######## block 1 ########
Fig. 1: block 1, I/O nets highlighted
Bar = 50 um.
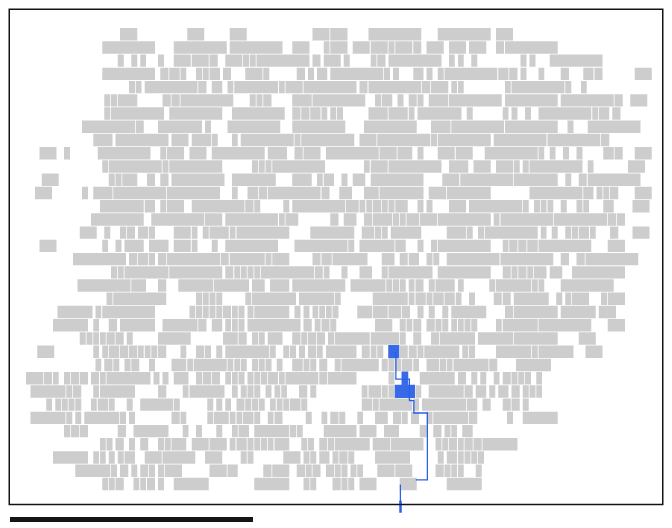

## src/rtl/ddr3_mem_pkg.sv

```systemverilog
// Shared DDR3 command encodings, operation opcodes, bank states and queue payload.
package ddr3_mem_pkg;

    // {CS_N, RAS_N, CAS_N, WE_N} pin encodings; any pattern with CS_N=1 is DESELECT
    localparam logic [3:0] CMD_MRS = 4'b0000;
    localparam logic [3:0] CMD_REF = 4'b0001;
    localparam logic [3:0] CMD_PRE = 4'b0010;
    localparam logic [3:0] CMD_ACT = 4'b0011;
    localparam logic [3:0] CMD_WR  = 4'b0100;
    localparam logic [3:0] CMD_RD  = 4'b0101;
    localparam logic [3:0] CMD_ZQ  = 4'b0110;
    localparam logic [3:0] CMD_NOP = 4'b0111;

    // Payload field widths sized for the largest DDR3 geometry (8 banks, A15:A0)
    localparam int unsigned PKT_BANK_W = 3;
    localparam int unsigned PKT_ADDR_W = 16;

    typedef enum logic [2:0] {
        OP_ACT = 3'd0,
        OP_RD  = 3'd1,
        OP_WR  = 3'd2,
        OP_PRE = 3'd3,
        OP_REF = 3'd4,
        OP_MRS = 3'd5
    } ddr3_op_t;

    typedef enum logic [1:0] {
        BANK_IDLE       = 2'd0,
        BANK_ACTIVATING = 2'd1,
        BANK_ACTIVE     = 2'd2
    } bank_state_t;

    typedef struct packed {
        ddr3_op_t                op;
        logic [PKT_BANK_W-1:0]   bank;
        logic [PKT_ADDR_W-1:0]   addr;
        logic                    ap;
    } ddr3_op_pkt_t;

endpackage

```

## src/rtl/ddr3_op_fifo.sv

```systemverilog
// Show-ahead FIFO of decoded operations; the head entry is readable without a pop.
module ddr3_op_fifo
    import ddr3_mem_pkg::*;
#(
    parameter int unsigned DEPTH = 4
) (
    input  logic         clk,
    input  logic         reset,
    input  logic         push,
    input  ddr3_op_pkt_t push_data,
    input  logic         pop,
    output ddr3_op_pkt_t head,
    output logic         empty,
    output logic         full
);

    localparam int unsigned PTR_W = (DEPTH > 1) ? $clog2(DEPTH) : 1;
    localparam int unsigned CNT_W = PTR_W + 1;

    ddr3_op_pkt_t     mem [DEPTH];
    logic [PTR_W-1:0] wr_ptr;
    logic [PTR_W-1:0] rd_ptr;
    logic [CNT_W-1:0] count;
    logic             do_push;
    logic             do_pop;

    assign empty   = (count == '0);
    assign full    = (count == CNT_W'(DEPTH));
    assign do_pop  = pop & ~empty;
    // A push into a full queue is still taken when the same edge pops
    assign do_push = push & (~full | do_pop);
    assign head    = mem[rd_ptr];

    // Storage, pointers and occupancy; storage is cleared so the head reads zero after reset
    always_ff @(posedge clk) begin
        if (reset) begin
            wr_ptr <= '0;
            rd_ptr <= '0;
            count  <= '0;
            for (int i = 0; i < int'(DEPTH); i++) begin
                mem[i] <= '0;
            end
        end else begin
            if (do_push) begin
                mem[wr_ptr] <= push_data;
                wr_ptr      <= wr_ptr + PTR_W'(1);
            end
            if (do_pop) begin
                rd_ptr <= rd_ptr + PTR_W'(1);
            end
            case ({do_push, do_pop})
                2'b10:   count <= count + CNT_W'(1);
                2'b01:   count <= count - CNT_W'(1);
                default: count <= count;
            endcase
        end
    end

endmodule

```

## src/rtl/ddr3_cmd_decode.sv

```systemverilog
// DDR3 command front end: pin decode, per-bank row/tRCD tracking, and operation queue.
module ddr3_cmd_decode
    import ddr3_mem_pkg::*;
#(
    parameter int unsigned NUM_BANKS  = 8,
    parameter int unsigned ADDR_W     = 14,
    parameter int unsigned T_RCD      = 4,
    parameter int unsigned FIFO_DEPTH = 4
) (
    input  logic                         cpu_clk,
    input  logic                         reset,
    input  logic                         cs_n,
    input  logic                         ras_n,
    input  logic                         cas_n,
    input  logic                         we_n,
    input  logic [$clog2(NUM_BANKS)-1:0] ba,
    input  logic [ADDR_W-1:0]            addr,
    output logic                         in_ready,
    output logic                         out_valid,
    input  logic                         out_ready,
    output logic [2:0]                   out_op,
    output logic [$clog2(NUM_BANKS)-1:0] out_bank,
    output logic [ADDR_W-1:0]            out_addr,
    output logic                         out_ap,
    output logic [NUM_BANKS-1:0]         bank_open,
    output logic                         err_illegal,
    output logic                         err_overflow
);

    localparam int unsigned BA_W          = $clog2(NUM_BANKS);
    localparam int unsigned CNT_W         = (T_RCD > 1) ? $clog2(T_RCD) : 1;
    localparam logic [CNT_W-1:0] RCD_LOAD = CNT_W'(T_RCD - 1);
    localparam logic DIRECT_ACTIVE        = (T_RCD == 1);

    ddr3_op_t       cmd_op;
    logic           cmd_valid;
    logic           cmd_zq;
    logic           cmd_legal;
    logic           accept;
    logic           illegal_c;
    logic           overflow_c;
    logic           ap_bit;
    logic           pop;
    logic           fifo_empty;
    logic           fifo_full;
    logic           ready_q;
    logic [NUM_BANKS-1:0] bank_idle;
    logic [NUM_BANKS-1:0] bank_active;
    ddr3_op_pkt_t   push_pkt;
    ddr3_op_pkt_t   head_pkt;
    logic           unused_head_bits;

    assign ap_bit = addr[10];

    // Pin decode; DESELECT and NOP leave cmd_valid low, ZQ is flagged as illegal
    always_comb begin
        cmd_valid = 1'b0;
        cmd_zq    = 1'b0;
        cmd_op    = OP_ACT;
        case ({cs_n, ras_n, cas_n, we_n})
            CMD_ACT: begin cmd_valid = 1'b1; cmd_op = OP_ACT; end
            CMD_RD:  begin cmd_valid = 1'b1; cmd_op = OP_RD;  end
            CMD_WR:  begin cmd_valid = 1'b1; cmd_op = OP_WR;  end
            CMD_PRE: begin cmd_valid = 1'b1; cmd_op = OP_PRE; end
            CMD_REF: begin cmd_valid = 1'b1; cmd_op = OP_REF; end
            CMD_MRS: begin cmd_valid = 1'b1; cmd_op = OP_MRS; end
            CMD_ZQ:  cmd_zq = 1'b1;
            default: ;
        endcase
    end

    // Legality against current bank state, plus queue payload assembly
    always_comb begin
        cmd_legal = 1'b0;
        case (cmd_op)
            OP_ACT:        cmd_legal = bank_idle[ba];
            OP_RD, OP_WR:  cmd_legal = bank_active[ba];
            OP_PRE:        cmd_legal = 1'b1;
            default:       cmd_legal = &bank_idle;
        endcase
        accept     = cmd_valid & cmd_legal;
        illegal_c  = (cmd_valid & ~cmd_legal) | cmd_zq;
        overflow_c = accept & fifo_full & ~pop;

        push_pkt      = '0;
        push_pkt.op   = cmd_op;
        push_pkt.bank = PKT_BANK_W'(ba);
        push_pkt.addr = PKT_ADDR_W'(addr);
        push_pkt.ap   = (cmd_op == OP_RD || cmd_op == OP_WR || cmd_op == OP_PRE) ? ap_bit : 1'b0;
    end

    // Per-bank row state machine with tRCD countdown
    for (genvar i = 0; i < int'(NUM_BANKS); i++) begin : g_bank
        bank_state_t      state;
        bank_state_t      state_nxt;
        logic [CNT_W-1:0] cnt;
        logic [CNT_W-1:0] cnt_nxt;
        logic             sel;

        assign sel            = (ba == BA_W'(i));
        assign bank_idle[i]   = (state == BANK_IDLE);
        assign bank_active[i] = (state == BANK_ACTIVE);

        // Next state; a precharge wins over any other transition including tRCD expiry
        always_comb begin
            state_nxt = state;
            cnt_nxt   = cnt;
            if (accept && cmd_op == OP_PRE && (ap_bit || sel)) begin
                state_nxt = BANK_IDLE;
                cnt_nxt   = '0;
            end else begin
                case (state)
                    BANK_IDLE: begin
                        if (accept && cmd_op == OP_ACT && sel) begin
                            state_nxt = DIRECT_ACTIVE ? BANK_ACTIVE : BANK_ACTIVATING;
                            cnt_nxt   = DIRECT_ACTIVE ? '0 : RCD_LOAD;
                        end
                    end
                    BANK_ACTIVATING: begin
                        if (cnt <= CNT_W'(1)) begin
                            state_nxt = BANK_ACTIVE;
                            cnt_nxt   = '0;
                        end else begin
                            cnt_nxt = cnt - CNT_W'(1);
                        end
                    end
                    BANK_ACTIVE: begin
                        if (accept && (cmd_op == OP_RD || cmd_op == OP_WR) && sel && ap_bit) begin
                            state_nxt = BANK_IDLE;
                        end
                    end
                    default: begin
                        state_nxt = BANK_IDLE;
                        cnt_nxt   = '0;
                    end
                endcase
            end
        end

        // Bank state register
        always_ff @(posedge cpu_clk) begin
            if (reset) begin
                state <= BANK_IDLE;
                cnt   <= '0;
            end else begin
                state <= state_nxt;
                cnt   <= cnt_nxt;
            end
        end
    end

    assign pop = out_valid & out_ready;

    ddr3_op_fifo #(
        .DEPTH (FIFO_DEPTH)
    ) u_fifo (
        .clk       (cpu_clk),
        .reset     (reset),
        .push      (accept),
        .push_data (push_pkt),
        .pop       (pop),
        .head      (head_pkt),
        .empty     (fifo_empty),
        .full      (fifo_full)
    );

    // Error pulses and the post-reset enable that holds in_ready low during reset
    always_ff @(posedge cpu_clk) begin
        if (reset) begin
            err_illegal  <= 1'b0;
            err_overflow <= 1'b0;
            ready_q      <= 1'b0;
        end else begin
            err_illegal  <= illegal_c;
            err_overflow <= overflow_c;
            ready_q      <= 1'b1;
        end
    end

    assign in_ready         = ready_q & ~fifo_full;
    assign out_valid        = ~fifo_empty;
    assign out_op           = head_pkt.op;
    assign out_bank         = head_pkt.bank[BA_W-1:0];
    assign out_addr         = head_pkt.addr[ADDR_W-1:0];
    assign out_ap           = head_pkt.ap;
    assign bank_open        = ~bank_idle;
    assign unused_head_bits = ^{head_pkt.addr, head_pkt.bank};

endmodule

```

## config.mk

```make
export PLATFORM = sky130hd
export DESIGN_NAME = ddr3_cmd_decode
export DESIGN_NICKNAME = d
export VERILOG_FILES = /design/src/rtl/ddr3_mem_pkg.sv /design/src/rtl/ddr3_op_fifo.sv /design/src/rtl/ddr3_cmd_decode.sv
export SDC_FILE = /design/constraint.sdc
export NUM_CORES = 1
export LEC_CHECK = 0
export ABC_AREA = 1
export CORE_ASPECT_RATIO = 0.75
export CORE_MARGIN = 2
export CORE_UTILIZATION = 53
export DETAILED_ROUTE_END_ITERATION = 10
export PLACE_DENSITY = 0.77
export SETUP_SLACK_MARGIN = 0.15
export SKIP_LAST_GASP = 1
export SLEW_MARGIN = 15
export SYNTH_ARGS = -nofsm -noshare
export SYNTH_HDL_FRONTEND = slang
export SYNTH_HIERARCHICAL = 1
export SYNTH_SLANG_ARGS = --single-unit
```

## constraint.sdc

```tcl
create_clock -name cpu_clk -period 4.5 [get_ports cpu_clk]
set_clock_uncertainty 0.2 [all_clocks]
set_input_delay 0.9 -clock cpu_clk [delete_from_list [all_inputs] [get_ports cpu_clk]]
set_output_delay 0.9 -clock cpu_clk [all_outputs]
set_load 0.03 [all_outputs]
```

######## block 2 ########
--- config.mk ---
export PLATFORM = sky130hd
export DESIGN_NAME = sm_led_status_ctrl
export DESIGN_NICKNAME = d
export VERILOG_FILES = /design/src/rtl/sm_led_status_ctrl.sv
export SDC_FILE = /design/constraint.sdc
export NUM_CORES = 1
export LEC_CHECK = 0
export ABC_AREA = 1
export CAP_MARGIN = 20
export CORE_ASPECT_RATIO = 1.4
export CORE_MARGIN = 2
export CORE_UTILIZATION = 40
export DETAILED_ROUTE_END_ITERATION = 7
export PLACE_DENSITY = 0.58
export REMOVE_ABC_BUFFERS = 1
export SETUP_SLACK_MARGIN = 0.4
export SLEW_MARGIN = 20
export SYNTH_ARGS = -nofsm -noshare
export SYNTH_HDL_FRONTEND = slang
export SYNTH_SLANG_ARGS = --single-unit
--- constraint.sdc ---
create_clock -name clk_50 -period 1.59 [get_ports clk_50]
set_clock_uncertainty 0.05 [all_clocks]
set_input_delay 0.318 -clock clk_50 [delete_from_list [all_inputs] [get_ports clk_50]]
set_output_delay 0.318 -clock clk_50 [all_outputs]
set_load 0.02 [all_outputs]
--- src/rtl/sm_led_status_ctrl.sv ---
// sm_led_status_ctrl
// RGB status-LED history controller. Each rising edge on a colour-detection
// input is latched into the next free LED slot. Entering a clear node empties
// the history. The most recently written slot can optionally blink.
// All outputs are registered, so a detection shows up one edge after it is seen.

module sm_led_status_ctrl #(
    parameter int NUM_LEDS   = 3,
    parameter int NODE_W     = 6,
    parameter int CLR_NODE_A = 11,
    parameter int CLR_NODE_B = 22,
    parameter int BLINK_HALF = 25000000,
    parameter int SATURATE   = 1
) (
    input  logic                              clk_50,
    input  logic                              reset,
    input  logic                              red,
    input  logic                              green,
    input  logic                              blue,
    input  logic [NODE_W-1:0]                 node,
    input  logic                              blink_en,
    output logic [NUM_LEDS-1:0]               led_red,
    output logic [NUM_LEDS-1:0]               led_green,
    output logic [NUM_LEDS-1:0]               led_blue,
    output logic [$clog2(NUM_LEDS+1)-1:0]     count,
    output logic                              full
);

    localparam int CNT_W = $clog2(NUM_LEDS + 1);
    localparam int PTR_W = (NUM_LEDS > 1) ? $clog2(NUM_LEDS) : 1;
    localparam int BLK_W = $clog2(BLINK_HALF);

    localparam logic [PTR_W-1:0]  LAST_IDX = PTR_W'(NUM_LEDS - 1);
    localparam logic [CNT_W-1:0]  FULL_CNT = CNT_W'(NUM_LEDS);
    localparam logic [BLK_W-1:0]  BLK_TOP  = BLK_W'(BLINK_HALF - 1);
    localparam logic [NODE_W-1:0] CLR_A    = NODE_W'(CLR_NODE_A);
    localparam logic [NODE_W-1:0] CLR_B    = NODE_W'(CLR_NODE_B);

    // History of inputs, used for edge / node-entry detection
    logic               r_red_prev;
    logic               r_green_prev;
    logic               r_blue_prev;
    logic [NODE_W-1:0]  r_node_prev;

    // Stored slot contents (never touched by blink gating)
    logic [NUM_LEDS-1:0] r_slot_red;
    logic [NUM_LEDS-1:0] r_slot_green;
    logic [NUM_LEDS-1:0] r_slot_blue;
    logic [PTR_W-1:0]    r_ptr;
    logic [PTR_W-1:0]    r_last;
    logic [CNT_W-1:0]    r_count;

    // Blink timebase; r_phase = 1 means the newest slot is lit
    logic [BLK_W-1:0]    r_blink_cnt;
    logic                r_phase;

    // Registered outputs
    logic [NUM_LEDS-1:0] r_led_red;
    logic [NUM_LEDS-1:0] r_led_green;
    logic [NUM_LEDS-1:0] r_led_blue;
    logic                r_full;

    // Edge detection and one-hot colour selection (green > red > blue)
    logic w_rise_r;
    logic w_rise_g;
    logic w_rise_b;
    logic w_event;
    logic w_col_r;
    logic w_col_g;
    logic w_col_b;
    logic w_clear;
    logic w_accept;
    logic w_restart;

    assign w_rise_r = red   & ~r_red_prev;
    assign w_rise_g = green & ~r_green_prev;
    assign w_rise_b = blue  & ~r_blue_prev;
    assign w_event  = w_rise_r | w_rise_g | w_rise_b;
    assign w_col_g  = w_rise_g;
    assign w_col_r  = ~w_rise_g & w_rise_r;
    assign w_col_b  = ~w_rise_g & ~w_rise_r & w_rise_b;

    // A clear only fires on entry into a clear node, not while dwelling there
    assign w_clear = ((node == CLR_A) || (node == CLR_B)) && (node != r_node_prev);

    // State after a possible clear; a same-cycle event is then written on top
    logic [NUM_LEDS-1:0] w_red_base;
    logic [NUM_LEDS-1:0] w_green_base;
    logic [NUM_LEDS-1:0] w_blue_base;
    logic [PTR_W-1:0]    w_ptr_base;
    logic [CNT_W-1:0]    w_count_base;

    assign w_red_base   = w_clear ? '0 : r_slot_red;
    assign w_green_base = w_clear ? '0 : r_slot_green;
    assign w_blue_base  = w_clear ? '0 : r_slot_blue;
    assign w_ptr_base   = w_clear ? '0 : r_ptr;
    assign w_count_base = w_clear ? '0 : r_count;

    // In saturating mode a full history swallows further events entirely
    assign w_accept  = w_event && !((SATURATE != 0) && (w_count_base == FULL_CNT));
    assign w_restart = w_clear | w_accept;

    logic [NUM_LEDS-1:0] w_red_nx;
    logic [NUM_LEDS-1:0] w_green_nx;
    logic [NUM_LEDS-1:0] w_blue_nx;
    logic [PTR_W-1:0]    w_ptr_nx;
    logic [PTR_W-1:0]    w_last_nx;
    logic [CNT_W-1:0]    w_count_nx;
    logic [BLK_W-1:0]    w_blink_cnt_nx;
    logic                w_phase_nx;
    logic [NUM_LEDS-1:0] w_mask;
    logic                w_blank;

    // Slot write: the accepted event lands in the slot at the write pointer
    always_comb begin
        w_red_nx   = w_red_base;
        w_green_nx = w_green_base;
        w_blue_nx  = w_blue_base;
        for (int i = 0; i < NUM_LEDS; i++) begin
            if (w_accept && (w_ptr_base == PTR_W'(i))) begin
                w_red_nx[i]   = w_col_r;
                w_green_nx[i] = w_col_g;
                w_blue_nx[i]  = w_col_b;
            end else begin
                w_red_nx[i]   = w_red_base[i];
                w_green_nx[i] = w_green_base[i];
                w_blue_nx[i]  = w_blue_base[i];
            end
        end
    end

    // Pointer, newest-slot index and fill count bookkeeping
    always_comb begin
        w_ptr_nx   = w_ptr_base;
        w_last_nx  = r_last;
        w_count_nx = w_count_base;
        if (w_accept) begin
            w_ptr_nx  = (w_ptr_base == LAST_IDX) ? '0 : (w_ptr_base + PTR_W'(1));
            w_last_nx = w_ptr_base;
            if (w_count_base != FULL_CNT) begin
                w_count_nx = w_count_base + CNT_W'(1);
            end else begin
                w_count_nx = w_count_base;
            end
        end else begin
            w_ptr_nx   = w_ptr_base;
            w_last_nx  = r_last;
            w_count_nx = w_count_base;
        end
    end

    // Blink timebase: restarts lit on every write or clear, otherwise free-runs
    always_comb begin
        w_blink_cnt_nx = r_blink_cnt;
        w_phase_nx     = r_phase;
        if (w_restart) begin
            w_blink_cnt_nx = '0;
            w_phase_nx     = 1'b1;
        end else if (r_blink_cnt == BLK_TOP) begin
            w_blink_cnt_nx = '0;
            w_phase_nx     = ~r_phase;
        end else begin
            w_blink_cnt_nx = r_blink_cnt + BLK_W'(1);
            w_phase_nx     = r_phase;
        end
    end

    // Output gating: only the newest slot is blanked during the off phase
    always_comb begin
        w_mask  = '0;
        w_blank = blink_en && (w_count_nx != '0) && !w_phase_nx;
        for (int i = 0; i < NUM_LEDS; i++) begin
            if (w_blank && (w_last_nx == PTR_W'(i))) begin
                w_mask[i] = 1'b1;
            end else begin
                w_mask[i] = 1'b0;
            end
        end
    end

    // State and output registers with synchronous reset
    always_ff @(posedge clk_50) begin
        if (reset) begin
            r_red_prev   <= 1'b0;
            r_green_prev <= 1'b0;
            r_blue_prev  <= 1'b0;
            r_node_prev  <= '0;
            r_slot_red   <= '0;
            r_slot_green <= '0;
            r_slot_blue  <= '0;
            r_ptr        <= '0;
            r_last       <= '0;
            r_count      <= '0;
            r_blink_cnt  <= '0;
            r_phase      <= 1'b1;
            r_led_red    <= '0;
            r_led_green  <= '0;
            r_led_blue   <= '0;
            r_full       <= 1'b0;
        end else begin
            r_red_prev   <= red;
            r_green_prev <= green;
            r_blue_prev  <= blue;
            r_node_prev  <= node;
            r_slot_red   <= w_red_nx;
            r_slot_green <= w_green_nx;
            r_slot_blue  <= w_blue_nx;
            r_ptr        <= w_ptr_nx;
            r_last       <= w_last_nx;
            r_count      <= w_count_nx;
            r_blink_cnt  <= w_blink_cnt_nx;
            r_phase      <= w_phase_nx;
            r_led_red    <= w_red_nx   & ~w_mask;
            r_led_green  <= w_green_nx & ~w_mask;
            r_led_blue   <= w_blue_nx  & ~w_mask;
            r_full       <= (w_count_nx == FULL_CNT);
        end
    end

    assign led_red   = r_led_red;
    assign led_green = r_led_green;
    assign led_blue  = r_led_blue;
    assign count     = r_count;
    assign full      = r_full;

endmodule
######## block 3 ########
[src/rtl/quad_decoder_pkg.sv]
// Shared types and Gray-code phase constants for the quadrature decoder.
package quad_pkg;

   typedef logic [1:0] phase_t;

   typedef enum logic {INIT, TRACK} state_t;

   // Phase codes are {A, B}; forward rotation walks 00 -> 01 -> 11 -> 10 -> 00.
   localparam phase_t PH_00 = 2'b00;
   localparam phase_t PH_01 = 2'b01;
   localparam phase_t PH_11 = 2'b11;
   localparam phase_t PH_10 = 2'b10;

   // Next phase in the forward direction; reverse neighbour is the inverse lookup.
   function automatic phase_t fwd_next(input phase_t p);
      case (p)
         PH_00:   return PH_01;
         PH_01:   return PH_11;
         PH_11:   return PH_10;
         default: return PH_00;
      endcase
   endfunction

endpackage

[src/rtl/quad_decoder_sync_debounce.sv]
// Two-flop synchronizer followed by a stable-count debounce filter for one channel.
module sync_debounce
   import quad_pkg::*;
#(
   parameter int DEB_CYCLES = 4
) (
   input  logic clk,
   input  logic RESET_N,
   input  logic d_in,
   output logic d_filt
);

   localparam int            CW      = $clog2(DEB_CYCLES + 1);
   localparam logic [CW-1:0] CNT_MAX = CW'(DEB_CYCLES - 1);

   logic [1:0]    r_sync;
   logic [CW-1:0] r_cnt;
   logic          r_filt;

   // Synchronize, then accept a new level only after DEB_CYCLES consecutive differing samples.
   always_ff @(posedge clk or negedge RESET_N) begin
      if (!RESET_N) begin
         r_sync <= '0;
         r_cnt  <= '0;
         r_filt <= 1'b0;
      end else begin
         r_sync <= {r_sync[0], d_in};
         if (r_sync[1] == r_filt) begin
            r_cnt <= '0;
         end else if (r_cnt == CNT_MAX) begin
            r_filt <= r_sync[1];
            r_cnt  <= '0;
         end else begin
            r_cnt <= r_cnt + 1'b1;
         end
      end
   end

   assign d_filt = r_filt;

endmodule

[src/rtl/quad_decoder.sv]
// Quadrature decoder: debounced A/B phases -> one-cycle STEP, direction UP, sticky ERR.
module quad_decoder
   import quad_pkg::*;
#(
   parameter int DEB_CYCLES = 4
) (
   input  logic clk,
   input  logic RESET_N,
   input  logic A_IN,
   input  logic B_IN,
   input  logic EN,
   input  logic CLR_ERR,
   output logic STEP,
   output logic UP,
   output logic ERR
);

   // Startup window covers the synchronizer plus one full debounce, so the
   // filtered phase has settled before the first reference sample is taken.
   localparam int            IW        = $clog2(DEB_CYCLES + 3);
   localparam logic [IW-1:0] INIT_LAST = IW'(DEB_CYCLES + 2);

   logic    w_a_filt, w_b_filt;
   phase_t  w_phase;
   state_t  r_state, w_state_nxt;
   logic [IW-1:0] r_init_cnt;
   phase_t  r_prev;
   logic    w_fwd, w_rev, w_bad;
   logic    r_step, r_up, r_err;

   sync_debounce #(.DEB_CYCLES(DEB_CYCLES)) u_deb_a (
      .clk(clk), .RESET_N(RESET_N), .d_in(A_IN), .d_filt(w_a_filt)
   );

   sync_debounce #(.DEB_CYCLES(DEB_CYCLES)) u_deb_b (
      .clk(clk), .RESET_N(RESET_N), .d_in(B_IN), .d_filt(w_b_filt)
   );

   assign w_phase = {w_a_filt, w_b_filt};

   // State register.
   always_ff @(posedge clk or negedge RESET_N) begin
      if (!RESET_N) r_state <= INIT;
      else          r_state <= w_state_nxt;
   end

   // Next state and phase-transition classification (only meaningful in TRACK).
   always_comb begin
      w_state_nxt = r_state;
      w_fwd       = 1'b0;
      w_rev       = 1'b0;
      w_bad       = 1'b0;
      case (r_state)
         INIT: begin
            if (r_init_cnt == INIT_LAST) w_state_nxt = TRACK;
         end
         TRACK: begin
            w_fwd = (fwd_next(r_prev) == w_phase);
            w_rev = (fwd_next(w_phase) == r_prev);
            w_bad = (w_phase == ~r_prev);
         end
         default: w_state_nxt = INIT;
      endcase
   end

   // Startup counter and previous-phase reference; prev is loaded on the INIT exit
   // and then every TRACK cycle, so tracking continues even while EN is low.
   always_ff @(posedge clk or negedge RESET_N) begin
      if (!RESET_N) begin
         r_init_cnt <= '0;
         r_prev     <= PH_00;
      end else begin
         if (r_state == INIT && r_init_cnt != INIT_LAST) r_init_cnt <= r_init_cnt + 1'b1;
         if (w_state_nxt == TRACK) r_prev <= w_phase;
      end
   end

   // Registered outputs; an illegal jump beats a same-cycle CLR_ERR.
   always_ff @(posedge clk or negedge RESET_N) begin
      if (!RESET_N) begin
         r_step <= 1'b0;
         r_up   <= 1'b1;
         r_err  <= 1'b0;
      end else begin
         r_step <= EN & (w_fwd | w_rev);
         if (EN & (w_fwd | w_rev)) r_up <= w_fwd;
         if (EN & w_bad)           r_err <= 1'b1;
         else if (CLR_ERR)         r_err <= 1'b0;
      end
   end

   assign STEP = r_step;
   assign UP   = r_up;
   assign ERR  = r_err;

endmodule

[config.mk]
export PLATFORM = sky130hd
export DESIGN_NAME = quad_decoder
export DESIGN_NICKNAME = d
export VERILOG_FILES = /design/src/rtl/quad_decoder_pkg.sv /design/src/rtl/quad_decoder_sync_debounce.sv /design/src/rtl/quad_decoder.sv
export SDC_FILE = /design/constraint.sdc
export NUM_CORES = 1
export LEC_CHECK = 0
export CORE_MARGIN = 1
export CORE_UTILIZATION = 47
export CTS_CLUSTER_DIAMETER = 80
export DETAILED_ROUTE_END_ITERATION = 8
export PLACE_DENSITY_LB_ADDON = 0.3
export SLEW_MARGIN = 10
export SYNTH_ARGS = -nofsm -noshare
export SYNTH_HDL_FRONTEND = slang
export SYNTH_SLANG_ARGS = --single-unit
[constraint.sdc]
create_clock -name clk -period 1.2 [get_ports clk]
set_input_delay 0.36 -clock clk [delete_from_list [all_inputs] [get_ports clk]]
set_output_delay 0.36 -clock clk [all_outputs]
set_load 0.02 [all_outputs]
Fig. 2: block 1, power grid
Bar = 50 um. Pins as bars on the die edge. Tap cells in grey.
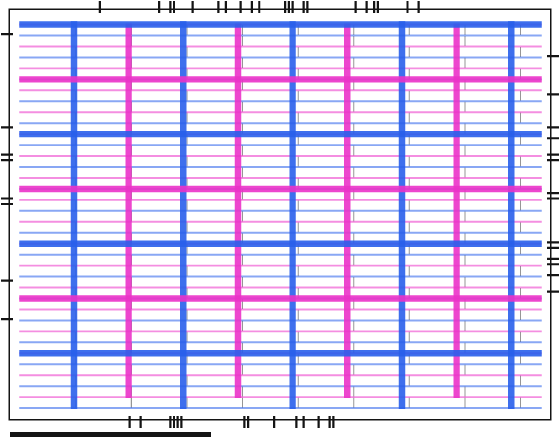
| net | colour |
|---|---|
| VSS | blue |
| VDD | magenta |
tap cells: 166
met4 straps: 9
met1 rails: 36

## Picture notes: Fig. 1
| port | colour | bits | direction | edge | end cells | buffers | wire |
|---|---|---|---|---|---|---|---|
| cs_n | blue | 1 | input | bottom | 3 | 1 | 39.0 um |
number of I/O pins: 57
count of buffers inserted at the top-level ports: 56

==> run notes, block 1 <==
The full implementation flow was run.

Setup repair after global routing left no endpoint under its margin. Overall routing resource usage recorded by global route was 24.7%. The part of the power in registers stands at 37.8%.

The relative contribution of the clock network to total power stands at 34.5%. The largest vdd supply drop stands at 309 uV. The worst setup path is captured at a primary output.

The floorplan step set the die height to 102 um. The run finished with clean final reports. On the critical path the largest part of the delay comes from buffers and inverters.

The global-route congestion overflow total stands at 0. The power share of the combinational group stands at 27.7%. In the layout the commonest cells are sky130_fd_sc_hd__nor2_1, sky130_fd_sc_hd__inv_1, sky130_fd_sc_hd__nand2_1, sky130_fd_sc_hd__edfxtp_1, sky130_fd_sc_hd__clkdlybuf4s50_1. The most critical min-delay path falls under reg -> reg. For this run, global-route usage on met3 was measured as 5.26%. The final power report lists total power as 0.00400 W. In the final routed layout, each cell accounts on average for 15.8 um.

Per the post-synthesis stats, the area per cell is 8.57 sq um. The synthesized netlist occupies a cell area of 0.00672 sq mm. The clock sink count stands at 128. STA on the placed design reports a worst setup slack of 0.485 ns.
## block 1: worst max-delay path by stage
stage,startpoint,depth (start not counted),slack [ns],end
3_5_place_dp,ba[1],16,0.49,u_fifo/mem[0][6]
5_1_grt,flop,4,0.32,out_addr[12]
4_1_cts,flop,4,0.51,out_addr[12]
6_report,flop,4,0.53,out_addr[12]
3_3_place_gp,ba[1],16,0.64,u_fifo/mem[0][6]
2_1_floorplan,ba[1],15,0.34,u_fifo/mem[0][0]
## block 1: metal layers
metal,routed length (um),vias up
met2,7650,223
met4,306,0
met5,0,-
li1,-,2677
met1,7190,2636
met3,1050,38
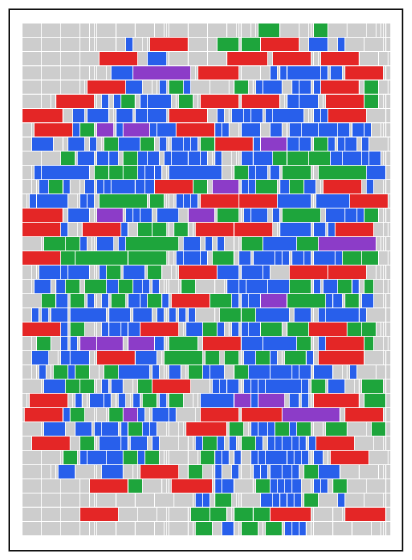
Fig. 3. Placement by cell class (block 2).
Fill, decap, tap and diode cells in grey.
| class | colour | cells |
|---|---|---|
| flops | red | 60 |
| other buffers and delay cells | green | 124 |
| combinational and other logic | blue | 327 |
| clock drivers and dummy loads | purple | 16 |

==> run notes, block 2 <==
The full implementation flow was run.

The flow ran to the end, but the final reports show violations. The checks that failed: negative setup slack. In the final layout, the fill cell count is 538. Of all the cell area in the finished design, the clock network holds 5.18%. Counting plain and timing-repair buffers in the layout gives 124. The post-synthesis sequential area ratio stands at 42.8%. The area fraction in and, or, nand and nor cells after synthesis stands at 36.9%. The width of the chip stands at 74.8 um. The final weighted congestion recorded by global placement is 0.854.

After synthesis, the share of cell area in mux cells is 0%. Across all register-to-register paths, the minimum setup slack is -0.23 ns. The switching component of the power was reported as 0.00117 W. On the critical path the data arrives at 2.01 ns. The synthesized-area fraction occupied by xor and xnor cells stands at 4.99%. The critical path's slowest stage uses the library cell sky130_fd_sc_hd__dfxtp_2. Ranked by instance count, the synthesized netlist is headed by sky130_fd_sc_hd__nand2_1, sky130_fd_sc_hd__inv_1, sky130_fd_sc_hd__nor2_1. The standard-cell row count stands at 36. The count of flip-flops and latches stands at 60. The register with the most flip-flops in the layout has 25 of them. The clock latency on the worst-skew pair stands at 0.34 ns. Across all setup checks in the final design, the least slack found is -0.232 ns. The footprint of the multi-input gates stands at 0.00178 sq mm. Global route summary, busiest routing layer listed as met2.

The synthesized instance count stands at 395. Entering global routing, the biggest net connects 15 pins. The total of endpoints with negative setup slack in the final report stands at 51.
[block 2: power groups by stage]
stage / clock (W) / sequential (W) / combinational (W)
final: 0.00173 / 0.00165 / 0.000858
after global routing: 0.00181 / 0.00165 / 0.000922
after CTS: 0.00175 / 0.00164 / 0.000726
after detailed placement: 0 / 0.00166 / 0.000540
after global placement: 0 / 0.00166 / 0.000532
after floorplan: 0 / 0.00170 / 0.000245
[block 2: worst paths after layout]
check                                       end  depth (start not counted)
worst min-delay path             r_node_prev[5]                          4
worst max register to register  r_blink_cnt[16]                         11
worst min register to register  r_blink_cnt[24]                          2
worst max-delay path            r_blink_cnt[16]                         11
Fig. 4: block 3, placement by cell class
Fill, decap, tap and diode cells in grey.
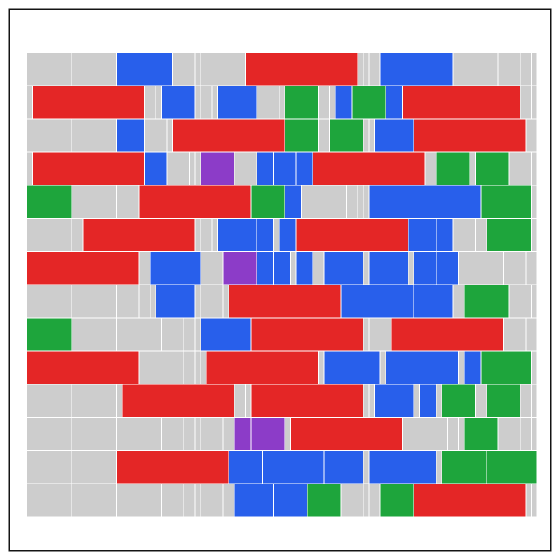
| class | colour | cells |
|---|---|---|
| other buffers and delay cells | green | 20 |
| combinational and other logic | blue | 42 |
| flops | red | 21 |
| clock drivers and dummy loads | purple | 4 |
post-layout instance area: 0.00110 sq mm
final standard cell utilization of the core: 68.9%
sequential fraction of total cell area: 48.0%

Fig. 5: block 3, I/O nets highlighted
Bar = 10 um.
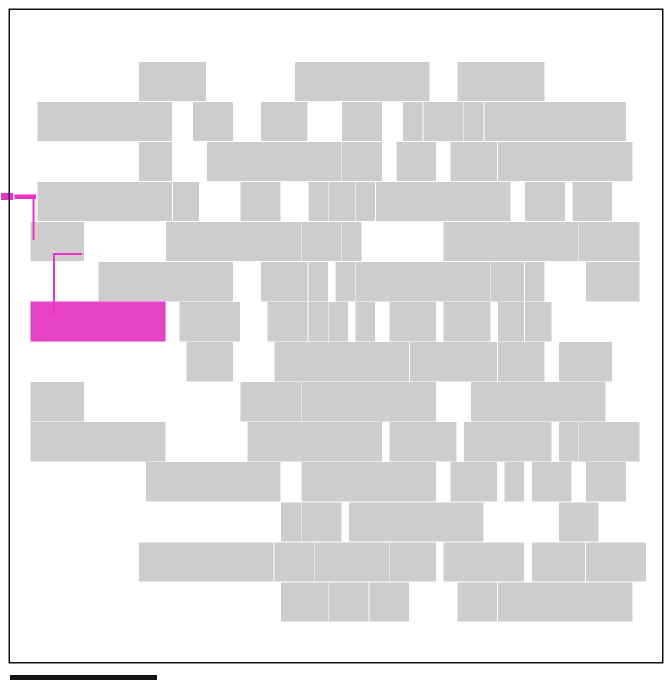
| port | colour | bits | direction | edge | end cells | buffers | wire |
|---|---|---|---|---|---|---|---|
| A_IN | magenta | 1 | input | left | 1 | 1 | 10.0 um |
count of buffers inserted at the top-level ports: 8
number of I/O pins: 9

==> run notes, block 3 <==
The full implementation flow was run.

Power attributed to the clock group is 0.000315 W. The post-synthesis sequential element count stands at 21. Per the layout area report, the combinational gate area comes to 330 sq um. The total number of cells along the worst setup path stands at 1. In the finished layout, the clock tree contains a buffer count of 4.

Per the finish-stage timing summary, setup violations number 1. The first global-routing pass estimated 2.32 mm of wire. The flow ran to the end, but the final reports show violations. The area growth from synthesis to layout stands at 30.7%. Per the synth stats, the proportion of register bits with asynchronous set or reset is 100%. On the critical path, the stage with the largest delay is an instance of sky130_fd_sc_hd__dfstp_2. For the worst min-delay path, the startpoint reported by OpenROAD is u_deb_b.r_sync[0]. The checks that failed: negative setup slack. The global-route track usage on met1 stands at 19.8%. STA classifies the critical path endpoint as a primary output. Once the floorplan was initialized, standard cells occupied 52.7% of the core.

The total clock buffers created by CTS stands at 3. The maximum number of buffers from clock root to sink stands at 2. The total of warnings raised by yosys stands at 0. The standard-cell row count stands at 14. The worst clock skew stands at 0.00610 ns. The cell count listed in synth_stat.txt stands at 64. Max-cap violations in this run came to 0. Clock tree buffers and inverters occupy 2.39% of the routed design's cell area. The worst register-to-register path has a setup slack of 0.05 ns. After layout, the worst setup slack is -0.117 ns.

Per report_power, the Combinational row totals 0.000777 W.
-- block 3: synthesized netlist by cell type, types with 2 or more instances --
library cell / instances / area share (%)
sky130_fd_sc_hd__dfrtp_1: 20 / 60
sky130_fd_sc_hd__nand2_1: 9 / 4.0
sky130_fd_sc_hd__xnor2_1: 8 / 8.3
sky130_fd_sc_hd__ha_1: 4 / 6.0
sky130_fd_sc_hd__inv_1: 3 / 1.3
sky130_fd_sc_hd__nor3b_1: 3 / 2.7
sky130_fd_sc_hd__mux2_2: 2 / 2.7
sky130_fd_sc_hd__nor2b_1: 2 / 1.5
sky130_fd_sc_hd__o21ai_0: 2 / 1.2

==> gallery <==
Routed metal per tile.
Plate I
9 x 9 tiles, from dark blue (low) to red (high), scaled to the fullest tile. Values are wire area over tile area, all layers added.
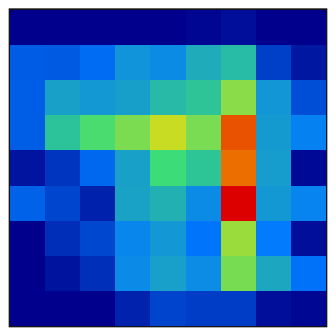
Plate II
27 x 20 tiles, from dark blue (low) to red (high), scaled to the fullest tile. Values are wire area over tile area, all layers added.
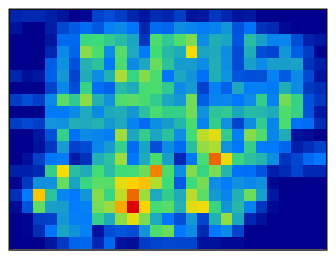
Plate III
15 x 21 tiles, from dark blue (low) to red (high), scaled to the fullest tile. Values are wire area over tile area, all layers added.
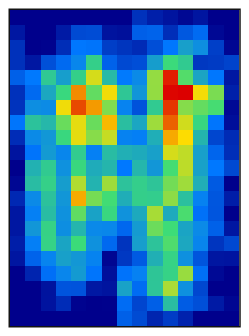
Plate II -> block 1
Plate I -> block 3
Plate III -> block 2


######## block 4 ########
Fig. 6: block 4, I/O nets highlighted
Bar = 100 um.
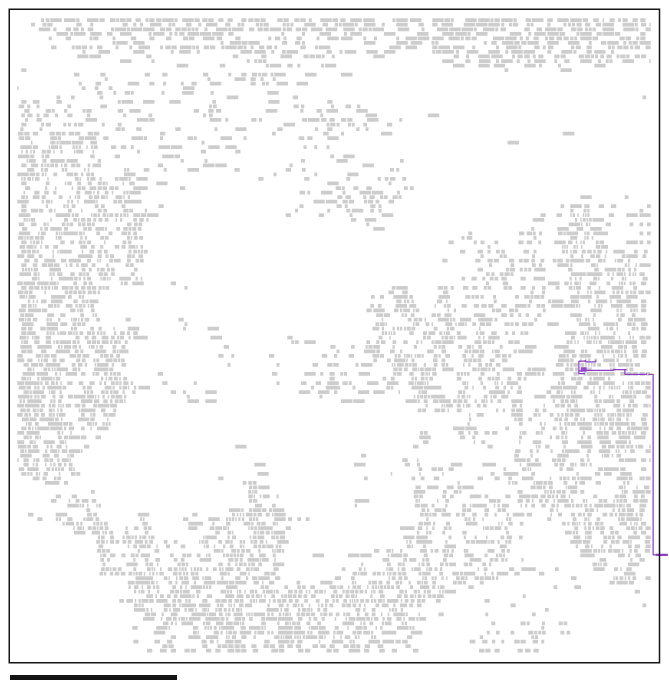

**src/rtl/mvm_pkg.sv**
```systemverilog
// Shared types and FSM encodings for the MVM tile scheduler.
package mvm_pkg;

    localparam int unsigned LANES     = 4;
    localparam int unsigned ACT_W     = 16;
    localparam int unsigned RES_W     = 32;
    localparam int unsigned ACC_W_DEF = 40;

    typedef logic signed [ACT_W-1:0]     act_t;
    typedef logic signed [RES_W-1:0]     res_t;
    typedef logic signed [ACC_W_DEF-1:0] acc_t;

    typedef act_t [LANES-1:0]            act_vec_t;
    typedef act_t [LANES-1:0][LANES-1:0] wgt_tile_t;   // [row i][col j]
    typedef res_t [LANES-1:0]            res_vec_t;

    localparam logic [2:0] ST_IDLE  = 3'd0;
    localparam logic [2:0] ST_ISSUE = 3'd1;
    localparam logic [2:0] ST_DRAIN = 3'd2;
    localparam logic [2:0] ST_OUT   = 3'd3;
    localparam logic [2:0] ST_FIN   = 3'd4;

    typedef enum logic [2:0] {
        SCHED_IDLE  = ST_IDLE,
        SCHED_ISSUE = ST_ISSUE,
        SCHED_DRAIN = ST_DRAIN,
        SCHED_OUT   = ST_OUT,
        SCHED_FIN   = ST_FIN
    } sched_state_e;

endpackage

```
**src/rtl/mvm_pipe_tracker.sv**
```systemverilog
// Tag shift register following issued tiles through SRAM read + MVM latency.
module mvm_pipe_tracker #(
    parameter int unsigned DEPTH = 3
) (
    input  logic clk,
    input  logic reset,
    input  logic in_valid,
    input  logic in_first,
    output logic res_valid,
    output logic res_first,
    output logic empty
);

    logic [DEPTH-1:0] vld_q, vld_d;
    logic [DEPTH-1:0] fst_q, fst_d;

    always_comb begin
        vld_d = {vld_q[DEPTH-2:0], in_valid};
        fst_d = {fst_q[DEPTH-2:0], in_valid & in_first};
    end

    always_ff @(posedge clk) begin
        if (!reset) begin
            vld_q <= '0;
            fst_q <= '0;
        end else begin
            vld_q <= vld_d;
            fst_q <= fst_d;
        end
    end

    assign res_valid = vld_q[DEPTH-1];
    assign res_first = fst_q[DEPTH-1];
    assign empty     = ~|vld_q;

endmodule

```
**src/rtl/mvm_tile_scheduler.sv**
```systemverilog
// Tile sequencer for the 4x4x16 MVM unit: reads act/weight tiles, accumulates per row group,
// emits one 4-lane result per group. Define MVM_RELU_EN to clamp negative output lanes to zero.
module mvm_tile_scheduler
    import mvm_pkg::*;
#(
    parameter int unsigned CNT_W   = 8,
    parameter int unsigned ACC_W   = 40,
    parameter int unsigned IPU_LAT = 2,
    parameter int unsigned ADDR_W  = 16
) (
    input  logic                        clk,
    input  logic                        reset,
    input  logic                        cmd_valid,
    output logic                        cmd_ready,
    input  logic [CNT_W-1:0]            cmd_rows,
    input  logic [CNT_W-1:0]            cmd_cols,
    output logic                        act_rd_en,
    output logic [ADDR_W-1:0]           act_rd_addr,
    input  act_vec_t                    act_rd_data,
    output logic                        wgt_rd_en,
    output logic [ADDR_W-1:0]           wgt_rd_addr,
    input  wgt_tile_t                   wgt_rd_data,
    output logic                        mvm_en,
    output act_vec_t                    mvm_act,
    output wgt_tile_t                   mvm_wgt,
    input  res_vec_t                    mvm_res,
    output logic                        out_valid,
    input  logic                        out_ready,
    output logic [LANES-1:0][ACC_W-1:0] out_data,
    output logic [CNT_W-1:0]            out_grp,
    output logic                        done
);

    sched_state_e                state_q, state_d;
    logic [CNT_W-1:0]            r_q, r_d, c_q, c_d, g_q, g_d, t_q, t_d;
    logic [ADDR_W-1:0]           waddr_q, waddr_d;
    logic                        mvm_en_q, mvm_en_d;
    logic [LANES-1:0][ACC_W-1:0] acc_q, acc_d;
    logic                        issue, issue_first;
    logic                        res_valid, res_first, trk_empty;

    assign issue       = (state_q == SCHED_ISSUE);
    assign issue_first = issue && (t_q == '0);

    // Tags are launched with the read; SRAM (1) + MVM (IPU_LAT) stages later they meet mvm_res.
    mvm_pipe_tracker #(
        .DEPTH (IPU_LAT + 1)
    ) u_tracker (
        .clk       (clk),
        .reset     (reset),
        .in_valid  (issue),
        .in_first  (issue_first),
        .res_valid (res_valid),
        .res_first (res_first),
        .empty     (trk_empty)
    );

    always_comb begin
        state_d = state_q;
        r_d     = r_q;
        c_d     = c_q;
        g_d     = g_q;
        t_d     = t_q;
        waddr_d = waddr_q;
        case (state_q)
            SCHED_IDLE: begin
                if (cmd_valid) begin
                    r_d     = cmd_rows;
                    c_d     = cmd_cols;
                    g_d     = '0;
                    t_d     = '0;
                    waddr_d = '0;
                    state_d = (cmd_rows == '0 || cmd_cols == '0) ? SCHED_FIN : SCHED_ISSUE;
                end
            end
            SCHED_ISSUE: begin
                // Weight address runs linearly across groups, giving g*C + t without a multiplier.
                waddr_d = waddr_q + 1'b1;
                if (t_q == c_q - 1'b1) begin
                    state_d = SCHED_DRAIN;
                end else begin
                    t_d = t_q + 1'b1;
                end
            end
            SCHED_DRAIN: begin
                if (trk_empty) begin
                    state_d = SCHED_OUT;
                end
            end
            SCHED_OUT: begin
                if (out_ready) begin
                    if (g_q == r_q - 1'b1) begin
                        state_d = SCHED_FIN;
                    end else begin
                        g_d     = g_q + 1'b1;
                        t_d     = '0;
                        state_d = SCHED_ISSUE;
                    end
                end
            end
            SCHED_FIN: begin
                state_d = SCHED_IDLE;
            end
            default: begin
                state_d = SCHED_IDLE;
            end
        endcase
    end

    always_comb begin
        mvm_en_d = issue;
        acc_d    = acc_q;
        if (res_valid) begin
            for (int unsigned i = 0; i < LANES; i++) begin
                if (res_first) begin
                    acc_d[i] = ACC_W'($signed(mvm_res[i]));
                end else begin
                    acc_d[i] = acc_q[i] + ACC_W'($signed(mvm_res[i]));
                end
            end
        end
    end

    always_ff @(posedge clk) begin
        if (!reset) begin
            state_q  <= SCHED_IDLE;
            r_q      <= '0;
            c_q      <= '0;
            g_q      <= '0;
            t_q      <= '0;
            waddr_q  <= '0;
            mvm_en_q <= 1'b0;
            acc_q    <= '0;
        end else begin
            state_q  <= state_d;
            r_q      <= r_d;
            c_q      <= c_d;
            g_q      <= g_d;
            t_q      <= t_d;
            waddr_q  <= waddr_d;
            mvm_en_q <= mvm_en_d;
            acc_q    <= acc_d;
        end
    end

    assign cmd_ready   = (state_q == SCHED_IDLE);
    assign act_rd_en   = issue;
    assign wgt_rd_en   = issue;
    assign act_rd_addr = ADDR_W'(t_q);
    assign wgt_rd_addr = waddr_q;
    assign mvm_en      = mvm_en_q;
    assign mvm_act     = mvm_en_q ? act_rd_data : '0;
    assign mvm_wgt     = mvm_en_q ? wgt_rd_data : '0;
    assign out_valid   = (state_q == SCHED_OUT);
    assign out_grp     = g_q;
    assign done        = (state_q == SCHED_FIN);

    always_comb begin
        for (int unsigned i = 0; i < LANES; i++) begin
`ifdef MVM_RELU_EN
            out_data[i] = acc_q[i][ACC_W-1] ? '0 : acc_q[i];
`else
            out_data[i] = acc_q[i];
`endif
        end
    end

endmodule
```
**config.mk**
```make
export PLATFORM = sky130hd
export DESIGN_NAME = mvm_tile_scheduler
export DESIGN_NICKNAME = d
export VERILOG_FILES = /design/src/rtl/mvm_pkg.sv /design/src/rtl/mvm_pipe_tracker.sv /design/src/rtl/mvm_tile_scheduler.sv
export SDC_FILE = /design/constraint.sdc
export NUM_CORES = 1
export LEC_CHECK = 0
export CAP_MARGIN = 0
export CORE_AREA = 4 4 385 387
export DETAILED_ROUTE_END_ITERATION = 12
export DIE_AREA = 0 0 389 391
export SLEW_MARGIN = 15
export SYNTH_ARGS = -nofsm -noshare
export SYNTH_HDL_FRONTEND = slang
export SYNTH_SLANG_ARGS = --single-unit
```
**constraint.sdc**
```tcl
create_clock -name clk -period 3 [get_ports clk]
set_input_delay 0.6 -clock clk [delete_from_list [all_inputs] [get_ports clk]]
set_output_delay 0.6 -clock clk [all_outputs]
set_load 0.05 [all_outputs]
```
######## block 5 ########
==> config.mk <==
export PLATFORM = sky130hd
export DESIGN_NAME = issue_scheduler_flat
export DESIGN_NICKNAME = d
export VERILOG_FILES = /design/src/rtl/issue_scheduler_if.sv /design/src/rtl/issue_scheduler.sv /design/src/flat_wrapper.sv
export SDC_FILE = /design/constraint.sdc
export NUM_CORES = 2
export LEC_CHECK = 0
export CAP_MARGIN = 0
export CELL_PAD_IN_SITES_DETAIL_PLACEMENT = 0
export CELL_PAD_IN_SITES_GLOBAL_PLACEMENT = 1
export CORE_AREA = 3 3 333 335
export DETAILED_ROUTE_END_ITERATION = 6
export DIE_AREA = 0 0 336 338
export GPL_TIMING_DRIVEN = 1
export PLACE_DENSITY_LB_ADDON = 0.1
export SYNTH_ARGS = -nofsm -noshare
export SYNTH_HDL_FRONTEND = slang
export SYNTH_SLANG_ARGS = --single-unit
==> constraint.sdc <==
create_clock -name clk -period 5 [get_ports clk]
set_clock_uncertainty 0.2 [all_clocks]
set_input_delay 1 -clock clk [delete_from_list [all_inputs] [get_ports clk]]
set_output_delay 1 -clock clk [all_outputs]
set_load 0.02 [all_outputs]
==> src/rtl/issue_scheduler_if.sv <==
// ---------------------------------------------------------------------------
// issue_scheduler_if
// Bundles the three channels of the issue scheduler:
//   alloc    : alloc_valid/alloc_ready handshake, rd/rs1/rs2 of the new
//              instruction, and alloc_index (the slot it will occupy)
//   issue    : issue_valid/issue_ready handshake, issue_index, issue_rd
//   complete : complete_valid, complete_index
//   count    : number of occupied slots
// The slave modport is the scheduler side; the master modport is the
// side that feeds instructions and consumes issues.
// ---------------------------------------------------------------------------
interface issue_scheduler_if #(
    parameter int bs     = 32,
    parameter int regnum = 16
);
    localparam int IW = $clog2(bs);
    localparam int RW = $clog2(regnum);

    logic          alloc_valid;
    logic          alloc_ready;
    logic [RW-1:0] alloc_rd;
    logic [RW-1:0] alloc_rs1;
    logic [RW-1:0] alloc_rs2;
    logic [IW-1:0] alloc_index;
    logic          issue_valid;
    logic          issue_ready;
    logic [IW-1:0] issue_index;
    logic [RW-1:0] issue_rd;
    logic          complete_valid;
    logic [IW-1:0] complete_index;
    logic [IW:0]   count;

    modport slave (
        input  alloc_valid, alloc_rd, alloc_rs1, alloc_rs2,
        input  issue_ready, complete_valid, complete_index,
        output alloc_ready, alloc_index, issue_valid, issue_index, issue_rd, count
    );

    modport master (
        output alloc_valid, alloc_rd, alloc_rs1, alloc_rs2,
        output issue_ready, complete_valid, complete_index,
        input  alloc_ready, alloc_index, issue_valid, issue_index, issue_rd, count
    );
endinterface

==> src/rtl/issue_scheduler.sv <==
// ---------------------------------------------------------------------------
// issue_scheduler
// Tracks up to bs in-flight instructions. At allocation each new entry
// records a wait bit for every live slot that produces one of its sources
// (RAW). One instruction per cycle is issued: the lowest-index slot that is
// live, not yet issued and has no outstanding wait bits. A completion frees
// the slot and clears its wait bit in every other entry.
// Ports:
//   clk  - rising-edge clock
//   rst  - asynchronous active-low reset
//   sif  - slave side of issue_scheduler_if (alloc / issue / complete / count)
// ---------------------------------------------------------------------------
module issue_scheduler #(
    parameter int bs     = 32,
    parameter int regnum = 16
) (
    input  logic            clk,
    input  logic            rst,
    issue_scheduler_if.slave sif
);
    localparam int IW = $clog2(bs);
    localparam int RW = $clog2(regnum);

    logic [bs-1:0] live_q,   live_d;
    logic [bs-1:0] issued_q, issued_d;
    logic [RW-1:0] rd_q     [bs];
    logic [RW-1:0] rd_d     [bs];
    logic [bs-1:0] wait_q   [bs];
    logic [bs-1:0] wait_d   [bs];
    logic [IW:0]   count_q,  count_d;

    logic [bs-1:0] issuable;
    logic [bs-1:0] new_wait;
    logic [IW-1:0] free_idx;
    logic [IW-1:0] iss_idx;
    logic          iss_vld;
    logic          alloc_fire;
    logic          iss_fire;
    logic          cpl_fire;

    // Free-slot and issue selection depend only on registered state, so
    // neither output has a combinational path from the inputs.
    always_comb begin
        free_idx = '0;
        iss_idx  = '0;
        issuable = '0;
        for (int i = bs - 1; i >= 0; i--) begin
            issuable[i] = live_q[i] & ~issued_q[i] & ~(|wait_q[i]);
            if (!live_q[i]) free_idx = IW'(i);
            if (issuable[i]) iss_idx = IW'(i);
        end
        iss_vld = |issuable;
    end

    assign sif.alloc_ready = ~(&live_q);
    assign sif.alloc_index = free_idx;
    assign sif.issue_valid = iss_vld;
    assign sif.issue_index = iss_idx;
    assign sif.issue_rd    = iss_vld ? rd_q[iss_idx] : '0;
    assign sif.count       = count_q;

    assign alloc_fire = sif.alloc_valid & sif.alloc_ready;
    assign iss_fire   = iss_vld & sif.issue_ready;
    // Completions for slots that are free or not yet issued are dropped.
    assign cpl_fire   = sif.complete_valid & live_q[sif.complete_index]
                        & issued_q[sif.complete_index];

    always_comb begin
        live_d   = live_q;
        issued_d = issued_q;
        rd_d     = rd_q;
        wait_d   = wait_q;
        count_d  = count_q;
        new_wait = '0;

        // A producer completing this very cycle is already done, so no wait
        // bit is recorded for it. x0 producers never create a dependency.
        // The target slot is free, so it can never match itself.
        for (int j = 0; j < bs; j++) begin
            new_wait[j] = live_q[j] && (rd_q[j] != '0)
                          && ((rd_q[j] == sif.alloc_rs1) || (rd_q[j] == sif.alloc_rs2))
                          && !(cpl_fire && (sif.complete_index == IW'(j)));
        end

        if (cpl_fire) begin
            live_d[sif.complete_index]   = 1'b0;
            issued_d[sif.complete_index] = 1'b0;
            for (int i = 0; i < bs; i++) begin
                wait_d[i][sif.complete_index] = 1'b0;
            end
        end

        if (iss_fire) begin
            issued_d[iss_idx] = 1'b1;
        end

        if (alloc_fire) begin
            live_d[free_idx]   = 1'b1;
            issued_d[free_idx] = 1'b0;
            rd_d[free_idx]     = sif.alloc_rd;
            wait_d[free_idx]   = new_wait;
        end

        case ({alloc_fire, cpl_fire})
            2'b10:   count_d = count_q + (IW+1)'(1);
            2'b01:   count_d = count_q - (IW+1)'(1);
            default: count_d = count_q;
        endcase
    end

    always_ff @(posedge clk or negedge rst) begin
        if (!rst) begin
            live_q   <= '0;
            issued_q <= '0;
            count_q  <= '0;
            for (int i = 0; i < bs; i++) begin
                rd_q[i]   <= '0;
                wait_q[i] <= '0;
            end
        end else begin
            live_q   <= live_d;
            issued_q <= issued_d;
            count_q  <= count_d;
            for (int i = 0; i < bs; i++) begin
                rd_q[i]   <= rd_d[i];
                wait_q[i] <= wait_d[i];
            end
        end
    end
endmodule
==> src/flat_wrapper.sv <==
// flat-port wrapper written by rule: the top's interface ports become plain ports
module issue_scheduler_flat 
#(
    parameter int bs     = 32,
    parameter int regnum = 16
)
  (clk, rst, sif_alloc_valid, sif_alloc_rd, sif_alloc_rs1, sif_alloc_rs2, sif_issue_ready, sif_complete_valid, sif_complete_index, sif_alloc_ready, sif_alloc_index, sif_issue_valid, sif_issue_index, sif_issue_rd, sif_count);
  issue_scheduler_if #(.bs(bs), .regnum(regnum)) sif_i ();
  input  logic clk;
  input  logic rst;
  input wire logic [$bits(sif_i.alloc_valid)-1:0] sif_alloc_valid;
  input wire logic [$bits(sif_i.alloc_rd)-1:0] sif_alloc_rd;
  input wire logic [$bits(sif_i.alloc_rs1)-1:0] sif_alloc_rs1;
  input wire logic [$bits(sif_i.alloc_rs2)-1:0] sif_alloc_rs2;
  input wire logic [$bits(sif_i.issue_ready)-1:0] sif_issue_ready;
  input wire logic [$bits(sif_i.complete_valid)-1:0] sif_complete_valid;
  input wire logic [$bits(sif_i.complete_index)-1:0] sif_complete_index;
  output wire logic [$bits(sif_i.alloc_ready)-1:0] sif_alloc_ready;
  output wire logic [$bits(sif_i.alloc_index)-1:0] sif_alloc_index;
  output wire logic [$bits(sif_i.issue_valid)-1:0] sif_issue_valid;
  output wire logic [$bits(sif_i.issue_index)-1:0] sif_issue_index;
  output wire logic [$bits(sif_i.issue_rd)-1:0] sif_issue_rd;
  output wire logic [$bits(sif_i.count)-1:0] sif_count;
  assign sif_i.alloc_valid = sif_alloc_valid;
  assign sif_i.alloc_rd = sif_alloc_rd;
  assign sif_i.alloc_rs1 = sif_alloc_rs1;
  assign sif_i.alloc_rs2 = sif_alloc_rs2;
  assign sif_i.issue_ready = sif_issue_ready;
  assign sif_i.complete_valid = sif_complete_valid;
  assign sif_i.complete_index = sif_complete_index;
  assign sif_alloc_ready = sif_i.alloc_ready;
  assign sif_alloc_index = sif_i.alloc_index;
  assign sif_issue_valid = sif_i.issue_valid;
  assign sif_issue_index = sif_i.issue_index;
  assign sif_issue_rd = sif_i.issue_rd;
  assign sif_count = sif_i.count;
  issue_scheduler #(.bs(bs), .regnum(regnum)) u_core (.clk(clk), .rst(rst), .sif(sif_i));
endmodule

==> gallery <==
Power grid.
Bar = 100 um. Pins as bars on the die edge. Tap cells in grey.
(a)
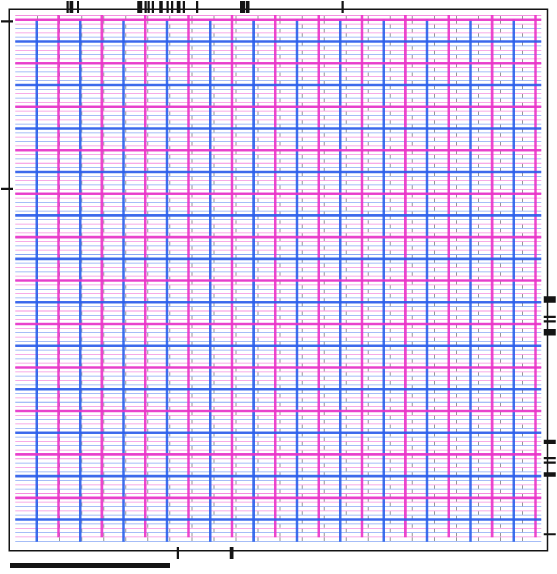
(b)
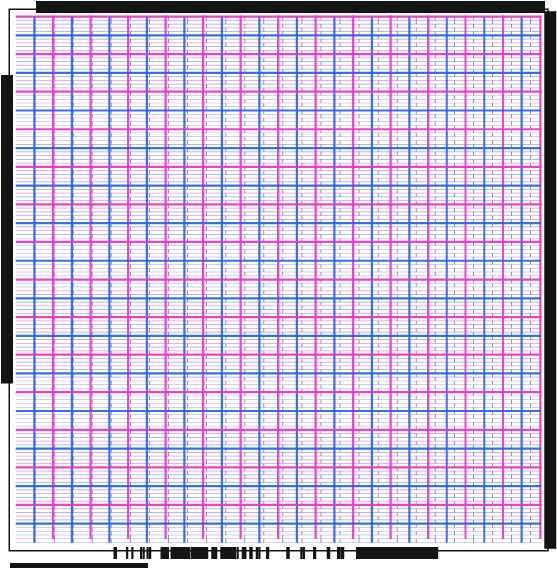
Block 5 is (a).
Block 4 is (b).

Key to (b):
| net | colour |
|---|---|
| VSS | blue |
| VDD | magenta |
rows: 140
met1 rails: 141
signal pins: 994
met4 straps: 28
met5 straps: 28

Fig. 7: block 5, placement by cell class
Fill, decap, tap and diode cells in grey.
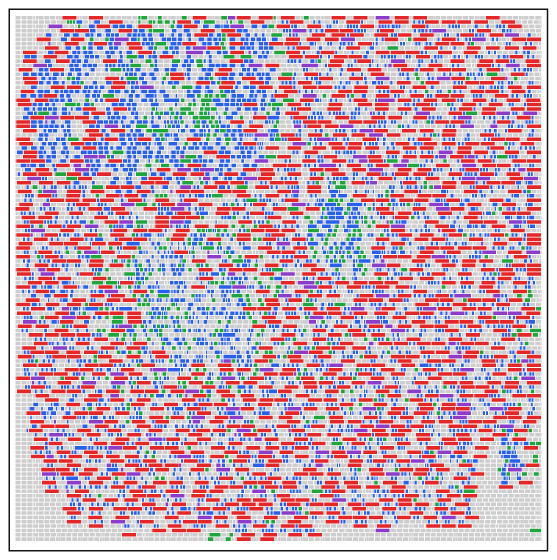
| class | colour | cells |
|---|---|---|
| combinational and other logic | blue | 3,599 |
| other buffers and delay cells | green | 572 |
| flops | red | 1,222 |
| clock drivers and dummy loads | purple | 231 |
post-layout instance area: 0.0641 sq mm
final standard cell utilization of the core: 59.1%
floorplan core area: 0.108 sq mm
count of standard-cell rows: 121

Fig. 8: block 5, I/O nets highlighted
Bar = 100 um.
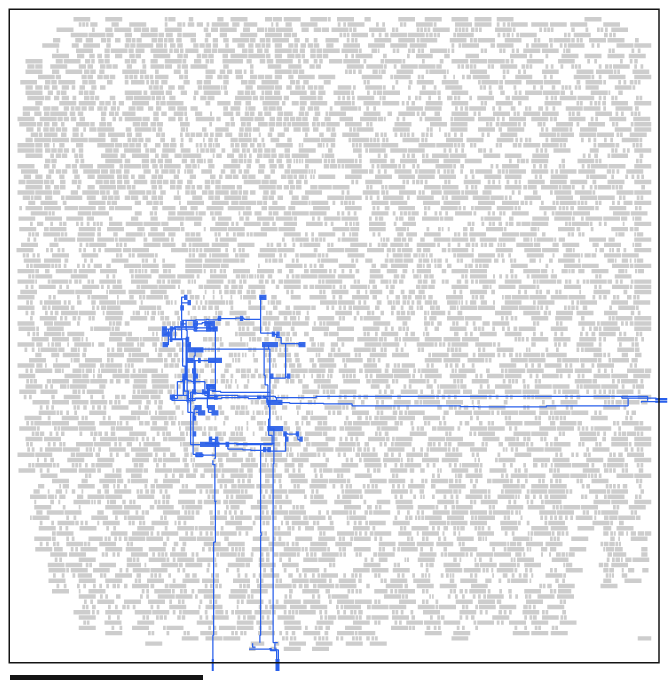
| port | colour | bits | direction | edge | end cells | buffers | wire |
|---|---|---|---|---|---|---|---|
| sif_complete_index | blue | 5 | input | 3 bottom, 2 right | 68 | 12 | 1,870 um |

==> run notes, block 5 <==
The full implementation flow was run.

The highest achievable clock rate stands at 162 MHz. The violation tally recorded at the end of detailed-routing iteration 0 is 4,520. The count of flip-flops and latches stands at 1,222. Of the total standard cell area in the layout, the sequential portion is 47.7%. More flip-flops sit in one register than any other, and that register is u_core.wait_q. The per-instance average area after synthesis stands at 10.1 sq um.

The initial cell density of the core stands at 49.8%. Clock tree synthesis found a total of 1,222 sinks. The register with the most flip-flops in the layout has 1,024 of them. The stage logs contain a warning count of 41. The post-synthesis sequential area ratio stands at 56.6%.

The count of cells resized by post-cts repair stands at 135. The post-synthesis instance area stands at 0.0540 sq mm. The die area stands at 0.114 sq mm. The number of cells on the worst reg-to-reg path stands at 19.

The placed standard-cell area stands at 0.0589 sq mm. The count of antenna-violating nets left after detailed routing stands at 0. The power report lists cell-internal power as 0.0233 W. The tightest hold path in the finished design has a slack of -0.0298 ns.

STA classifies the critical path startpoint as a flop. In this run, synthesis produced a sequential element count of 1,222. The final reports fail on negative hold slack, negative setup slack. The length of routed met3 wiring stands at 17.1 mm. In the post-route analysis, the smallest setup slack over all paths is -1.19 ns.

The post-synthesis net count stands at 5,370. The biggest slice of the area belongs to sequential cells. Yosys mapped a number of flops with a built-in enable equal to 0. Sorting the Yosys area breakdown by cell type puts at the top sky130_fd_sc_hd__dfrtp_1.

The layout has 198 clock buffers. The final worst-path cycle share stands at 124%. Switching power as a fraction of the total was reported as 37.5%.

The global-route track usage on met3 stands at 7.61%. The accumulated negative setup slack stands at -5.87 ns. Among the stages of the critical path, the cell type that occurs most often is sky130_fd_sc_hd__buf_4. Entering global routing, the biggest net connects 120 pins. For this run, the final setup violation count is recorded as 7. The worst path arrival time stands at 4.99 ns. The flow ran to the end, but the final reports show violations. The tree is rooted in a sky130_fd_sc_hd__clkbuf_16. The unique cell type count in the Yosys netlist stands at 75. The most critical setup path has its endpoint at sif_issue_rd[0]. The first TritonRoute pass finished after 6 iterations.

The total count of hold-check failures in the final report stands at 2. Checking hold timing, the worst path is listed with class in -> async. Signal nets in the final route climb as high as met5. Combinational power for this build is 0.0159 W. The remaining routing DRC violations stands at 0. The global router reports that the layer with the highest usage is met2. TritonCTS built the clock tree. The final timing report derives a shortest allowable period of 6.19 ns.

In the synthesis report, Yosys lists the chip area as 0.0540 sq mm. The power share of the combinational group stands at 42.7%.
[block 5: cell families (layout without fill, tap and decap cells)]
family,count (synthesis),after routing,share of synthesized area (%)
AOI/OAI and AO/OA,1144,1144,11.5
xor gates and xnor gates,262,262,4.25
adders and majority gates,6,6,0.153
buffers and inverters,546,828,3.94
DFF,1222,1222,56.6
muxes,244,244,4.96
other,0,4,0
and+or+nand+nor,1918,1918,18.6
Fig. 9: block 4, placement by cell class
Fill, decap, tap and diode cells in grey.
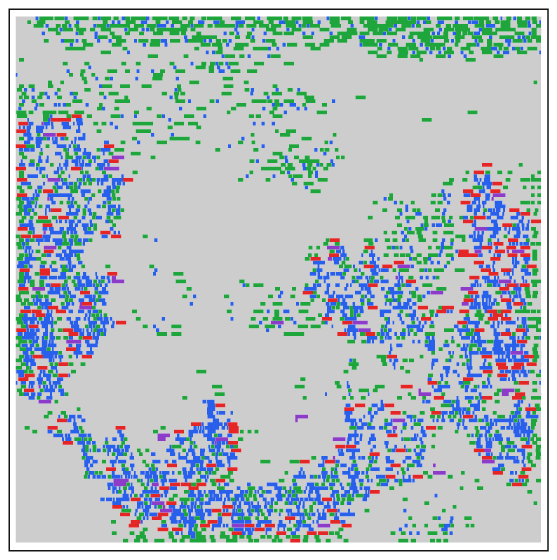
| class | colour | cells |
|---|---|---|
| clock drivers and dummy loads | purple | 62 |
| flops | red | 217 |
| other buffers and delay cells | green | 1,466 |
| combinational and other logic | blue | 2,394 |

## Picture notes: Fig. 6
| port | colour | bits | direction | edge | end cells | buffers | wire |
|---|---|---|---|---|---|---|---|
| cmd_ready | purple | 1 | output | right | 1 | 1 | 179 um |
count of buffers inserted at the top-level ports: 985
number of I/O pins: 994

==> run notes, block 4 <==
The full implementation flow was run.

The flow ran to the end, and the final reports show no timing, DRC or antenna violations. In this run, synthesis produced a sequential element count of 217. The combinational power reported by the tool is 0.0124 W. Looking at the global route congestion table, the highest-usage layer is met2. For reference, the top cells by count after synthesis are sky130_fd_sc_hd__and2_1, sky130_fd_sc_hd__a21oi_1, sky130_fd_sc_hd__nand2_1. For reference, the top cells by area after synthesis are sky130_fd_sc_hd__dfxtp_1, sky130_fd_sc_hd__and2_1, sky130_fd_sc_hd__ha_1, sky130_fd_sc_hd__a21oi_1, sky130_fd_sc_hd__o21ai_0. After synthesis, the chip area reported by Yosys is 0.0200 sq mm.

The number of stages on the worst hold path stands at 3. The worst-case setup margin in the final layout stands at 0.0420 ns. Overall power consumption after layout is estimated at 0.0201 W. The fraction of cell area in sequential cells is reported as 11.1%. Per report_power, the combinational group accounts for 61.8% of the total. 54 antenna diodes ended up in the layout.

In this run the clock root is driven by a sky130_fd_sc_hd__clkbuf_16. The placed standard-cell area stands at 0.0372 sq mm. In the layout the tool counted multi-input logic cells amounting to 2,337. Per the synthesis report, the adder-cell share of the synthesized area is 10.5%. STA shows the worst min-delay path finishing at out_data[137]. The detail route stage leaves a number of antenna-violating nets equal to 0. For reference, the critical path cell chain is clkdlybuf4s50_1 -> ha_4 -> a21oi_1 -> nor2_1 -> a211oi_2 -> buf_4 -> buf_4 -> or4_1 -> o211ai_1 -> a21oi_2 -> o221ai_2 -> xor2_1 -> o22ai_1 -> nor2_1. The first global-routing pass estimated 233 mm of wire. The synthesis run identifies the leading combinational cell family as simple AND/OR/NAND/NOR gates. By area, buffers come first. The total tool warning count stands at 33.

After layout, the minimum clock period comes to 2.96 ns. The die area stands at 0.152 sq mm. The total clock buffers created by CTS stands at 34. STA classifies the critical path endpoint as a flop. Non-clock buffers in the final layout number 1,466. The worst slack after detailed placement stands at -0.906 ns.

The share of cells above drive strength 1 stands at 24.7%. The synthesized-area fraction occupied by xor and xnor cells stands at 7.03%. The clock reaches the later pin of the worst-skew pair after 0.58 ns. Setup repair after global routing could not meet its margin everywhere. The clock buffer and inverter area fraction after layout stands at 2.84%.

The internal portion of total power stands at 0.0105 W. The setup path with the least slack is of type in -> reg. During synthesis, Yosys emitted a total of 0 warnings.
-- block 4: routing by layer --
layer,vias up,wire (um)
li1,12657,-
met2,1090,75500
met3,273,27800
met4,28,6630
met5,-,470
met1,12916,69200
-- block 4: critical path, delay by kind of cell --
family / cells / cell delay (ns)
xor gates and xnor gates: 1 / 0.22
buffers and inverters: 3 / 0.82
adders and majority gates: 1 / 0.34
AOI/OAI and AO/OA: 6 / 0.72
and+or+nand+nor: 3 / 0.75

######## block 6 ########
Fig. 10: block 6, placement by cell class
Fill, decap, tap and diode cells in grey.
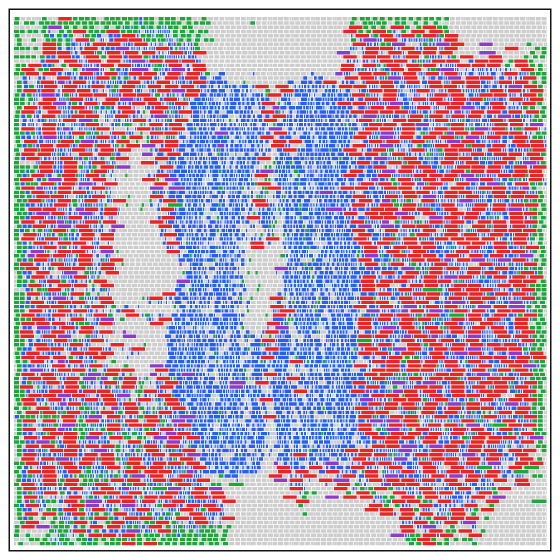

File: src/rtl/ff_addsub.sv
// ff_addsub - limb-serial modular adder/subtractor over GF(P).
//
// Computes out = (a + b) mod P when op = 0, or (a - b) mod P when op = 1.
// The operands are zero-extended to W = NLIMBS*LIMB_W bits and processed
// one limb per cycle through a two-stage limb pipeline:
//   stage 1: raw limb sum/difference r = a +/- b
//   stage 2: correction candidate t = r - P (add) or r + P (sub),
//            running one cycle behind stage 1
// In the FINAL cycle the carry/borrow out of the chains selects r or t.
//
// Ports
//   clk    in   1        rising-edge clock
//   rst_n  in   1        asynchronous reset, active low
//   start  in   1        request, sampled only while idle
//   op     in   1        0 = add, 1 = subtract (latched with start)
//   a_i    in   FIELD_W  operand a, reduced (< P)
//   b_i    in   FIELD_W  operand b, reduced (< P)
//   busy   out  1        high from the cycle after acceptance until done
//   done   out  1        one-cycle pulse, out valid in that cycle
//   out    out  FIELD_W  registered result, held until the next done
module ff_addsub #(
  parameter int unsigned        FIELD_W = 255,
  parameter int unsigned        LIMB_W  = 64,
  parameter int unsigned        NLIMBS  = 4,
  parameter logic [FIELD_W-1:0] P       = 255'h7FFFFFFF_FFFFFFFF_FFFFFFFF_FFFFFFFF_FFFFFFFF_FFFFFFFF_FFFFFFFF_FFFFFFED
) (
  input  logic               clk,
  input  logic               rst_n,
  input  logic               start,
  input  logic               op,
  input  logic [FIELD_W-1:0] a_i,
  input  logic [FIELD_W-1:0] b_i,
  output logic               busy,
  output logic               done,
  output logic [FIELD_W-1:0] out
);

  localparam int unsigned W  = NLIMBS * LIMB_W;
  localparam int unsigned KW = $clog2(NLIMBS + 1);
  localparam logic [KW-1:0] K_LAST = KW'(NLIMBS);

  // The raw result needs one spare bit above FIELD_W so a+b never overflows.
  if (NLIMBS * LIMB_W < FIELD_W + 1) begin : g_cfg_err
    $error("ff_addsub: NLIMBS*LIMB_W must be at least FIELD_W+1");
  end

  typedef enum logic [1:0] {
    S_IDLE  = 2'd0,
    S_RUN   = 2'd1,
    S_FINAL = 2'd2
  } state_e;

  state_e             state_q, state_d;
  logic [KW-1:0]      k_q, k_d;
  logic               op_q;
  logic [W-1:0]       a_q, b_q, p_q;   // shift right one limb per stage step
  logic [W-1:0]       r_q, t_q;        // filled from the top, one limb per step
  logic               c1_q, c2_q;      // stage 1 / stage 2 carry-or-borrow
  logic               busy_q, done_q;
  logic [FIELD_W-1:0] out_q;

  logic               s1_en, s2_en;
  logic [LIMB_W:0]    s1_sum, s2_sum;

  assign s1_en = (state_q == S_RUN) && (k_q != K_LAST);
  assign s2_en = (state_q == S_RUN) && (k_q != {KW{1'b0}});

  // Limb arithmetic for both stages. The top bit of each sum is the carry
  // (add) or the borrow (subtract) into the next limb. Stage 2 reads the
  // top limb of r_q, which is the limb stage 1 produced one cycle earlier.
  always_comb begin
    s1_sum = {(LIMB_W + 1){1'b0}};
    s2_sum = {(LIMB_W + 1){1'b0}};
    if (op_q) begin
      s1_sum = {1'b0, a_q[LIMB_W-1:0]} - {1'b0, b_q[LIMB_W-1:0]}
             - {{LIMB_W{1'b0}}, c1_q};
      s2_sum = {1'b0, r_q[W-1 -: LIMB_W]} + {1'b0, p_q[LIMB_W-1:0]}
             + {{LIMB_W{1'b0}}, c2_q};
    end else begin
      s1_sum = {1'b0, a_q[LIMB_W-1:0]} + {1'b0, b_q[LIMB_W-1:0]}
             + {{LIMB_W{1'b0}}, c1_q};
      s2_sum = {1'b0, r_q[W-1 -: LIMB_W]} - {1'b0, p_q[LIMB_W-1:0]}
             - {{LIMB_W{1'b0}}, c2_q};
    end
  end

  // Next-state and limb counter logic.
  always_comb begin
    state_d = state_q;
    k_d     = k_q;
    case (state_q)
      S_IDLE: begin
        if (start) begin
          state_d = S_RUN;
          k_d     = {KW{1'b0}};
        end else begin
          state_d = S_IDLE;
        end
      end
      S_RUN: begin
        if (k_q == K_LAST) begin
          state_d = S_FINAL;
        end else begin
          k_d = k_q + KW'(1);
        end
      end
      S_FINAL: begin
        state_d = S_IDLE;
        k_d     = {KW{1'b0}};
      end
      default: begin
        state_d = S_IDLE;
        k_d     = {KW{1'b0}};
      end
    endcase
  end

  // State, counter and status flag registers.
  always_ff @(posedge clk or negedge rst_n) begin
    if (!rst_n) begin
      state_q <= S_IDLE;
      k_q     <= {KW{1'b0}};
      busy_q  <= 1'b0;
      done_q  <= 1'b0;
    end else begin
      state_q <= state_d;
      k_q     <= k_d;
      busy_q  <= (state_d != S_IDLE);
      done_q  <= (state_q == S_FINAL);
    end
  end

  // Operand latch, limb pipeline and result register.
  always_ff @(posedge clk or negedge rst_n) begin
    if (!rst_n) begin
      op_q  <= 1'b0;
      a_q   <= {W{1'b0}};
      b_q   <= {W{1'b0}};
      p_q   <= {W{1'b0}};
      r_q   <= {W{1'b0}};
      t_q   <= {W{1'b0}};
      c1_q  <= 1'b0;
      c2_q  <= 1'b0;
      out_q <= {FIELD_W{1'b0}};
    end else begin
      case (state_q)
        S_IDLE: begin
          if (start) begin
            op_q <= op;
            a_q  <= W'(a_i);
            b_q  <= W'(b_i);
            p_q  <= W'(P);
            c1_q <= 1'b0;
            c2_q <= 1'b0;
          end
        end
        S_RUN: begin
          if (s1_en) begin
            a_q  <= a_q >> LIMB_W;
            b_q  <= b_q >> LIMB_W;
            r_q  <= (r_q >> LIMB_W) | (W'(s1_sum[LIMB_W-1:0]) << (W - LIMB_W));
            c1_q <= s1_sum[LIMB_W];
          end
          if (s2_en) begin
            p_q  <= p_q >> LIMB_W;
            t_q  <= (t_q >> LIMB_W) | (W'(s2_sum[LIMB_W-1:0]) << (W - LIMB_W));
            c2_q <= s2_sum[LIMB_W];
          end
        end
        S_FINAL: begin
          // add: a borrow out of r-P means r < P, keep r.
          // sub: a borrow out of a-b means a < b, take r+P.
          if (op_q) begin
            out_q <= c1_q ? t_q[FIELD_W-1:0] : r_q[FIELD_W-1:0];
          end else begin
            out_q <= c2_q ? r_q[FIELD_W-1:0] : t_q[FIELD_W-1:0];
          end
        end
        default: begin
          out_q <= out_q;
        end
      endcase
    end
  end

  assign busy = busy_q;
  assign done = done_q;
  assign out  = out_q;

endmodule

File: config.mk
export PLATFORM = sky130hd
export DESIGN_NAME = ff_addsub
export DESIGN_NICKNAME = d
export VERILOG_FILES = /design/src/rtl/ff_addsub.sv
export SDC_FILE = /design/constraint.sdc
export NUM_CORES = 2
export LEC_CHECK = 0
export ABC_AREA = 0
export CAP_MARGIN = 10
export CORE_MARGIN = 2
export CORE_UTILIZATION = 60
export DETAILED_ROUTE_END_ITERATION = 10
export GPL_ROUTABILITY_DRIVEN = 0
export GPL_TIMING_DRIVEN = 0
export PLACE_DENSITY = 0.89
export SLEW_MARGIN = 20
export SYNTH_ARGS = -nofsm -noshare
export SYNTH_HDL_FRONTEND = slang
export SYNTH_SLANG_ARGS = --single-unit
File: constraint.sdc
create_clock -name clk -period 13.9 [get_ports clk]
set_input_delay 2.78 -clock clk [delete_from_list [all_inputs] [get_ports clk]]
set_output_delay 2.78 -clock clk [all_outputs]
set_load 0.02 [all_outputs]
######## block 7 ########
File: config.mk
export PLATFORM = sky130hd
export DESIGN_NAME = avalon_bus_arbiter
export DESIGN_NICKNAME = d
export VERILOG_FILES = /design/src/rtl/avalon_bus_arbiter.sv
export SDC_FILE = /design/constraint.sdc
export NUM_CORES = 1
export LEC_CHECK = 0
export CAP_MARGIN = 20
export CORE_AREA = 10 10 115 117
export CTS_BUF_LIST = sky130_fd_sc_hd__clkbuf_8
export DETAILED_ROUTE_END_ITERATION = 10
export DIE_AREA = 0 0 125 127
export PLACE_DENSITY = 0.7
export SYNTH_ARGS = -nofsm -noshare
export SYNTH_HDL_FRONTEND = slang
export SYNTH_SLANG_ARGS = --single-unit
export TNS_END_PERCENT = 5
File: constraint.sdc
create_clock -name clk -period 2.4 [get_ports clk]
set_input_delay 0.36 -clock clk [delete_from_list [all_inputs] [get_ports clk]]
set_output_delay 0.36 -clock clk [all_outputs]
set_load 0.01 [all_outputs]
File: src/rtl/avalon_bus_arbiter.sv
// avalon_bus_arbiter
//   Two-master, one-slave Avalon-MM arbiter between the CPU bus port (M0)
//   and a secondary requester such as a loader/DMA engine (M1), in front of
//   a single RAM slave. Round-robin on simultaneous requests, grant held
//   until the slave completes the transfer, sticky flag on long stalls.
//
// Ports
//   clk, reset                  clock, synchronous active-low reset
//   m0_* / m1_*                 master ports: address, read, write,
//                               writedata, byteenable in; waitrequest,
//                               readdata out
//   s_*                         slave port: address, read, write,
//                               writedata, byteenable out; waitrequest,
//                               readdata in
//   grant                       one-hot owner (01 = M0, 10 = M1, 00 = idle)
//   stall_err                   sticky: TIMEOUT consecutive stalled cycles
module avalon_bus_arbiter #(
  parameter int unsigned TIMEOUT = 64
) (
  input  logic        clk,
  input  logic        reset,
  input  logic [31:0] m0_address,
  input  logic        m0_read,
  input  logic        m0_write,
  input  logic [31:0] m0_writedata,
  input  logic [3:0]  m0_byteenable,
  output logic        m0_waitrequest,
  output logic [31:0] m0_readdata,
  input  logic [31:0] m1_address,
  input  logic        m1_read,
  input  logic        m1_write,
  input  logic [31:0] m1_writedata,
  input  logic [3:0]  m1_byteenable,
  output logic        m1_waitrequest,
  output logic [31:0] m1_readdata,
  output logic [31:0] s_address,
  output logic        s_read,
  output logic        s_write,
  output logic [31:0] s_writedata,
  output logic [3:0]  s_byteenable,
  input  logic        s_waitrequest,
  input  logic [31:0] s_readdata,
  output logic [1:0]  grant,
  output logic        stall_err
);

  localparam int unsigned CW = $clog2(TIMEOUT + 1);
  localparam logic [CW-1:0] CNT_MAX = CW'(TIMEOUT);

  typedef enum logic [1:0] {
    IDLE = 2'd0,
    GNT0 = 2'd1,
    GNT1 = 2'd2
  } state_t;

  state_t        state, state_nxt;
  logic          last, last_nxt;      // 0 = M0 won the last tie, 1 = M1
  logic [CW-1:0] cnt, cnt_nxt;
  logic          err_q;

  logic req0, req1;
  assign req0 = m0_read | m0_write;
  assign req1 = m1_read | m1_write;

  // Next state. The stall counter is zero whenever the next state is IDLE,
  // so clearing on every transition to IDLE falls out of the default.
  always_comb begin
    state_nxt = state;
    last_nxt  = last;
    cnt_nxt   = '0;
    case (state)
      IDLE: begin
        if (req0 && req1) begin
          if (last) begin
            state_nxt = GNT0;
            last_nxt  = 1'b0;
          end else begin
            state_nxt = GNT1;
            last_nxt  = 1'b1;
          end
        end else if (req0) begin
          state_nxt = GNT0;
        end else if (req1) begin
          state_nxt = GNT1;
        end
      end
      GNT0: begin
        if (!req0 || !s_waitrequest) state_nxt = IDLE;
        else cnt_nxt = (cnt == CNT_MAX) ? cnt : cnt + CW'(1);
      end
      GNT1: begin
        if (!req1 || !s_waitrequest) state_nxt = IDLE;
        else cnt_nxt = (cnt == CNT_MAX) ? cnt : cnt + CW'(1);
      end
      default: state_nxt = IDLE;
    endcase
  end

  always_ff @(posedge clk) begin
    if (!reset) begin
      state <= IDLE;
      last  <= 1'b1;
      cnt   <= '0;
      err_q <= 1'b0;
    end else begin
      state <= state_nxt;
      last  <= last_nxt;
      cnt   <= cnt_nxt;
      err_q <= err_q | (cnt_nxt == CNT_MAX);
    end
  end

  // Slave command mux and master stalls.
  always_comb begin
    s_address      = '0;
    s_read         = 1'b0;
    s_write        = 1'b0;
    s_writedata    = '0;
    s_byteenable   = '0;
    m0_waitrequest = 1'b1;
    m1_waitrequest = 1'b1;
    grant          = 2'b00;
    case (state)
      GNT0: begin
        s_address      = m0_address;
        s_read         = m0_read;
        s_write        = m0_write;
        s_writedata    = m0_writedata;
        s_byteenable   = m0_byteenable;
        m0_waitrequest = s_waitrequest;
        grant          = 2'b01;
      end
      GNT1: begin
        s_address      = m1_address;
        s_read         = m1_read;
        s_write        = m1_write;
        s_writedata    = m1_writedata;
        s_byteenable   = m1_byteenable;
        m1_waitrequest = s_waitrequest;
        grant          = 2'b10;
      end
      default: ;
    endcase
  end

  assign m0_readdata = s_readdata;
  assign m1_readdata = s_readdata;
  assign stall_err   = err_q;

endmodule

######## block 8 ########
## config.mk

```make
export PLATFORM = sky130hd
export DESIGN_NAME = pipe_bypass_stage
export DESIGN_NICKNAME = d
export VERILOG_FILES = /design/src/rtl/pipe_bypass_stage.sv
export SDC_FILE = /design/constraint.sdc
export NUM_CORES = 1
export LEC_CHECK = 0
export CAP_MARGIN = 30
export CELL_PAD_IN_SITES_DETAIL_PLACEMENT = 0
export CELL_PAD_IN_SITES_GLOBAL_PLACEMENT = 2
export CORE_ASPECT_RATIO = 1.4
export CORE_MARGIN = 2
export CORE_UTILIZATION = 29
export CTS_CLUSTER_SIZE = 14
export DETAILED_ROUTE_END_ITERATION = 12
export PLACE_DENSITY_LB_ADDON = 0.1
export SYNTH_ARGS = -nofsm -noshare
export SYNTH_HDL_FRONTEND = slang
export SYNTH_SLANG_ARGS = --single-unit
```

## constraint.sdc

```tcl
create_clock -name CLK -period 2.6 [get_ports CLK]
set_input_delay 0.39 -clock CLK [delete_from_list [all_inputs] [get_ports CLK]]
set_output_delay 0.39 -clock CLK [all_outputs]
set_load 0.005 [all_outputs]
```

## src/rtl/pipe_bypass_stage.sv

```systemverilog
// Operand pipeline stage: run-time source mux, then a 0..MAX_DEPTH register
// chain with a run-time selected tap; a valid bit travels with the data.
//
// Ports:
//   CLK, RST        rising-edge clock, async active-high reset
//   CE, clr         chain clock enable, synchronous clear (CE-qualified)
//   sel_src         0 = x_direct, 1 = x_cascade
//   depth           active register stages (clamped to MAX_DEPTH)
//   in_valid        qualifies the selected input
//   x_direct        direct operand
//   x_cascade       cascade operand from the neighbouring slice
//   y, y_valid      tapped operand and its valid
//   y_cascade       last physical stage, independent of depth
module pipe_bypass_stage #(
  parameter int                    DATA_WIDTH = 18,
  parameter int                    MAX_DEPTH  = 2,
  parameter int                    DEPTH_W    = 2,
  parameter logic [DATA_WIDTH-1:0] RESET_VAL  = '0
) (
  input  logic                  CLK,
  input  logic                  RST,
  input  logic                  CE,
  input  logic                  clr,
  input  logic                  sel_src,
  input  logic [DEPTH_W-1:0]    depth,
  input  logic                  in_valid,
  input  logic [DATA_WIDTH-1:0] x_direct,
  input  logic [DATA_WIDTH-1:0] x_cascade,
  output logic [DATA_WIDTH-1:0] y,
  output logic                  y_valid,
  output logic [DATA_WIDTH-1:0] y_cascade
);

  localparam logic [31:0] MAXD = 32'(MAX_DEPTH);

  logic [DATA_WIDTH-1:0] s;
  logic                  sv;

  logic [DATA_WIDTH-1:0] d_q [1:MAX_DEPTH];
  logic [DATA_WIDTH-1:0] d_d [1:MAX_DEPTH];
  logic [MAX_DEPTH:1]    v_q;
  logic [MAX_DEPTH:1]    v_d;

  logic [31:0] dep32;
  logic [31:0] ed;

  assign s  = sel_src ? x_cascade : x_direct;
  assign sv = in_valid;

  // Next state of the chain; clr overrides the shift.
  always_comb begin
    d_d[1] = s;
    v_d[1] = sv;
    for (int k = 2; k <= MAX_DEPTH; k++) begin
      d_d[k] = d_q[k-1];
      v_d[k] = v_q[k-1];
    end
    if (clr) begin
      for (int k = 1; k <= MAX_DEPTH; k++) begin
        d_d[k] = RESET_VAL;
      end
      v_d = '0;
    end
  end

  always_ff @(posedge CLK or posedge RST) begin
    if (RST) begin
      for (int k = 1; k <= MAX_DEPTH; k++) begin
        d_q[k] <= RESET_VAL;
      end
      v_q <= '0;
    end else if (CE) begin
      d_q <= d_d;
      v_q <= v_d;
    end
  end

  // Oversized depth clamps to the last physical stage.
  assign dep32 = 32'(depth);
  assign ed    = (dep32 > MAXD) ? MAXD : dep32;

  // Tap 0 is the combinational bypass, live even during RST.
  always_comb begin
    y       = s;
    y_valid = sv;
    for (int k = 1; k <= MAX_DEPTH; k++) begin
      if (ed == 32'(k)) begin
        y       = d_q[k];
        y_valid = v_q[k];
      end
    end
  end

  assign y_cascade = d_q[MAX_DEPTH];

endmodule

```

######## block 9 ########
File: src/rtl/alu_cmd_driver.sv
// alu_cmd_driver: sequential initiator for the 4-bit combinational ALU.
//
// Accepts a command (op, a, b) over a valid/ready handshake and registers it onto the ALU inputs.
// It then waits one settling cycle and captures {result, carry, op} into a small circular result
// FIFO. Downstream logic drains the FIFO over a second valid/ready handshake.
//
// Optional feature macro: ALU_DRV_FLAGS_EN
//   When defined, each FIFO entry also carries a zero flag and a signed-overflow flag, and the
//   rsp_zero_o / rsp_ovf_o ports exist.
//
// Ports:
//   clk, rst_n         clock, asynchronous active-low reset
//   cmd_valid_i        command present
//   cmd_ready_o        command can be accepted this cycle
//   cmd_op_i           00 add, 01 sub, 10 shift-left, 11 and
//   cmd_a_i, cmd_b_i   operands
//   alu_op_o           registered opcode to the ALU
//   alu_a_o, alu_b_o   registered operands to the ALU
//   alu_result_i       ALU result
//   alu_carry_i        ALU carry-out
//   rsp_valid_o        FIFO head valid
//   rsp_ready_i        consumer takes head entry
//   rsp_data_o         head result
//   rsp_carry_o        head carry (forced to 0 for shift/and)
//   rsp_op_o           head opcode echo
//   rsp_zero_o         head zero flag (ALU_DRV_FLAGS_EN only)
//   rsp_ovf_o          head signed overflow flag (ALU_DRV_FLAGS_EN only)
module alu_cmd_driver #(
  parameter int unsigned Depth = 4
) (
  input  logic       clk,
  input  logic       rst_n,
  input  logic       cmd_valid_i,
  output logic       cmd_ready_o,
  input  logic [1:0] cmd_op_i,
  input  logic [3:0] cmd_a_i,
  input  logic [3:0] cmd_b_i,
  output logic [1:0] alu_op_o,
  output logic [3:0] alu_a_o,
  output logic [3:0] alu_b_o,
  input  logic [3:0] alu_result_i,
  input  logic       alu_carry_i,
  output logic       rsp_valid_o,
  input  logic       rsp_ready_i,
  output logic [3:0] rsp_data_o,
  output logic       rsp_carry_o,
`ifdef ALU_DRV_FLAGS_EN
  output logic       rsp_zero_o,
  output logic       rsp_ovf_o,
`endif
  output logic [1:0] rsp_op_o
);

  localparam int unsigned PtrW = $clog2(Depth);
  localparam int unsigned CntW = PtrW + 1;
`ifdef ALU_DRV_FLAGS_EN
  localparam int unsigned EntW = 9;
`else
  localparam int unsigned EntW = 7;
`endif

  typedef enum logic [1:0] {StIdle, StDrive, StCapt} state_e;

  state_e            state_q;
  logic [1:0]        alu_op_q;
  logic [3:0]        alu_a_q;
  logic [3:0]        alu_b_q;

  logic [EntW-1:0]   mem_q [Depth];
  logic [PtrW-1:0]   wr_ptr_q;
  logic [PtrW-1:0]   rd_ptr_q;
  logic [CntW-1:0]   count_q;

  logic              accept;
  logic              push;
  logic              pop;
  logic              carry_sel;
  logic [EntW-1:0]   push_entry;
  logic [EntW-1:0]   head_entry;

  // Admission is gated on free space, so the single in-flight command always has a slot at capture.
  assign cmd_ready_o = (state_q == StIdle) && (count_q < CntW'(Depth));
  assign accept      = cmd_valid_i && cmd_ready_o;
  assign push        = (state_q == StCapt);
  assign rsp_valid_o = (count_q != '0);
  assign pop         = rsp_valid_o && rsp_ready_i;

  // Shift and AND have no meaningful carry.
  assign carry_sel = alu_op_q[1] ? 1'b0 : alu_carry_i;

`ifdef ALU_DRV_FLAGS_EN
  logic zero_flag;
  logic b_sign_eff;
  logic ovf_flag;

  assign zero_flag  = (alu_result_i == 4'd0);
  // Subtraction adds ~b, so the effective B sign is inverted.
  assign b_sign_eff = alu_op_q[0] ? ~alu_b_q[3] : alu_b_q[3];
  assign ovf_flag   = ~alu_op_q[1] && (alu_a_q[3] == b_sign_eff) &&
                      (alu_result_i[3] != alu_a_q[3]);
  assign push_entry = {ovf_flag, zero_flag, alu_result_i, carry_sel, alu_op_q};
`else
  assign push_entry = {alu_result_i, carry_sel, alu_op_q};
`endif

  // Command FSM with registered ALU drive.
  always_ff @(posedge clk or negedge rst_n) begin
    if (!rst_n) begin
      state_q  <= StIdle;
      alu_op_q <= 2'd0;
      alu_a_q  <= 4'd0;
      alu_b_q  <= 4'd0;
    end else begin
      unique case (state_q)
        StIdle: begin
          if (accept) begin
            alu_op_q <= cmd_op_i;
            alu_a_q  <= cmd_a_i;
            alu_b_q  <= cmd_b_i;
            state_q  <= StDrive;
          end
        end
        StDrive: state_q <= StCapt;
        StCapt:  state_q <= StIdle;
        default: state_q <= StIdle;
      endcase
    end
  end

  // Result FIFO; pointers wrap naturally since Depth is a power of two.
  always_ff @(posedge clk or negedge rst_n) begin
    if (!rst_n) begin
      for (int i = 0; i < Depth; i++) begin
        mem_q[i] <= '0;
      end
      wr_ptr_q <= '0;
      rd_ptr_q <= '0;
      count_q  <= '0;
    end else begin
      if (push) begin
        mem_q[wr_ptr_q] <= push_entry;
        wr_ptr_q        <= wr_ptr_q + 1'b1;
      end
      if (pop) begin
        rd_ptr_q <= rd_ptr_q + 1'b1;
      end
      if (push && !pop) begin
        count_q <= count_q + 1'b1;
      end else if (pop && !push) begin
        count_q <= count_q - 1'b1;
      end
    end
  end

  assign head_entry  = mem_q[rd_ptr_q];
  assign rsp_op_o    = head_entry[1:0];
  assign rsp_carry_o = head_entry[2];
  assign rsp_data_o  = head_entry[6:3];
`ifdef ALU_DRV_FLAGS_EN
  assign rsp_zero_o  = head_entry[7];
  assign rsp_ovf_o   = head_entry[8];
`endif

  assign alu_op_o = alu_op_q;
  assign alu_a_o  = alu_a_q;
  assign alu_b_o  = alu_b_q;

endmodule
File: config.mk
export PLATFORM = sky130hd
export DESIGN_NAME = alu_cmd_driver
export DESIGN_NICKNAME = d
export VERILOG_FILES = /design/src/rtl/alu_cmd_driver.sv
export SDC_FILE = /design/constraint.sdc
export NUM_CORES = 1
export LEC_CHECK = 0
export CAP_MARGIN = 20
export CORE_ASPECT_RATIO = 1.2
export CORE_MARGIN = 10
export CORE_UTILIZATION = 24
export CTS_CLUSTER_DIAMETER = 50
export CTS_CLUSTER_SIZE = 8
export DETAILED_ROUTE_END_ITERATION = 8
export PLACE_DENSITY = 0.43
export SLEW_MARGIN = 25
export SYNTH_ARGS = -nofsm -noshare
export SYNTH_HDL_FRONTEND = slang
export SYNTH_SLANG_ARGS = --single-unit
File: constraint.sdc
create_clock -name clk -period 2.3 [get_ports clk]
set_input_delay 0.46 -clock clk [delete_from_list [all_inputs] [get_ports clk]]
set_output_delay 0.46 -clock clk [all_outputs]
set_load 0.02 [all_outputs]
######## block 10 ########
File: config.mk
export PLATFORM = sky130hd
export DESIGN_NAME = robo_limpa_tubos
export DESIGN_NICKNAME = d
export VERILOG_FILES = /design/src/rtl/robo_limpa_tubos.sv
export SDC_FILE = /design/constraint.sdc
export NUM_CORES = 1
export LEC_CHECK = 0
export ABC_CLOCK_PERIOD_IN_PS = 3100
export CORE_MARGIN = 5
export CORE_UTILIZATION = 30
export CTS_CLUSTER_SIZE = 10
export DETAILED_ROUTE_END_ITERATION = 16
export DONT_BUFFER_PORTS = 1
export GPL_ROUTABILITY_DRIVEN = 0
export PLACE_DENSITY = 0.44
export SLEW_MARGIN = 25
export SYNTH_ARGS = -nofsm -noshare
export SYNTH_HDL_FRONTEND = slang
export SYNTH_SLANG_ARGS = --single-unit
File: constraint.sdc
create_clock -name clock -period 3.1 [get_ports clock]
set_input_delay 0.31 -clock clock [delete_from_list [all_inputs] [get_ports clock]]
set_output_delay 0.31 -clock clock [all_outputs]
set_load 0.005 [all_outputs]
File: src/rtl/robo_limpa_tubos.sv
// robo_limpa_tubos: left-hand wall-following controller for a pipe-cleaning robot.
// Every non-halted cycle issues exactly one registered action: front, turn or remove.
module robo_limpa_tubos #(
   parameter int REMOVE_CYCLES = 3
) (
   input  logic clock,
   input  logic reset,
   input  logic head,
   input  logic left,
   input  logic under,
   input  logic barrier,
   output logic front,
   output logic turn,
   output logic remove
);
   localparam int RW = $clog2(REMOVE_CYCLES + 1);

   typedef enum logic [2:0] {SEARCH, FOLLOW, AFTER_TURN, ROTATE, REMOVE, HALT} state_t;

   state_t state_q, state_d, ret_q, ret_d, src, ev;
   logic [1:0] rot_q, rot_d;
   logic [RW-1:0] rem_q, rem_d;
   logic front_q, front_d, turn_q, turn_d, remove_q, remove_d;
   logic decide;

   always_comb begin
      state_d = state_q;
      ret_d = ret_q;
      rot_d = rot_q;
      rem_d = rem_q;
      front_d = 1'b0;
      turn_d = 1'b0;
      remove_d = 1'b0;
      src = state_q == REMOVE ? ret_q : state_q;
      // a side wall seen while searching means the wall is acquired right now
      ev = (src == SEARCH && left) ? FOLLOW : src;
      decide = state_q inside {SEARCH, FOLLOW, AFTER_TURN} ||
               (state_q == REMOVE && rem_q == RW'(REMOVE_CYCLES));
      if (state_q == ROTATE) begin
         turn_d = 1'b1;
         rot_d = rot_q - 2'd1;
         if (rot_q == 2'd1) state_d = FOLLOW;
      end else if (state_q == REMOVE && !decide) begin
         remove_d = 1'b1;
         rem_d = rem_q + 1'b1;
      end
      if (decide) begin
         rem_d = '0;
         if (barrier) begin
            remove_d = 1'b1;
            rem_d = RW'(1);
            ret_d = src;
            state_d = REMOVE_CYCLES > 1 ? REMOVE : src;
         end else if (ev == FOLLOW && !left) begin
            turn_d = 1'b1;
            state_d = AFTER_TURN;
         end else if (!head) begin
            front_d = 1'b1;
            state_d = ev == AFTER_TURN ? FOLLOW : ev;
         end else begin
            // right turn: this turn plus two more from ROTATE
            turn_d = 1'b1;
            rot_d = 2'd2;
            state_d = ROTATE;
         end
      end
      if (under) begin
         state_d = HALT;
         front_d = 1'b0;
         turn_d = 1'b0;
         remove_d = 1'b0;
      end
   end

   always_ff @(posedge clock) begin
      if (reset) begin
         state_q <= SEARCH;
         ret_q <= SEARCH;
         rot_q <= '0;
         rem_q <= '0;
         front_q <= 1'b0;
         turn_q <= 1'b0;
         remove_q <= 1'b0;
      end else begin
         state_q <= state_d;
         ret_q <= ret_d;
         rot_q <= rot_d;
         rem_q <= rem_d;
         front_q <= front_d;
         turn_q <= turn_d;
         remove_q <= remove_d;
      end
   end

   assign front = front_q;
   assign turn = turn_q;
   assign remove = remove_q;
endmodule


## Gallery

I/O nets highlighted.
shot_01.png
Bar = 20 um.
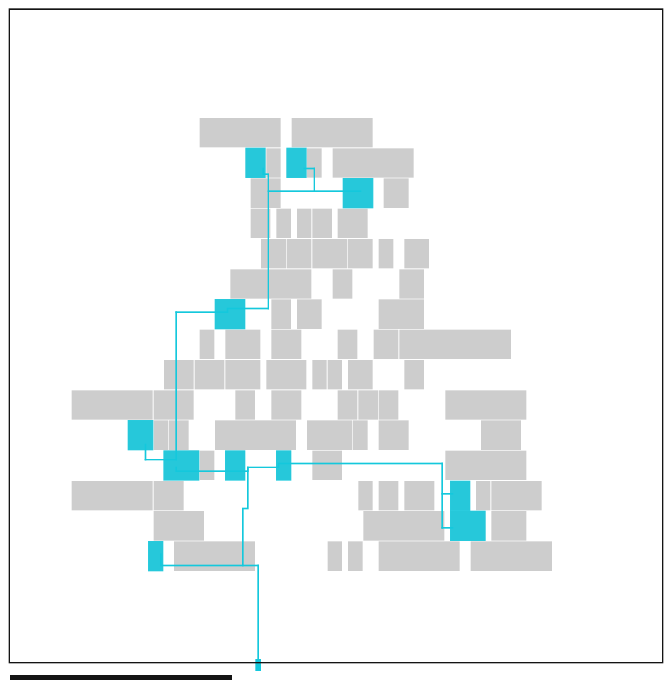
shot_02.png
Bar = 20 um.
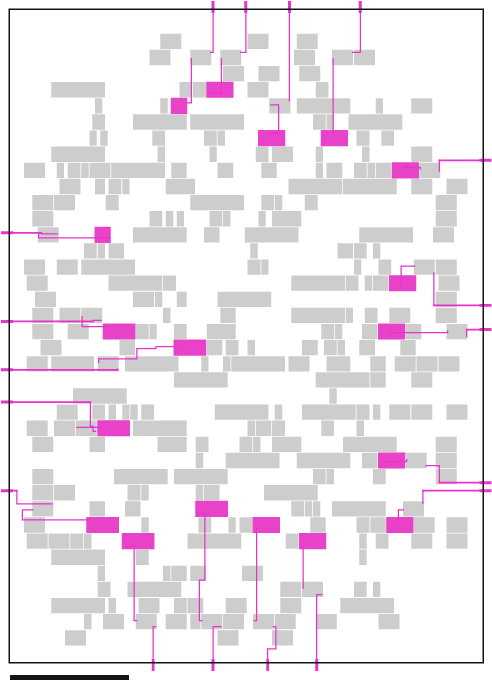
shot_03.png
Bar = 100 um.
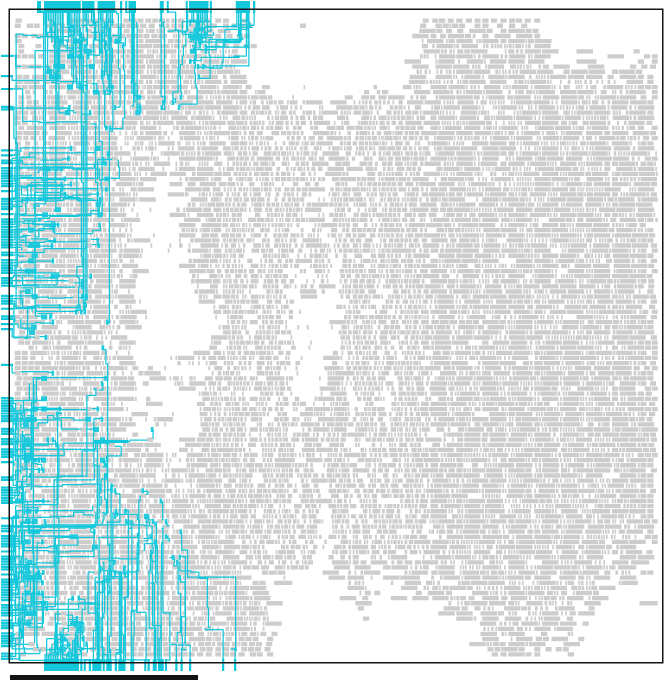
shot_04.png
Bar = 20 um.
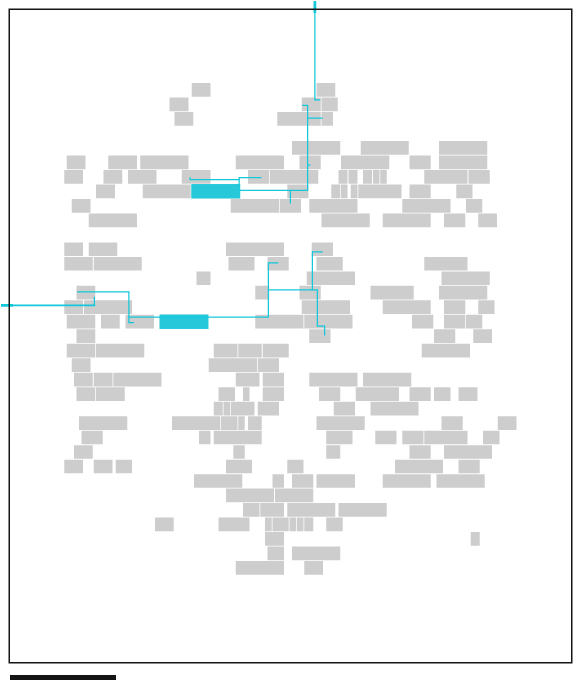
shot_05.png
Bar = 50 um.
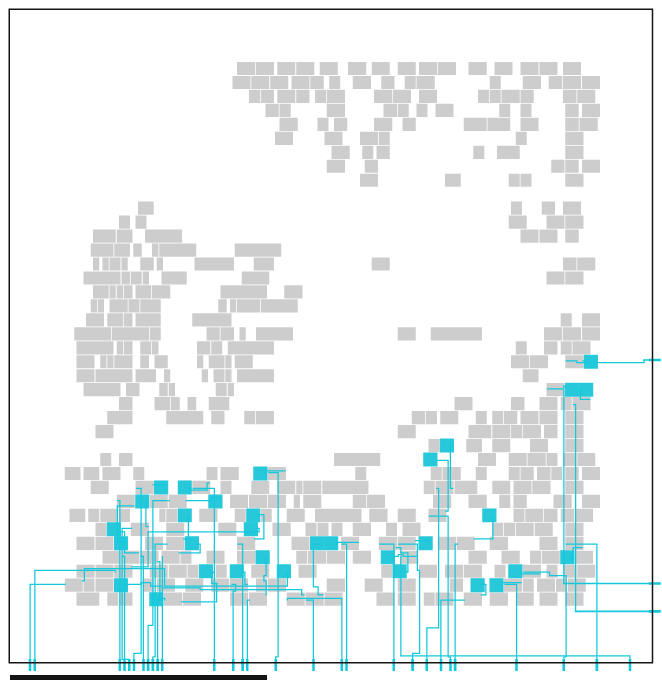
block 10: shot_01.png
block 6: shot_03.png
block 7: shot_05.png
block 8: shot_02.png
block 9: shot_04.png
Of these, smallest die: shot_01.png
Of these, largest die: shot_03.png

Key to shot_02.png:
| port | colour | bits | direction | edge | end cells | buffers | wire |
|---|---|---|---|---|---|---|---|
| y | magenta | 18 | output | 5 left, 5 right, 4 top, 4 bottom | 18 | 18 | 366 um |

Fig. 11: block 7, placement by cell class
Fill, decap, tap and diode cells in grey.
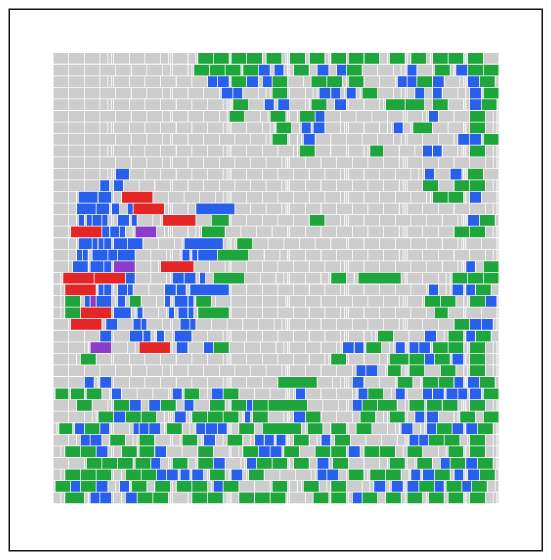
| class | colour | cells |
|---|---|---|
| combinational and other logic | blue | 212 |
| other buffers and delay cells | green | 227 |
| clock drivers and dummy loads | purple | 4 |
| flops | red | 11 |

==> run notes, block 7 <==
The full implementation flow was run.

The share of cells above drive strength 1 stands at 4.85%. The total of warnings raised by yosys stands at 0. The number of nets handed over by synthesis was 492. Per the area breakdown, the dominant cell category is buffers. In the final layout, excluding clock inverters the inverter count is 10.

Clock tree synthesis selected as its root buffer the cell sky130_fd_sc_hd__clkbuf_8. The final non-filler cell area stands at 0.00430 sq mm. The footprint of the multi-input gates stands at 0.00143 sq mm. For reference, the critical path is launched at state[1]. The top fanout value on the critical path stands at 25.

The fraction of area in registers stands at 5.18%. The core outline area stands at 0.0111 sq mm. The flow ran to the end, and the final reports show no timing, DRC or antenna violations. 314 I/O pins were placed. The remaining routing DRC violations stands at 0.

The placed standard-cell area stands at 0.00409 sq mm. The worst slew margin relative to its limit stands at 69.9%. The number of flip-flops under the largest register name stands at 7. cnt holds more flip-flops than any other register. For reference, the top cells by area after synthesis are sky130_fd_sc_hd__a22oi_1, sky130_fd_sc_hd__buf_4, sky130_fd_sc_hd__nor2b_1, sky130_fd_sc_hd__dfxtp_1, sky130_fd_sc_hd__clkbuf_1.
## block 7: cell families (layout without fill, tap and decap cells)
logic type / count (synthesis) / in the layout / share of synthesized area [%]
XOR/XNOR: 5 / 5 / 1.96
AND-OR/OR-AND: 90 / 90 / 30.0
AND/OR/NAND/NOR: 100 / 100 / 26.8
multiplexers: 1 / 1 / 0.449
other: 0 / 1 / 0
adder cells (fa/ha/maj): 6 / 6 / 3.37
flip-flops: 11 / 11 / 9.87
buffers and inverters: 98 / 241 / 27.5
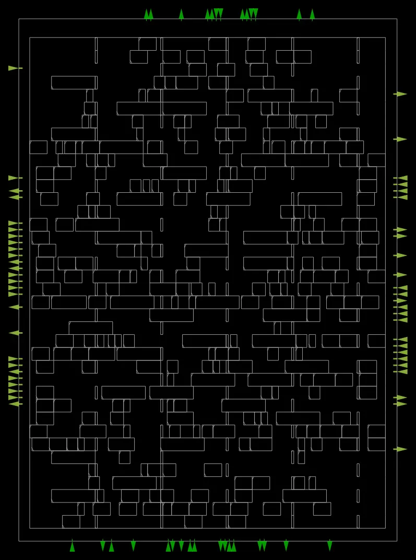
Fig. 12. Cell outlines without signal wires (block 8).
flop count: 38
# fillers: 792
count of standard-cell rows: 38

Fig. 13: block 8, routed metal per tile
16 x 22 tiles, from dark blue (low) to red (high), scaled to the fullest tile. Values are wire area over tile area, all layers added.
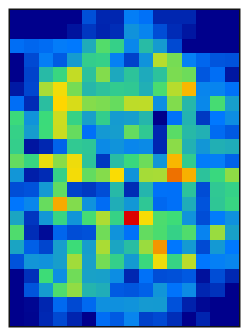
mean over tiles: 0.11
nearly empty tiles: 10%
tiles over half the peak: 20%
fullest tile: 0.35
vias: 1,915
Total Wirelength: 6.16 mm
wire length per cell: 15.2 um

==> run notes, block 8 <==
The full implementation flow was run.

Across the placement rows, the number of tap cells is 100. The slowest stage of the critical path is the sky130_fd_sc_hd__clkdlybuf4s50_1 cell. The first global-routing pass estimated 10.0 mm of wire. In this run, synthesis produced a sequential element count of 38. The synthesized instance count stands at 242.

Across the run, the number of max-cap violations was 0. The core region is 0.00775 sq mm. The number of buffers added to fix hold violations after cts stands at 0.

The global routing usage on met2 stands at 26.2%. The share of flip-flops with an asynchronous set or reset after synthesis stands at 100%. Post-synth the commonest register cell is sky130_fd_sc_hd__dfrtp_1. For this run, the share of the core covered by cells in the final layout is 40.8%. The number of nets at the end of the flow stands at 349. The flow ran to the end, and the final reports show no timing, DRC or antenna violations. The final non-filler cell area stands at 0.00317 sq mm. In the final layout, non-clock buffers account for 28.5% of the cell area. The post-synthesis sequential area ratio stands at 40.8%. Summed over all failing endpoints, the final setup total negative slack is 0 ns. The sequential cells in the finished layout cover a total of 951 sq um. Counting the inverters off the clock network in the layout gives 40.
[block 8: repair_timing]
item	in CTS	in global routing
setup buffers	0	3
setup endpoints to repair	0	3
gates resized	0	0
[block 8: cell families after synthesis]
group,after synthesis,share of synthesized area [%]
mux,19,8.17
buf+inv,77,17.8
simple gates,51,12.8
compound gates,57,20.3
flops,38,40.8
[block 8: registers in the layout, indices dropped and copies added (netlist names)]
register / flops
v_q: 2
d_q: 18
y_cascade: 18
Fig. 14: block 10, routed metal per tile
12 x 12 tiles, from dark blue (low) to red (high), scaled to the fullest tile. Values are wire area over tile area, all layers added.
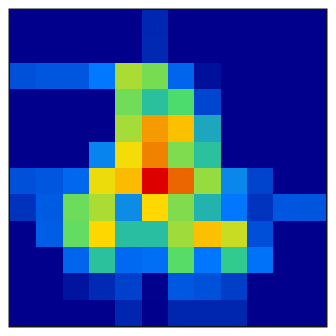
emptiest ninth of the die: upper right
tiles over half the peak: 17%
fullest tile: 0.34

Fig. 15: block 10, cell outlines without signal wires
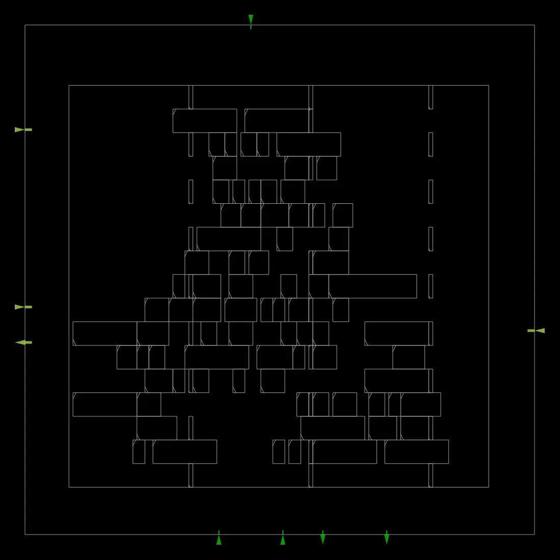
floorplan core area: 0.00223 sq mm
count of standard-cell rows: 17
final instance count without filler cells: 110
final standard cell utilization of the core: 33.6%

==> run notes, block 10 <==
The full implementation flow was run.

The worst hold slack stands at 0.0862 ns. The count of antenna-violating nets left after detailed routing stands at 0. The worst setup path is captured at a flop.

The global-route congestion overflow total stands at 0. Global routing used 14.2% of the available met2 tracks. The non-clock buffer count in the final layout stands at 0. Looking at hold timing, the worst path starts from reset. The largest individual stage delay along the critical path comes from the cell sky130_fd_sc_hd__dfxtp_1. Per the synthesis report, the dominant area consumer among library cells is sky130_fd_sc_hd__dfxtp_1.

The count of flip-flops and latches stands at 13. After routing, the total negative slack on setup checks comes to 0 ns. Of the total synthesized cell area, the portion taken by XOR and XNOR cells is 1.23%. The clock sink count stands at 13.

The actual transition at the worst max-transition pin stands at 0.552 ns. The overall die size recorded for this design is 0.00344 sq mm. Leaving out fill and tap cells, the most frequent cells in the layout are sky130_fd_sc_hd__dfxtp_1, sky130_fd_sc_hd__nor2_1, sky130_fd_sc_hd__a21oi_1, sky130_fd_sc_hd__nor3_1, sky130_fd_sc_hd__nand2_1. The total of endpoints with negative setup slack in the final report stands at 0. The die span in y stands at 58.6 um. In this design, the largest share of critical-path delay is due to simple AND/OR/NAND/NOR gates. The detail-routed via count per cell stands at 5.25.

Listed in order, past its start point the critical path passes or3_4 -> a2111oi_4 -> nand3b_1 -> and3b_1. The number of warnings reported in the stage logs is 26. The area taken by flip-flops and latches stands at 260 sq um. The run finished with clean final reports. The total number of cells along the worst setup path stands at 4. The area fraction in and, or, nand and nor cells after synthesis stands at 28.2%. The mean routed wirelength per cell stands at 13.0 um.

The final non-filler cell area stands at 749 sq um.
[block 10: state kept, by name, summed over array words and instances (netlist names)]
| register | flops |
|---|---|
| remove | 1 |
| ret_q | 3 |
| rem_q | 2 |
| state_q | 3 |
| turn | 1 |
| front | 1 |
| rot_q | 2 |
Fig. 16: block 9, power grid
Bar = 20 um. Pins as bars on the die edge. Tap cells in grey.
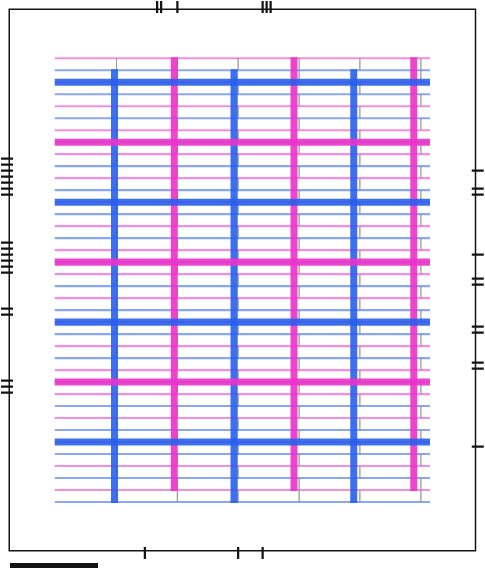
| net | colour |
|---|---|
| VSS | blue |
| VDD | magenta |
rows: 37
signal pins: 38
floorplan core area: 0.00856 sq mm
die width: 105 um
vertical die dimension: 122 um

Fig. 17: block 9, routed metal per tile
21 x 24 tiles, from dark blue (low) to red (high), scaled to the fullest tile. Values are wire area over tile area, all layers added.
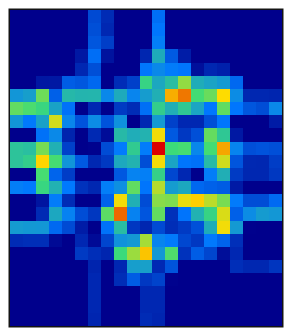
mean over tiles: 0.054
fullest tile: 0.34
tiles over half the peak: 8.1%
densest ninth of the die: centre
emptiest ninth of the die: lower left
vias: 1,197
Total GRT Usage: 7.39%

==> run notes, block 9 <==
The full implementation flow was run.

The flow ran to the end, and the final reports show no timing, DRC or antenna violations. Sorting the synthesized cells by area gives the leading types as sky130_fd_sc_hd__dfrtp_1, sky130_fd_sc_hd__mux2_2, sky130_fd_sc_hd__mux4_2, sky130_fd_sc_hd__mux2_4, sky130_fd_sc_hd__ha_1. The synthesized-area fraction occupied by adder cells stands at 3.93%. The relative area of non-clock buffer cells in the final design stands at 14.7%. The number of logic gates stands at 77. The clock-pin transition on the worst setup and hold timing paths stands at 0.10 ns. The logs give a warning total of 29. The worst-case setup margin in the final layout stands at 0.101 ns. The required arrival time at the worst endpoint stands at 1.84 ns.

The critical path starts at rd_ptr_q[0]. Data arrives at the worst endpoint at 1.74 ns. Yosys instantiated no cell more often than sky130_fd_sc_hd__dfrtp_1. Setup repair after global routing left no endpoint under its margin.

Sorting the synthesized cells by how often they occur yields sky130_fd_sc_hd__dfrtp_1, sky130_fd_sc_hd__mux2_2, sky130_fd_sc_hd__mux2_4. The final layout contains routed wiring with a total length of 4.45 mm. The clock buffer count in the final layout stands at 5. After the last flow step, the layout net total stands at 200. The synthesized-area fraction occupied by xor and xnor cells stands at 2.50%.

The first global-routing pass estimated 7.59 mm of wire. Synthesis produced 131 cells. For this design, the slowest cell found on the critical path is sky130_fd_sc_hd__mux4_2. At the pin with the least slew margin, the transition time is 0.446 ns. Clock tree synthesis selected as its root buffer the cell sky130_fd_sc_hd__clkbuf_8. The flow inserted 117 tap cells.

Per the cell usage report, the commonest logic cell in the layout is sky130_fd_sc_hd__dfrtp_1. The number of ordinary inverters in the final layout stands at 3.
## block 9: what timing repair did
item,4_1_cts,5_1_grt
setup buffers,0,0
endpoints found under the setup margin,7,0
gates resized,7,0
Fig. 18: block 6, cell outlines without signal wires
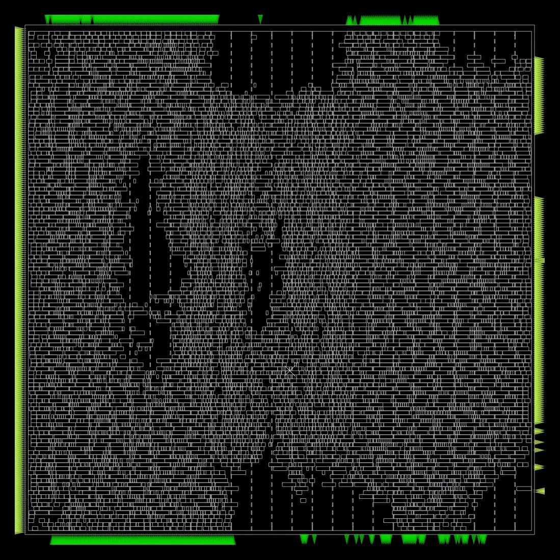
count of standard-cell rows: 125
floorplan core area: 0.117 sq mm
sequential fraction of total cell area: 37.9%
final instance count without filler cells: 10,886
final standard cell utilization of the core: 73.1%

Fig. 19: block 6, routed metal per tile
35 x 35 tiles, from dark blue (low) to red (high), scaled to the fullest tile. Values are wire area over tile area, all layers added.
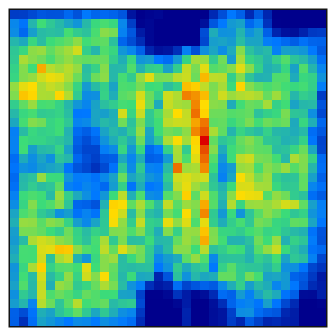
mean over tiles: 0.41
densest ninth of the die: centre
tiles over half the peak: 35%
nearly empty tiles: 5.7%
fullest tile: 0.98
vias: 69,380
Total Wirelength: 265 mm
Total GRT Usage: 43.1%
wire length per cell: 24.3 um

Notes on Fig. 10 above:
| class | colour | cells |
|---|---|---|
| flops | red | 1,292 |
| clock drivers and dummy loads | purple | 244 |
| other buffers and delay cells | green | 1,263 |
| combinational and other logic | blue | 6,540 |
post-layout instance area: 0.0852 sq mm

==> run notes, block 6 <==
The full implementation flow was run.

The number of multi-input combinational cells in the layout is 6,108. Among cell families on the critical path, the largest total delay comes from AND-OR/OR-AND gates. Buffers inserted to repair hold after CTS numbered 0.

In the per-layer summary, the met1 wirelength comes to 86.5 mm. Summing all multi-input logic gate instances after layout gives 0.0348 sq mm. In this design, the critical path's most frequently occurring cell is sky130_fd_sc_hd__o211ai_1. TritonRoute reported its final design rule violation total as 1. The initial cell density of the core stands at 60.6%. Derived from the worst setup path, the maximum achievable clock frequency is 162 MHz. In the CTS report, the clock slew at the register clock pins of the worst setup and hold paths is listed as 0.06 ns. The accumulated negative setup slack stands at 0 ns. The non-clock buffer count in the final layout stands at 1,263. The required arrival time at the worst endpoint stands at 14.58 ns. The number of antenna violations at the first check in global routing is 32.

There are 1,292 flip-flops and latches. The worst setup path is launched from a flop. The checks that failed: design-rule violations. The final report lists the setup-violating endpoint count as 0. The number of I/O port buffers stands at 770. The total clock buffers created by CTS stands at 136. According to the floorplan report, the die width is 347 um. The run finished, with violations left.

The most common logic cell in the final layout is sky130_fd_sc_hd__nand2_1. Across all hold checks on the routed design, the worst slack comes to 0.477 ns. In the Yosys stats the netlist draws on 88 distinct library cells.

The number of placed instances with taps included stands at 10,619. The tap cell count stands at 1,524. Among all flip-flop cells after synthesis, the most frequent one is sky130_fd_sc_hd__dfrtp_1. The path class of the tightest hold or removal check is reg -> reg. Wire segments on met2 add up to 118 mm in the final route. Looking at the area split, the leading class of cells is logic gates. The actual transition at the worst max-transition pin stands at 1.35 ns.

Ranked by total cell area, the synthesized netlist is headed by sky130_fd_sc_hd__dfrtp_1, sky130_fd_sc_hd__nand2_1, sky130_fd_sc_hd__ha_1, sky130_fd_sc_hd__o21ai_0, sky130_fd_sc_hd__mux2i_1. The synthesized instance count stands at 8,315. On met2, the global router reports a usage of 67.8%.

The clock sink count stands at 1,292. For this run, the detailed router reports a per-instance via density of 6.37. The I/O pin total stands at 771. The count of buffering cells on the critical path with inverters included stands at 2.

The multi-input gate share of total cell area stands at 40.9%.
## block 6: path summary, 6_finish.rpt
check	start	to	slack, ns	cells after the start
hold / removal	r_q[16]	r_q[16]	0.48	2
hold reg to reg	r_q[16]	r_q[16]	0.48	2
max in group asynchronous	rst_n	b_q[225]	8.73	6
setup reg to reg	p_q[62]	c2_q	7.72	18
setup / recovery	p_q[62]	c2_q	7.72	18
min in group asynchronous	rst_n	out[11]	1.88	1
## block 6: flip-flops by register name, indices dropped and copies added, names as in the netlist, 2 cells and up
name and count:
r_q 256, t_q 256, k_q 3, b_q 255, out 255, a_q 255, state_q 2, p_q 5


==> gallery <==
Routed metal per tile.
image #1
39 x 39 tiles, from dark blue (low) to red (high), scaled to the fullest tile. Values are wire area over tile area, all layers added.
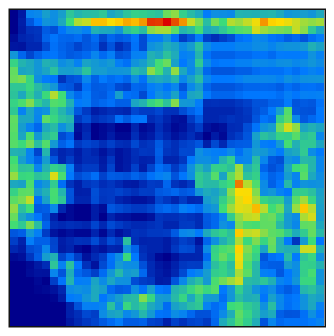
image #2
25 x 25 tiles, from dark blue (low) to red (high), scaled to the fullest tile. Values are wire area over tile area, all layers added.
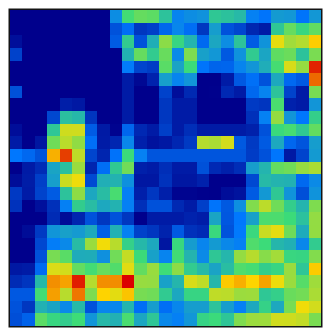
image #3
34 x 34 tiles, from dark blue (low) to red (high), scaled to the fullest tile. Values are wire area over tile area, all layers added.
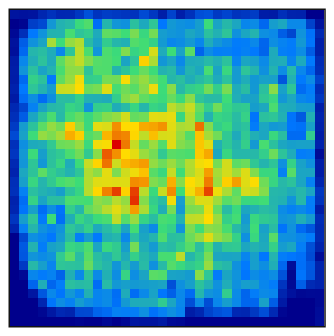
Block 5 is image #3.
Block 4 is image #1.
Block 7 is image #2.


==> gallery <==
Power grid.
picture 1
Bar = 20 um. Pins as bars on the die edge. Tap cells in grey.
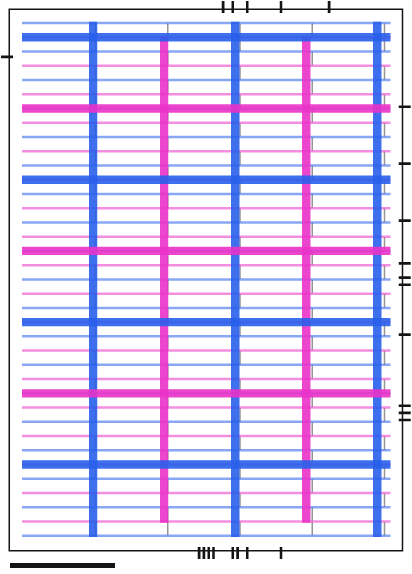
picture 2
Bar = 10 um. Pins as bars on the die edge. Tap cells in grey.
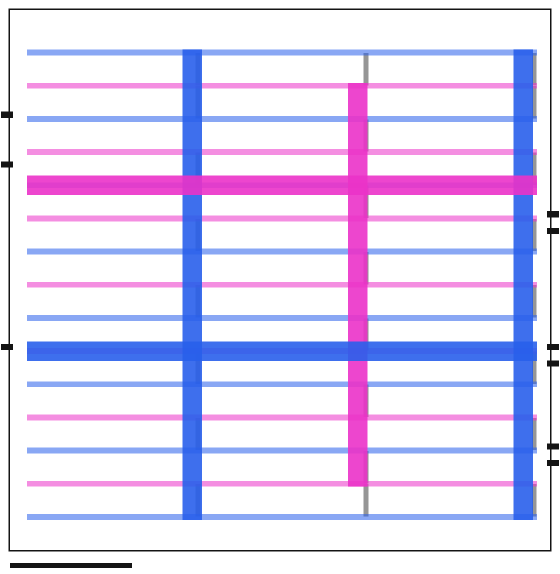
picture 3
Bar = 20 um. Pins as bars on the die edge. Tap cells in grey.
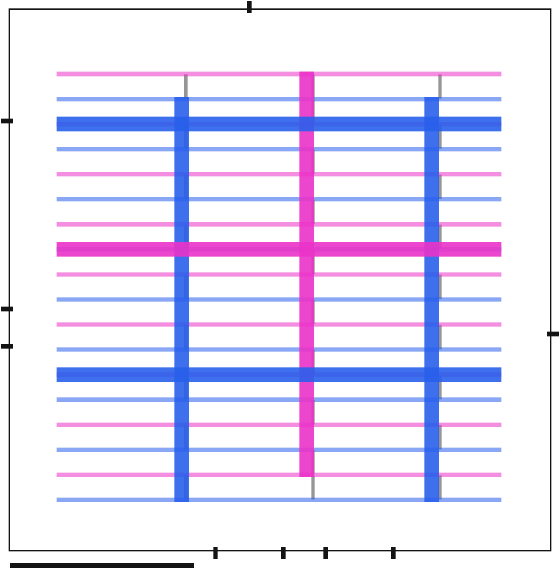
picture 4
Bar = 100 um. Pins as bars on the die edge. Tap cells in grey.
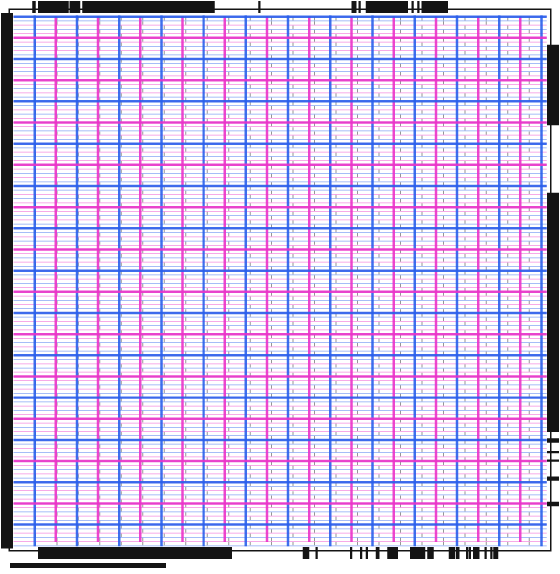
picture 5
Bar = 20 um. Pins as bars on the die edge. Tap cells in grey.
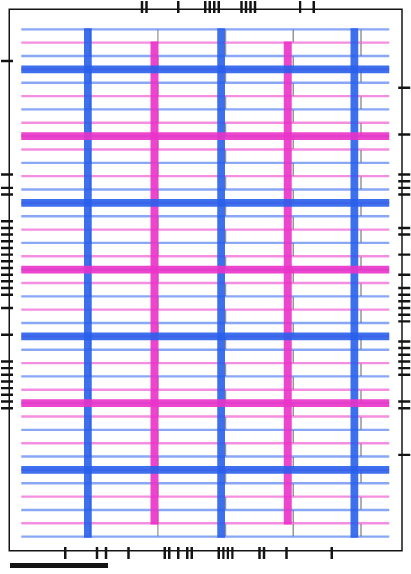
picture 6
Bar = 50 um. Pins as bars on the die edge. Tap cells in grey.
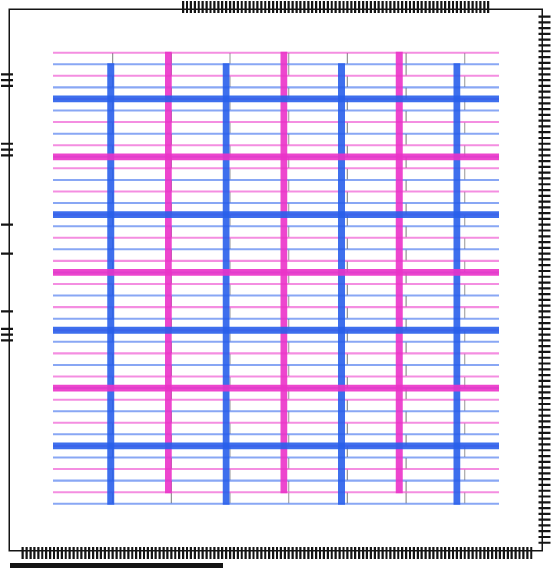
block 10: picture 3
block 7: picture 6
block 8: picture 5
block 6: picture 4
block 3: picture 2
block 2: picture 1
Of these, largest die: picture 4

Power figures rest on the tool's default switching activity, not on a simulated workload.
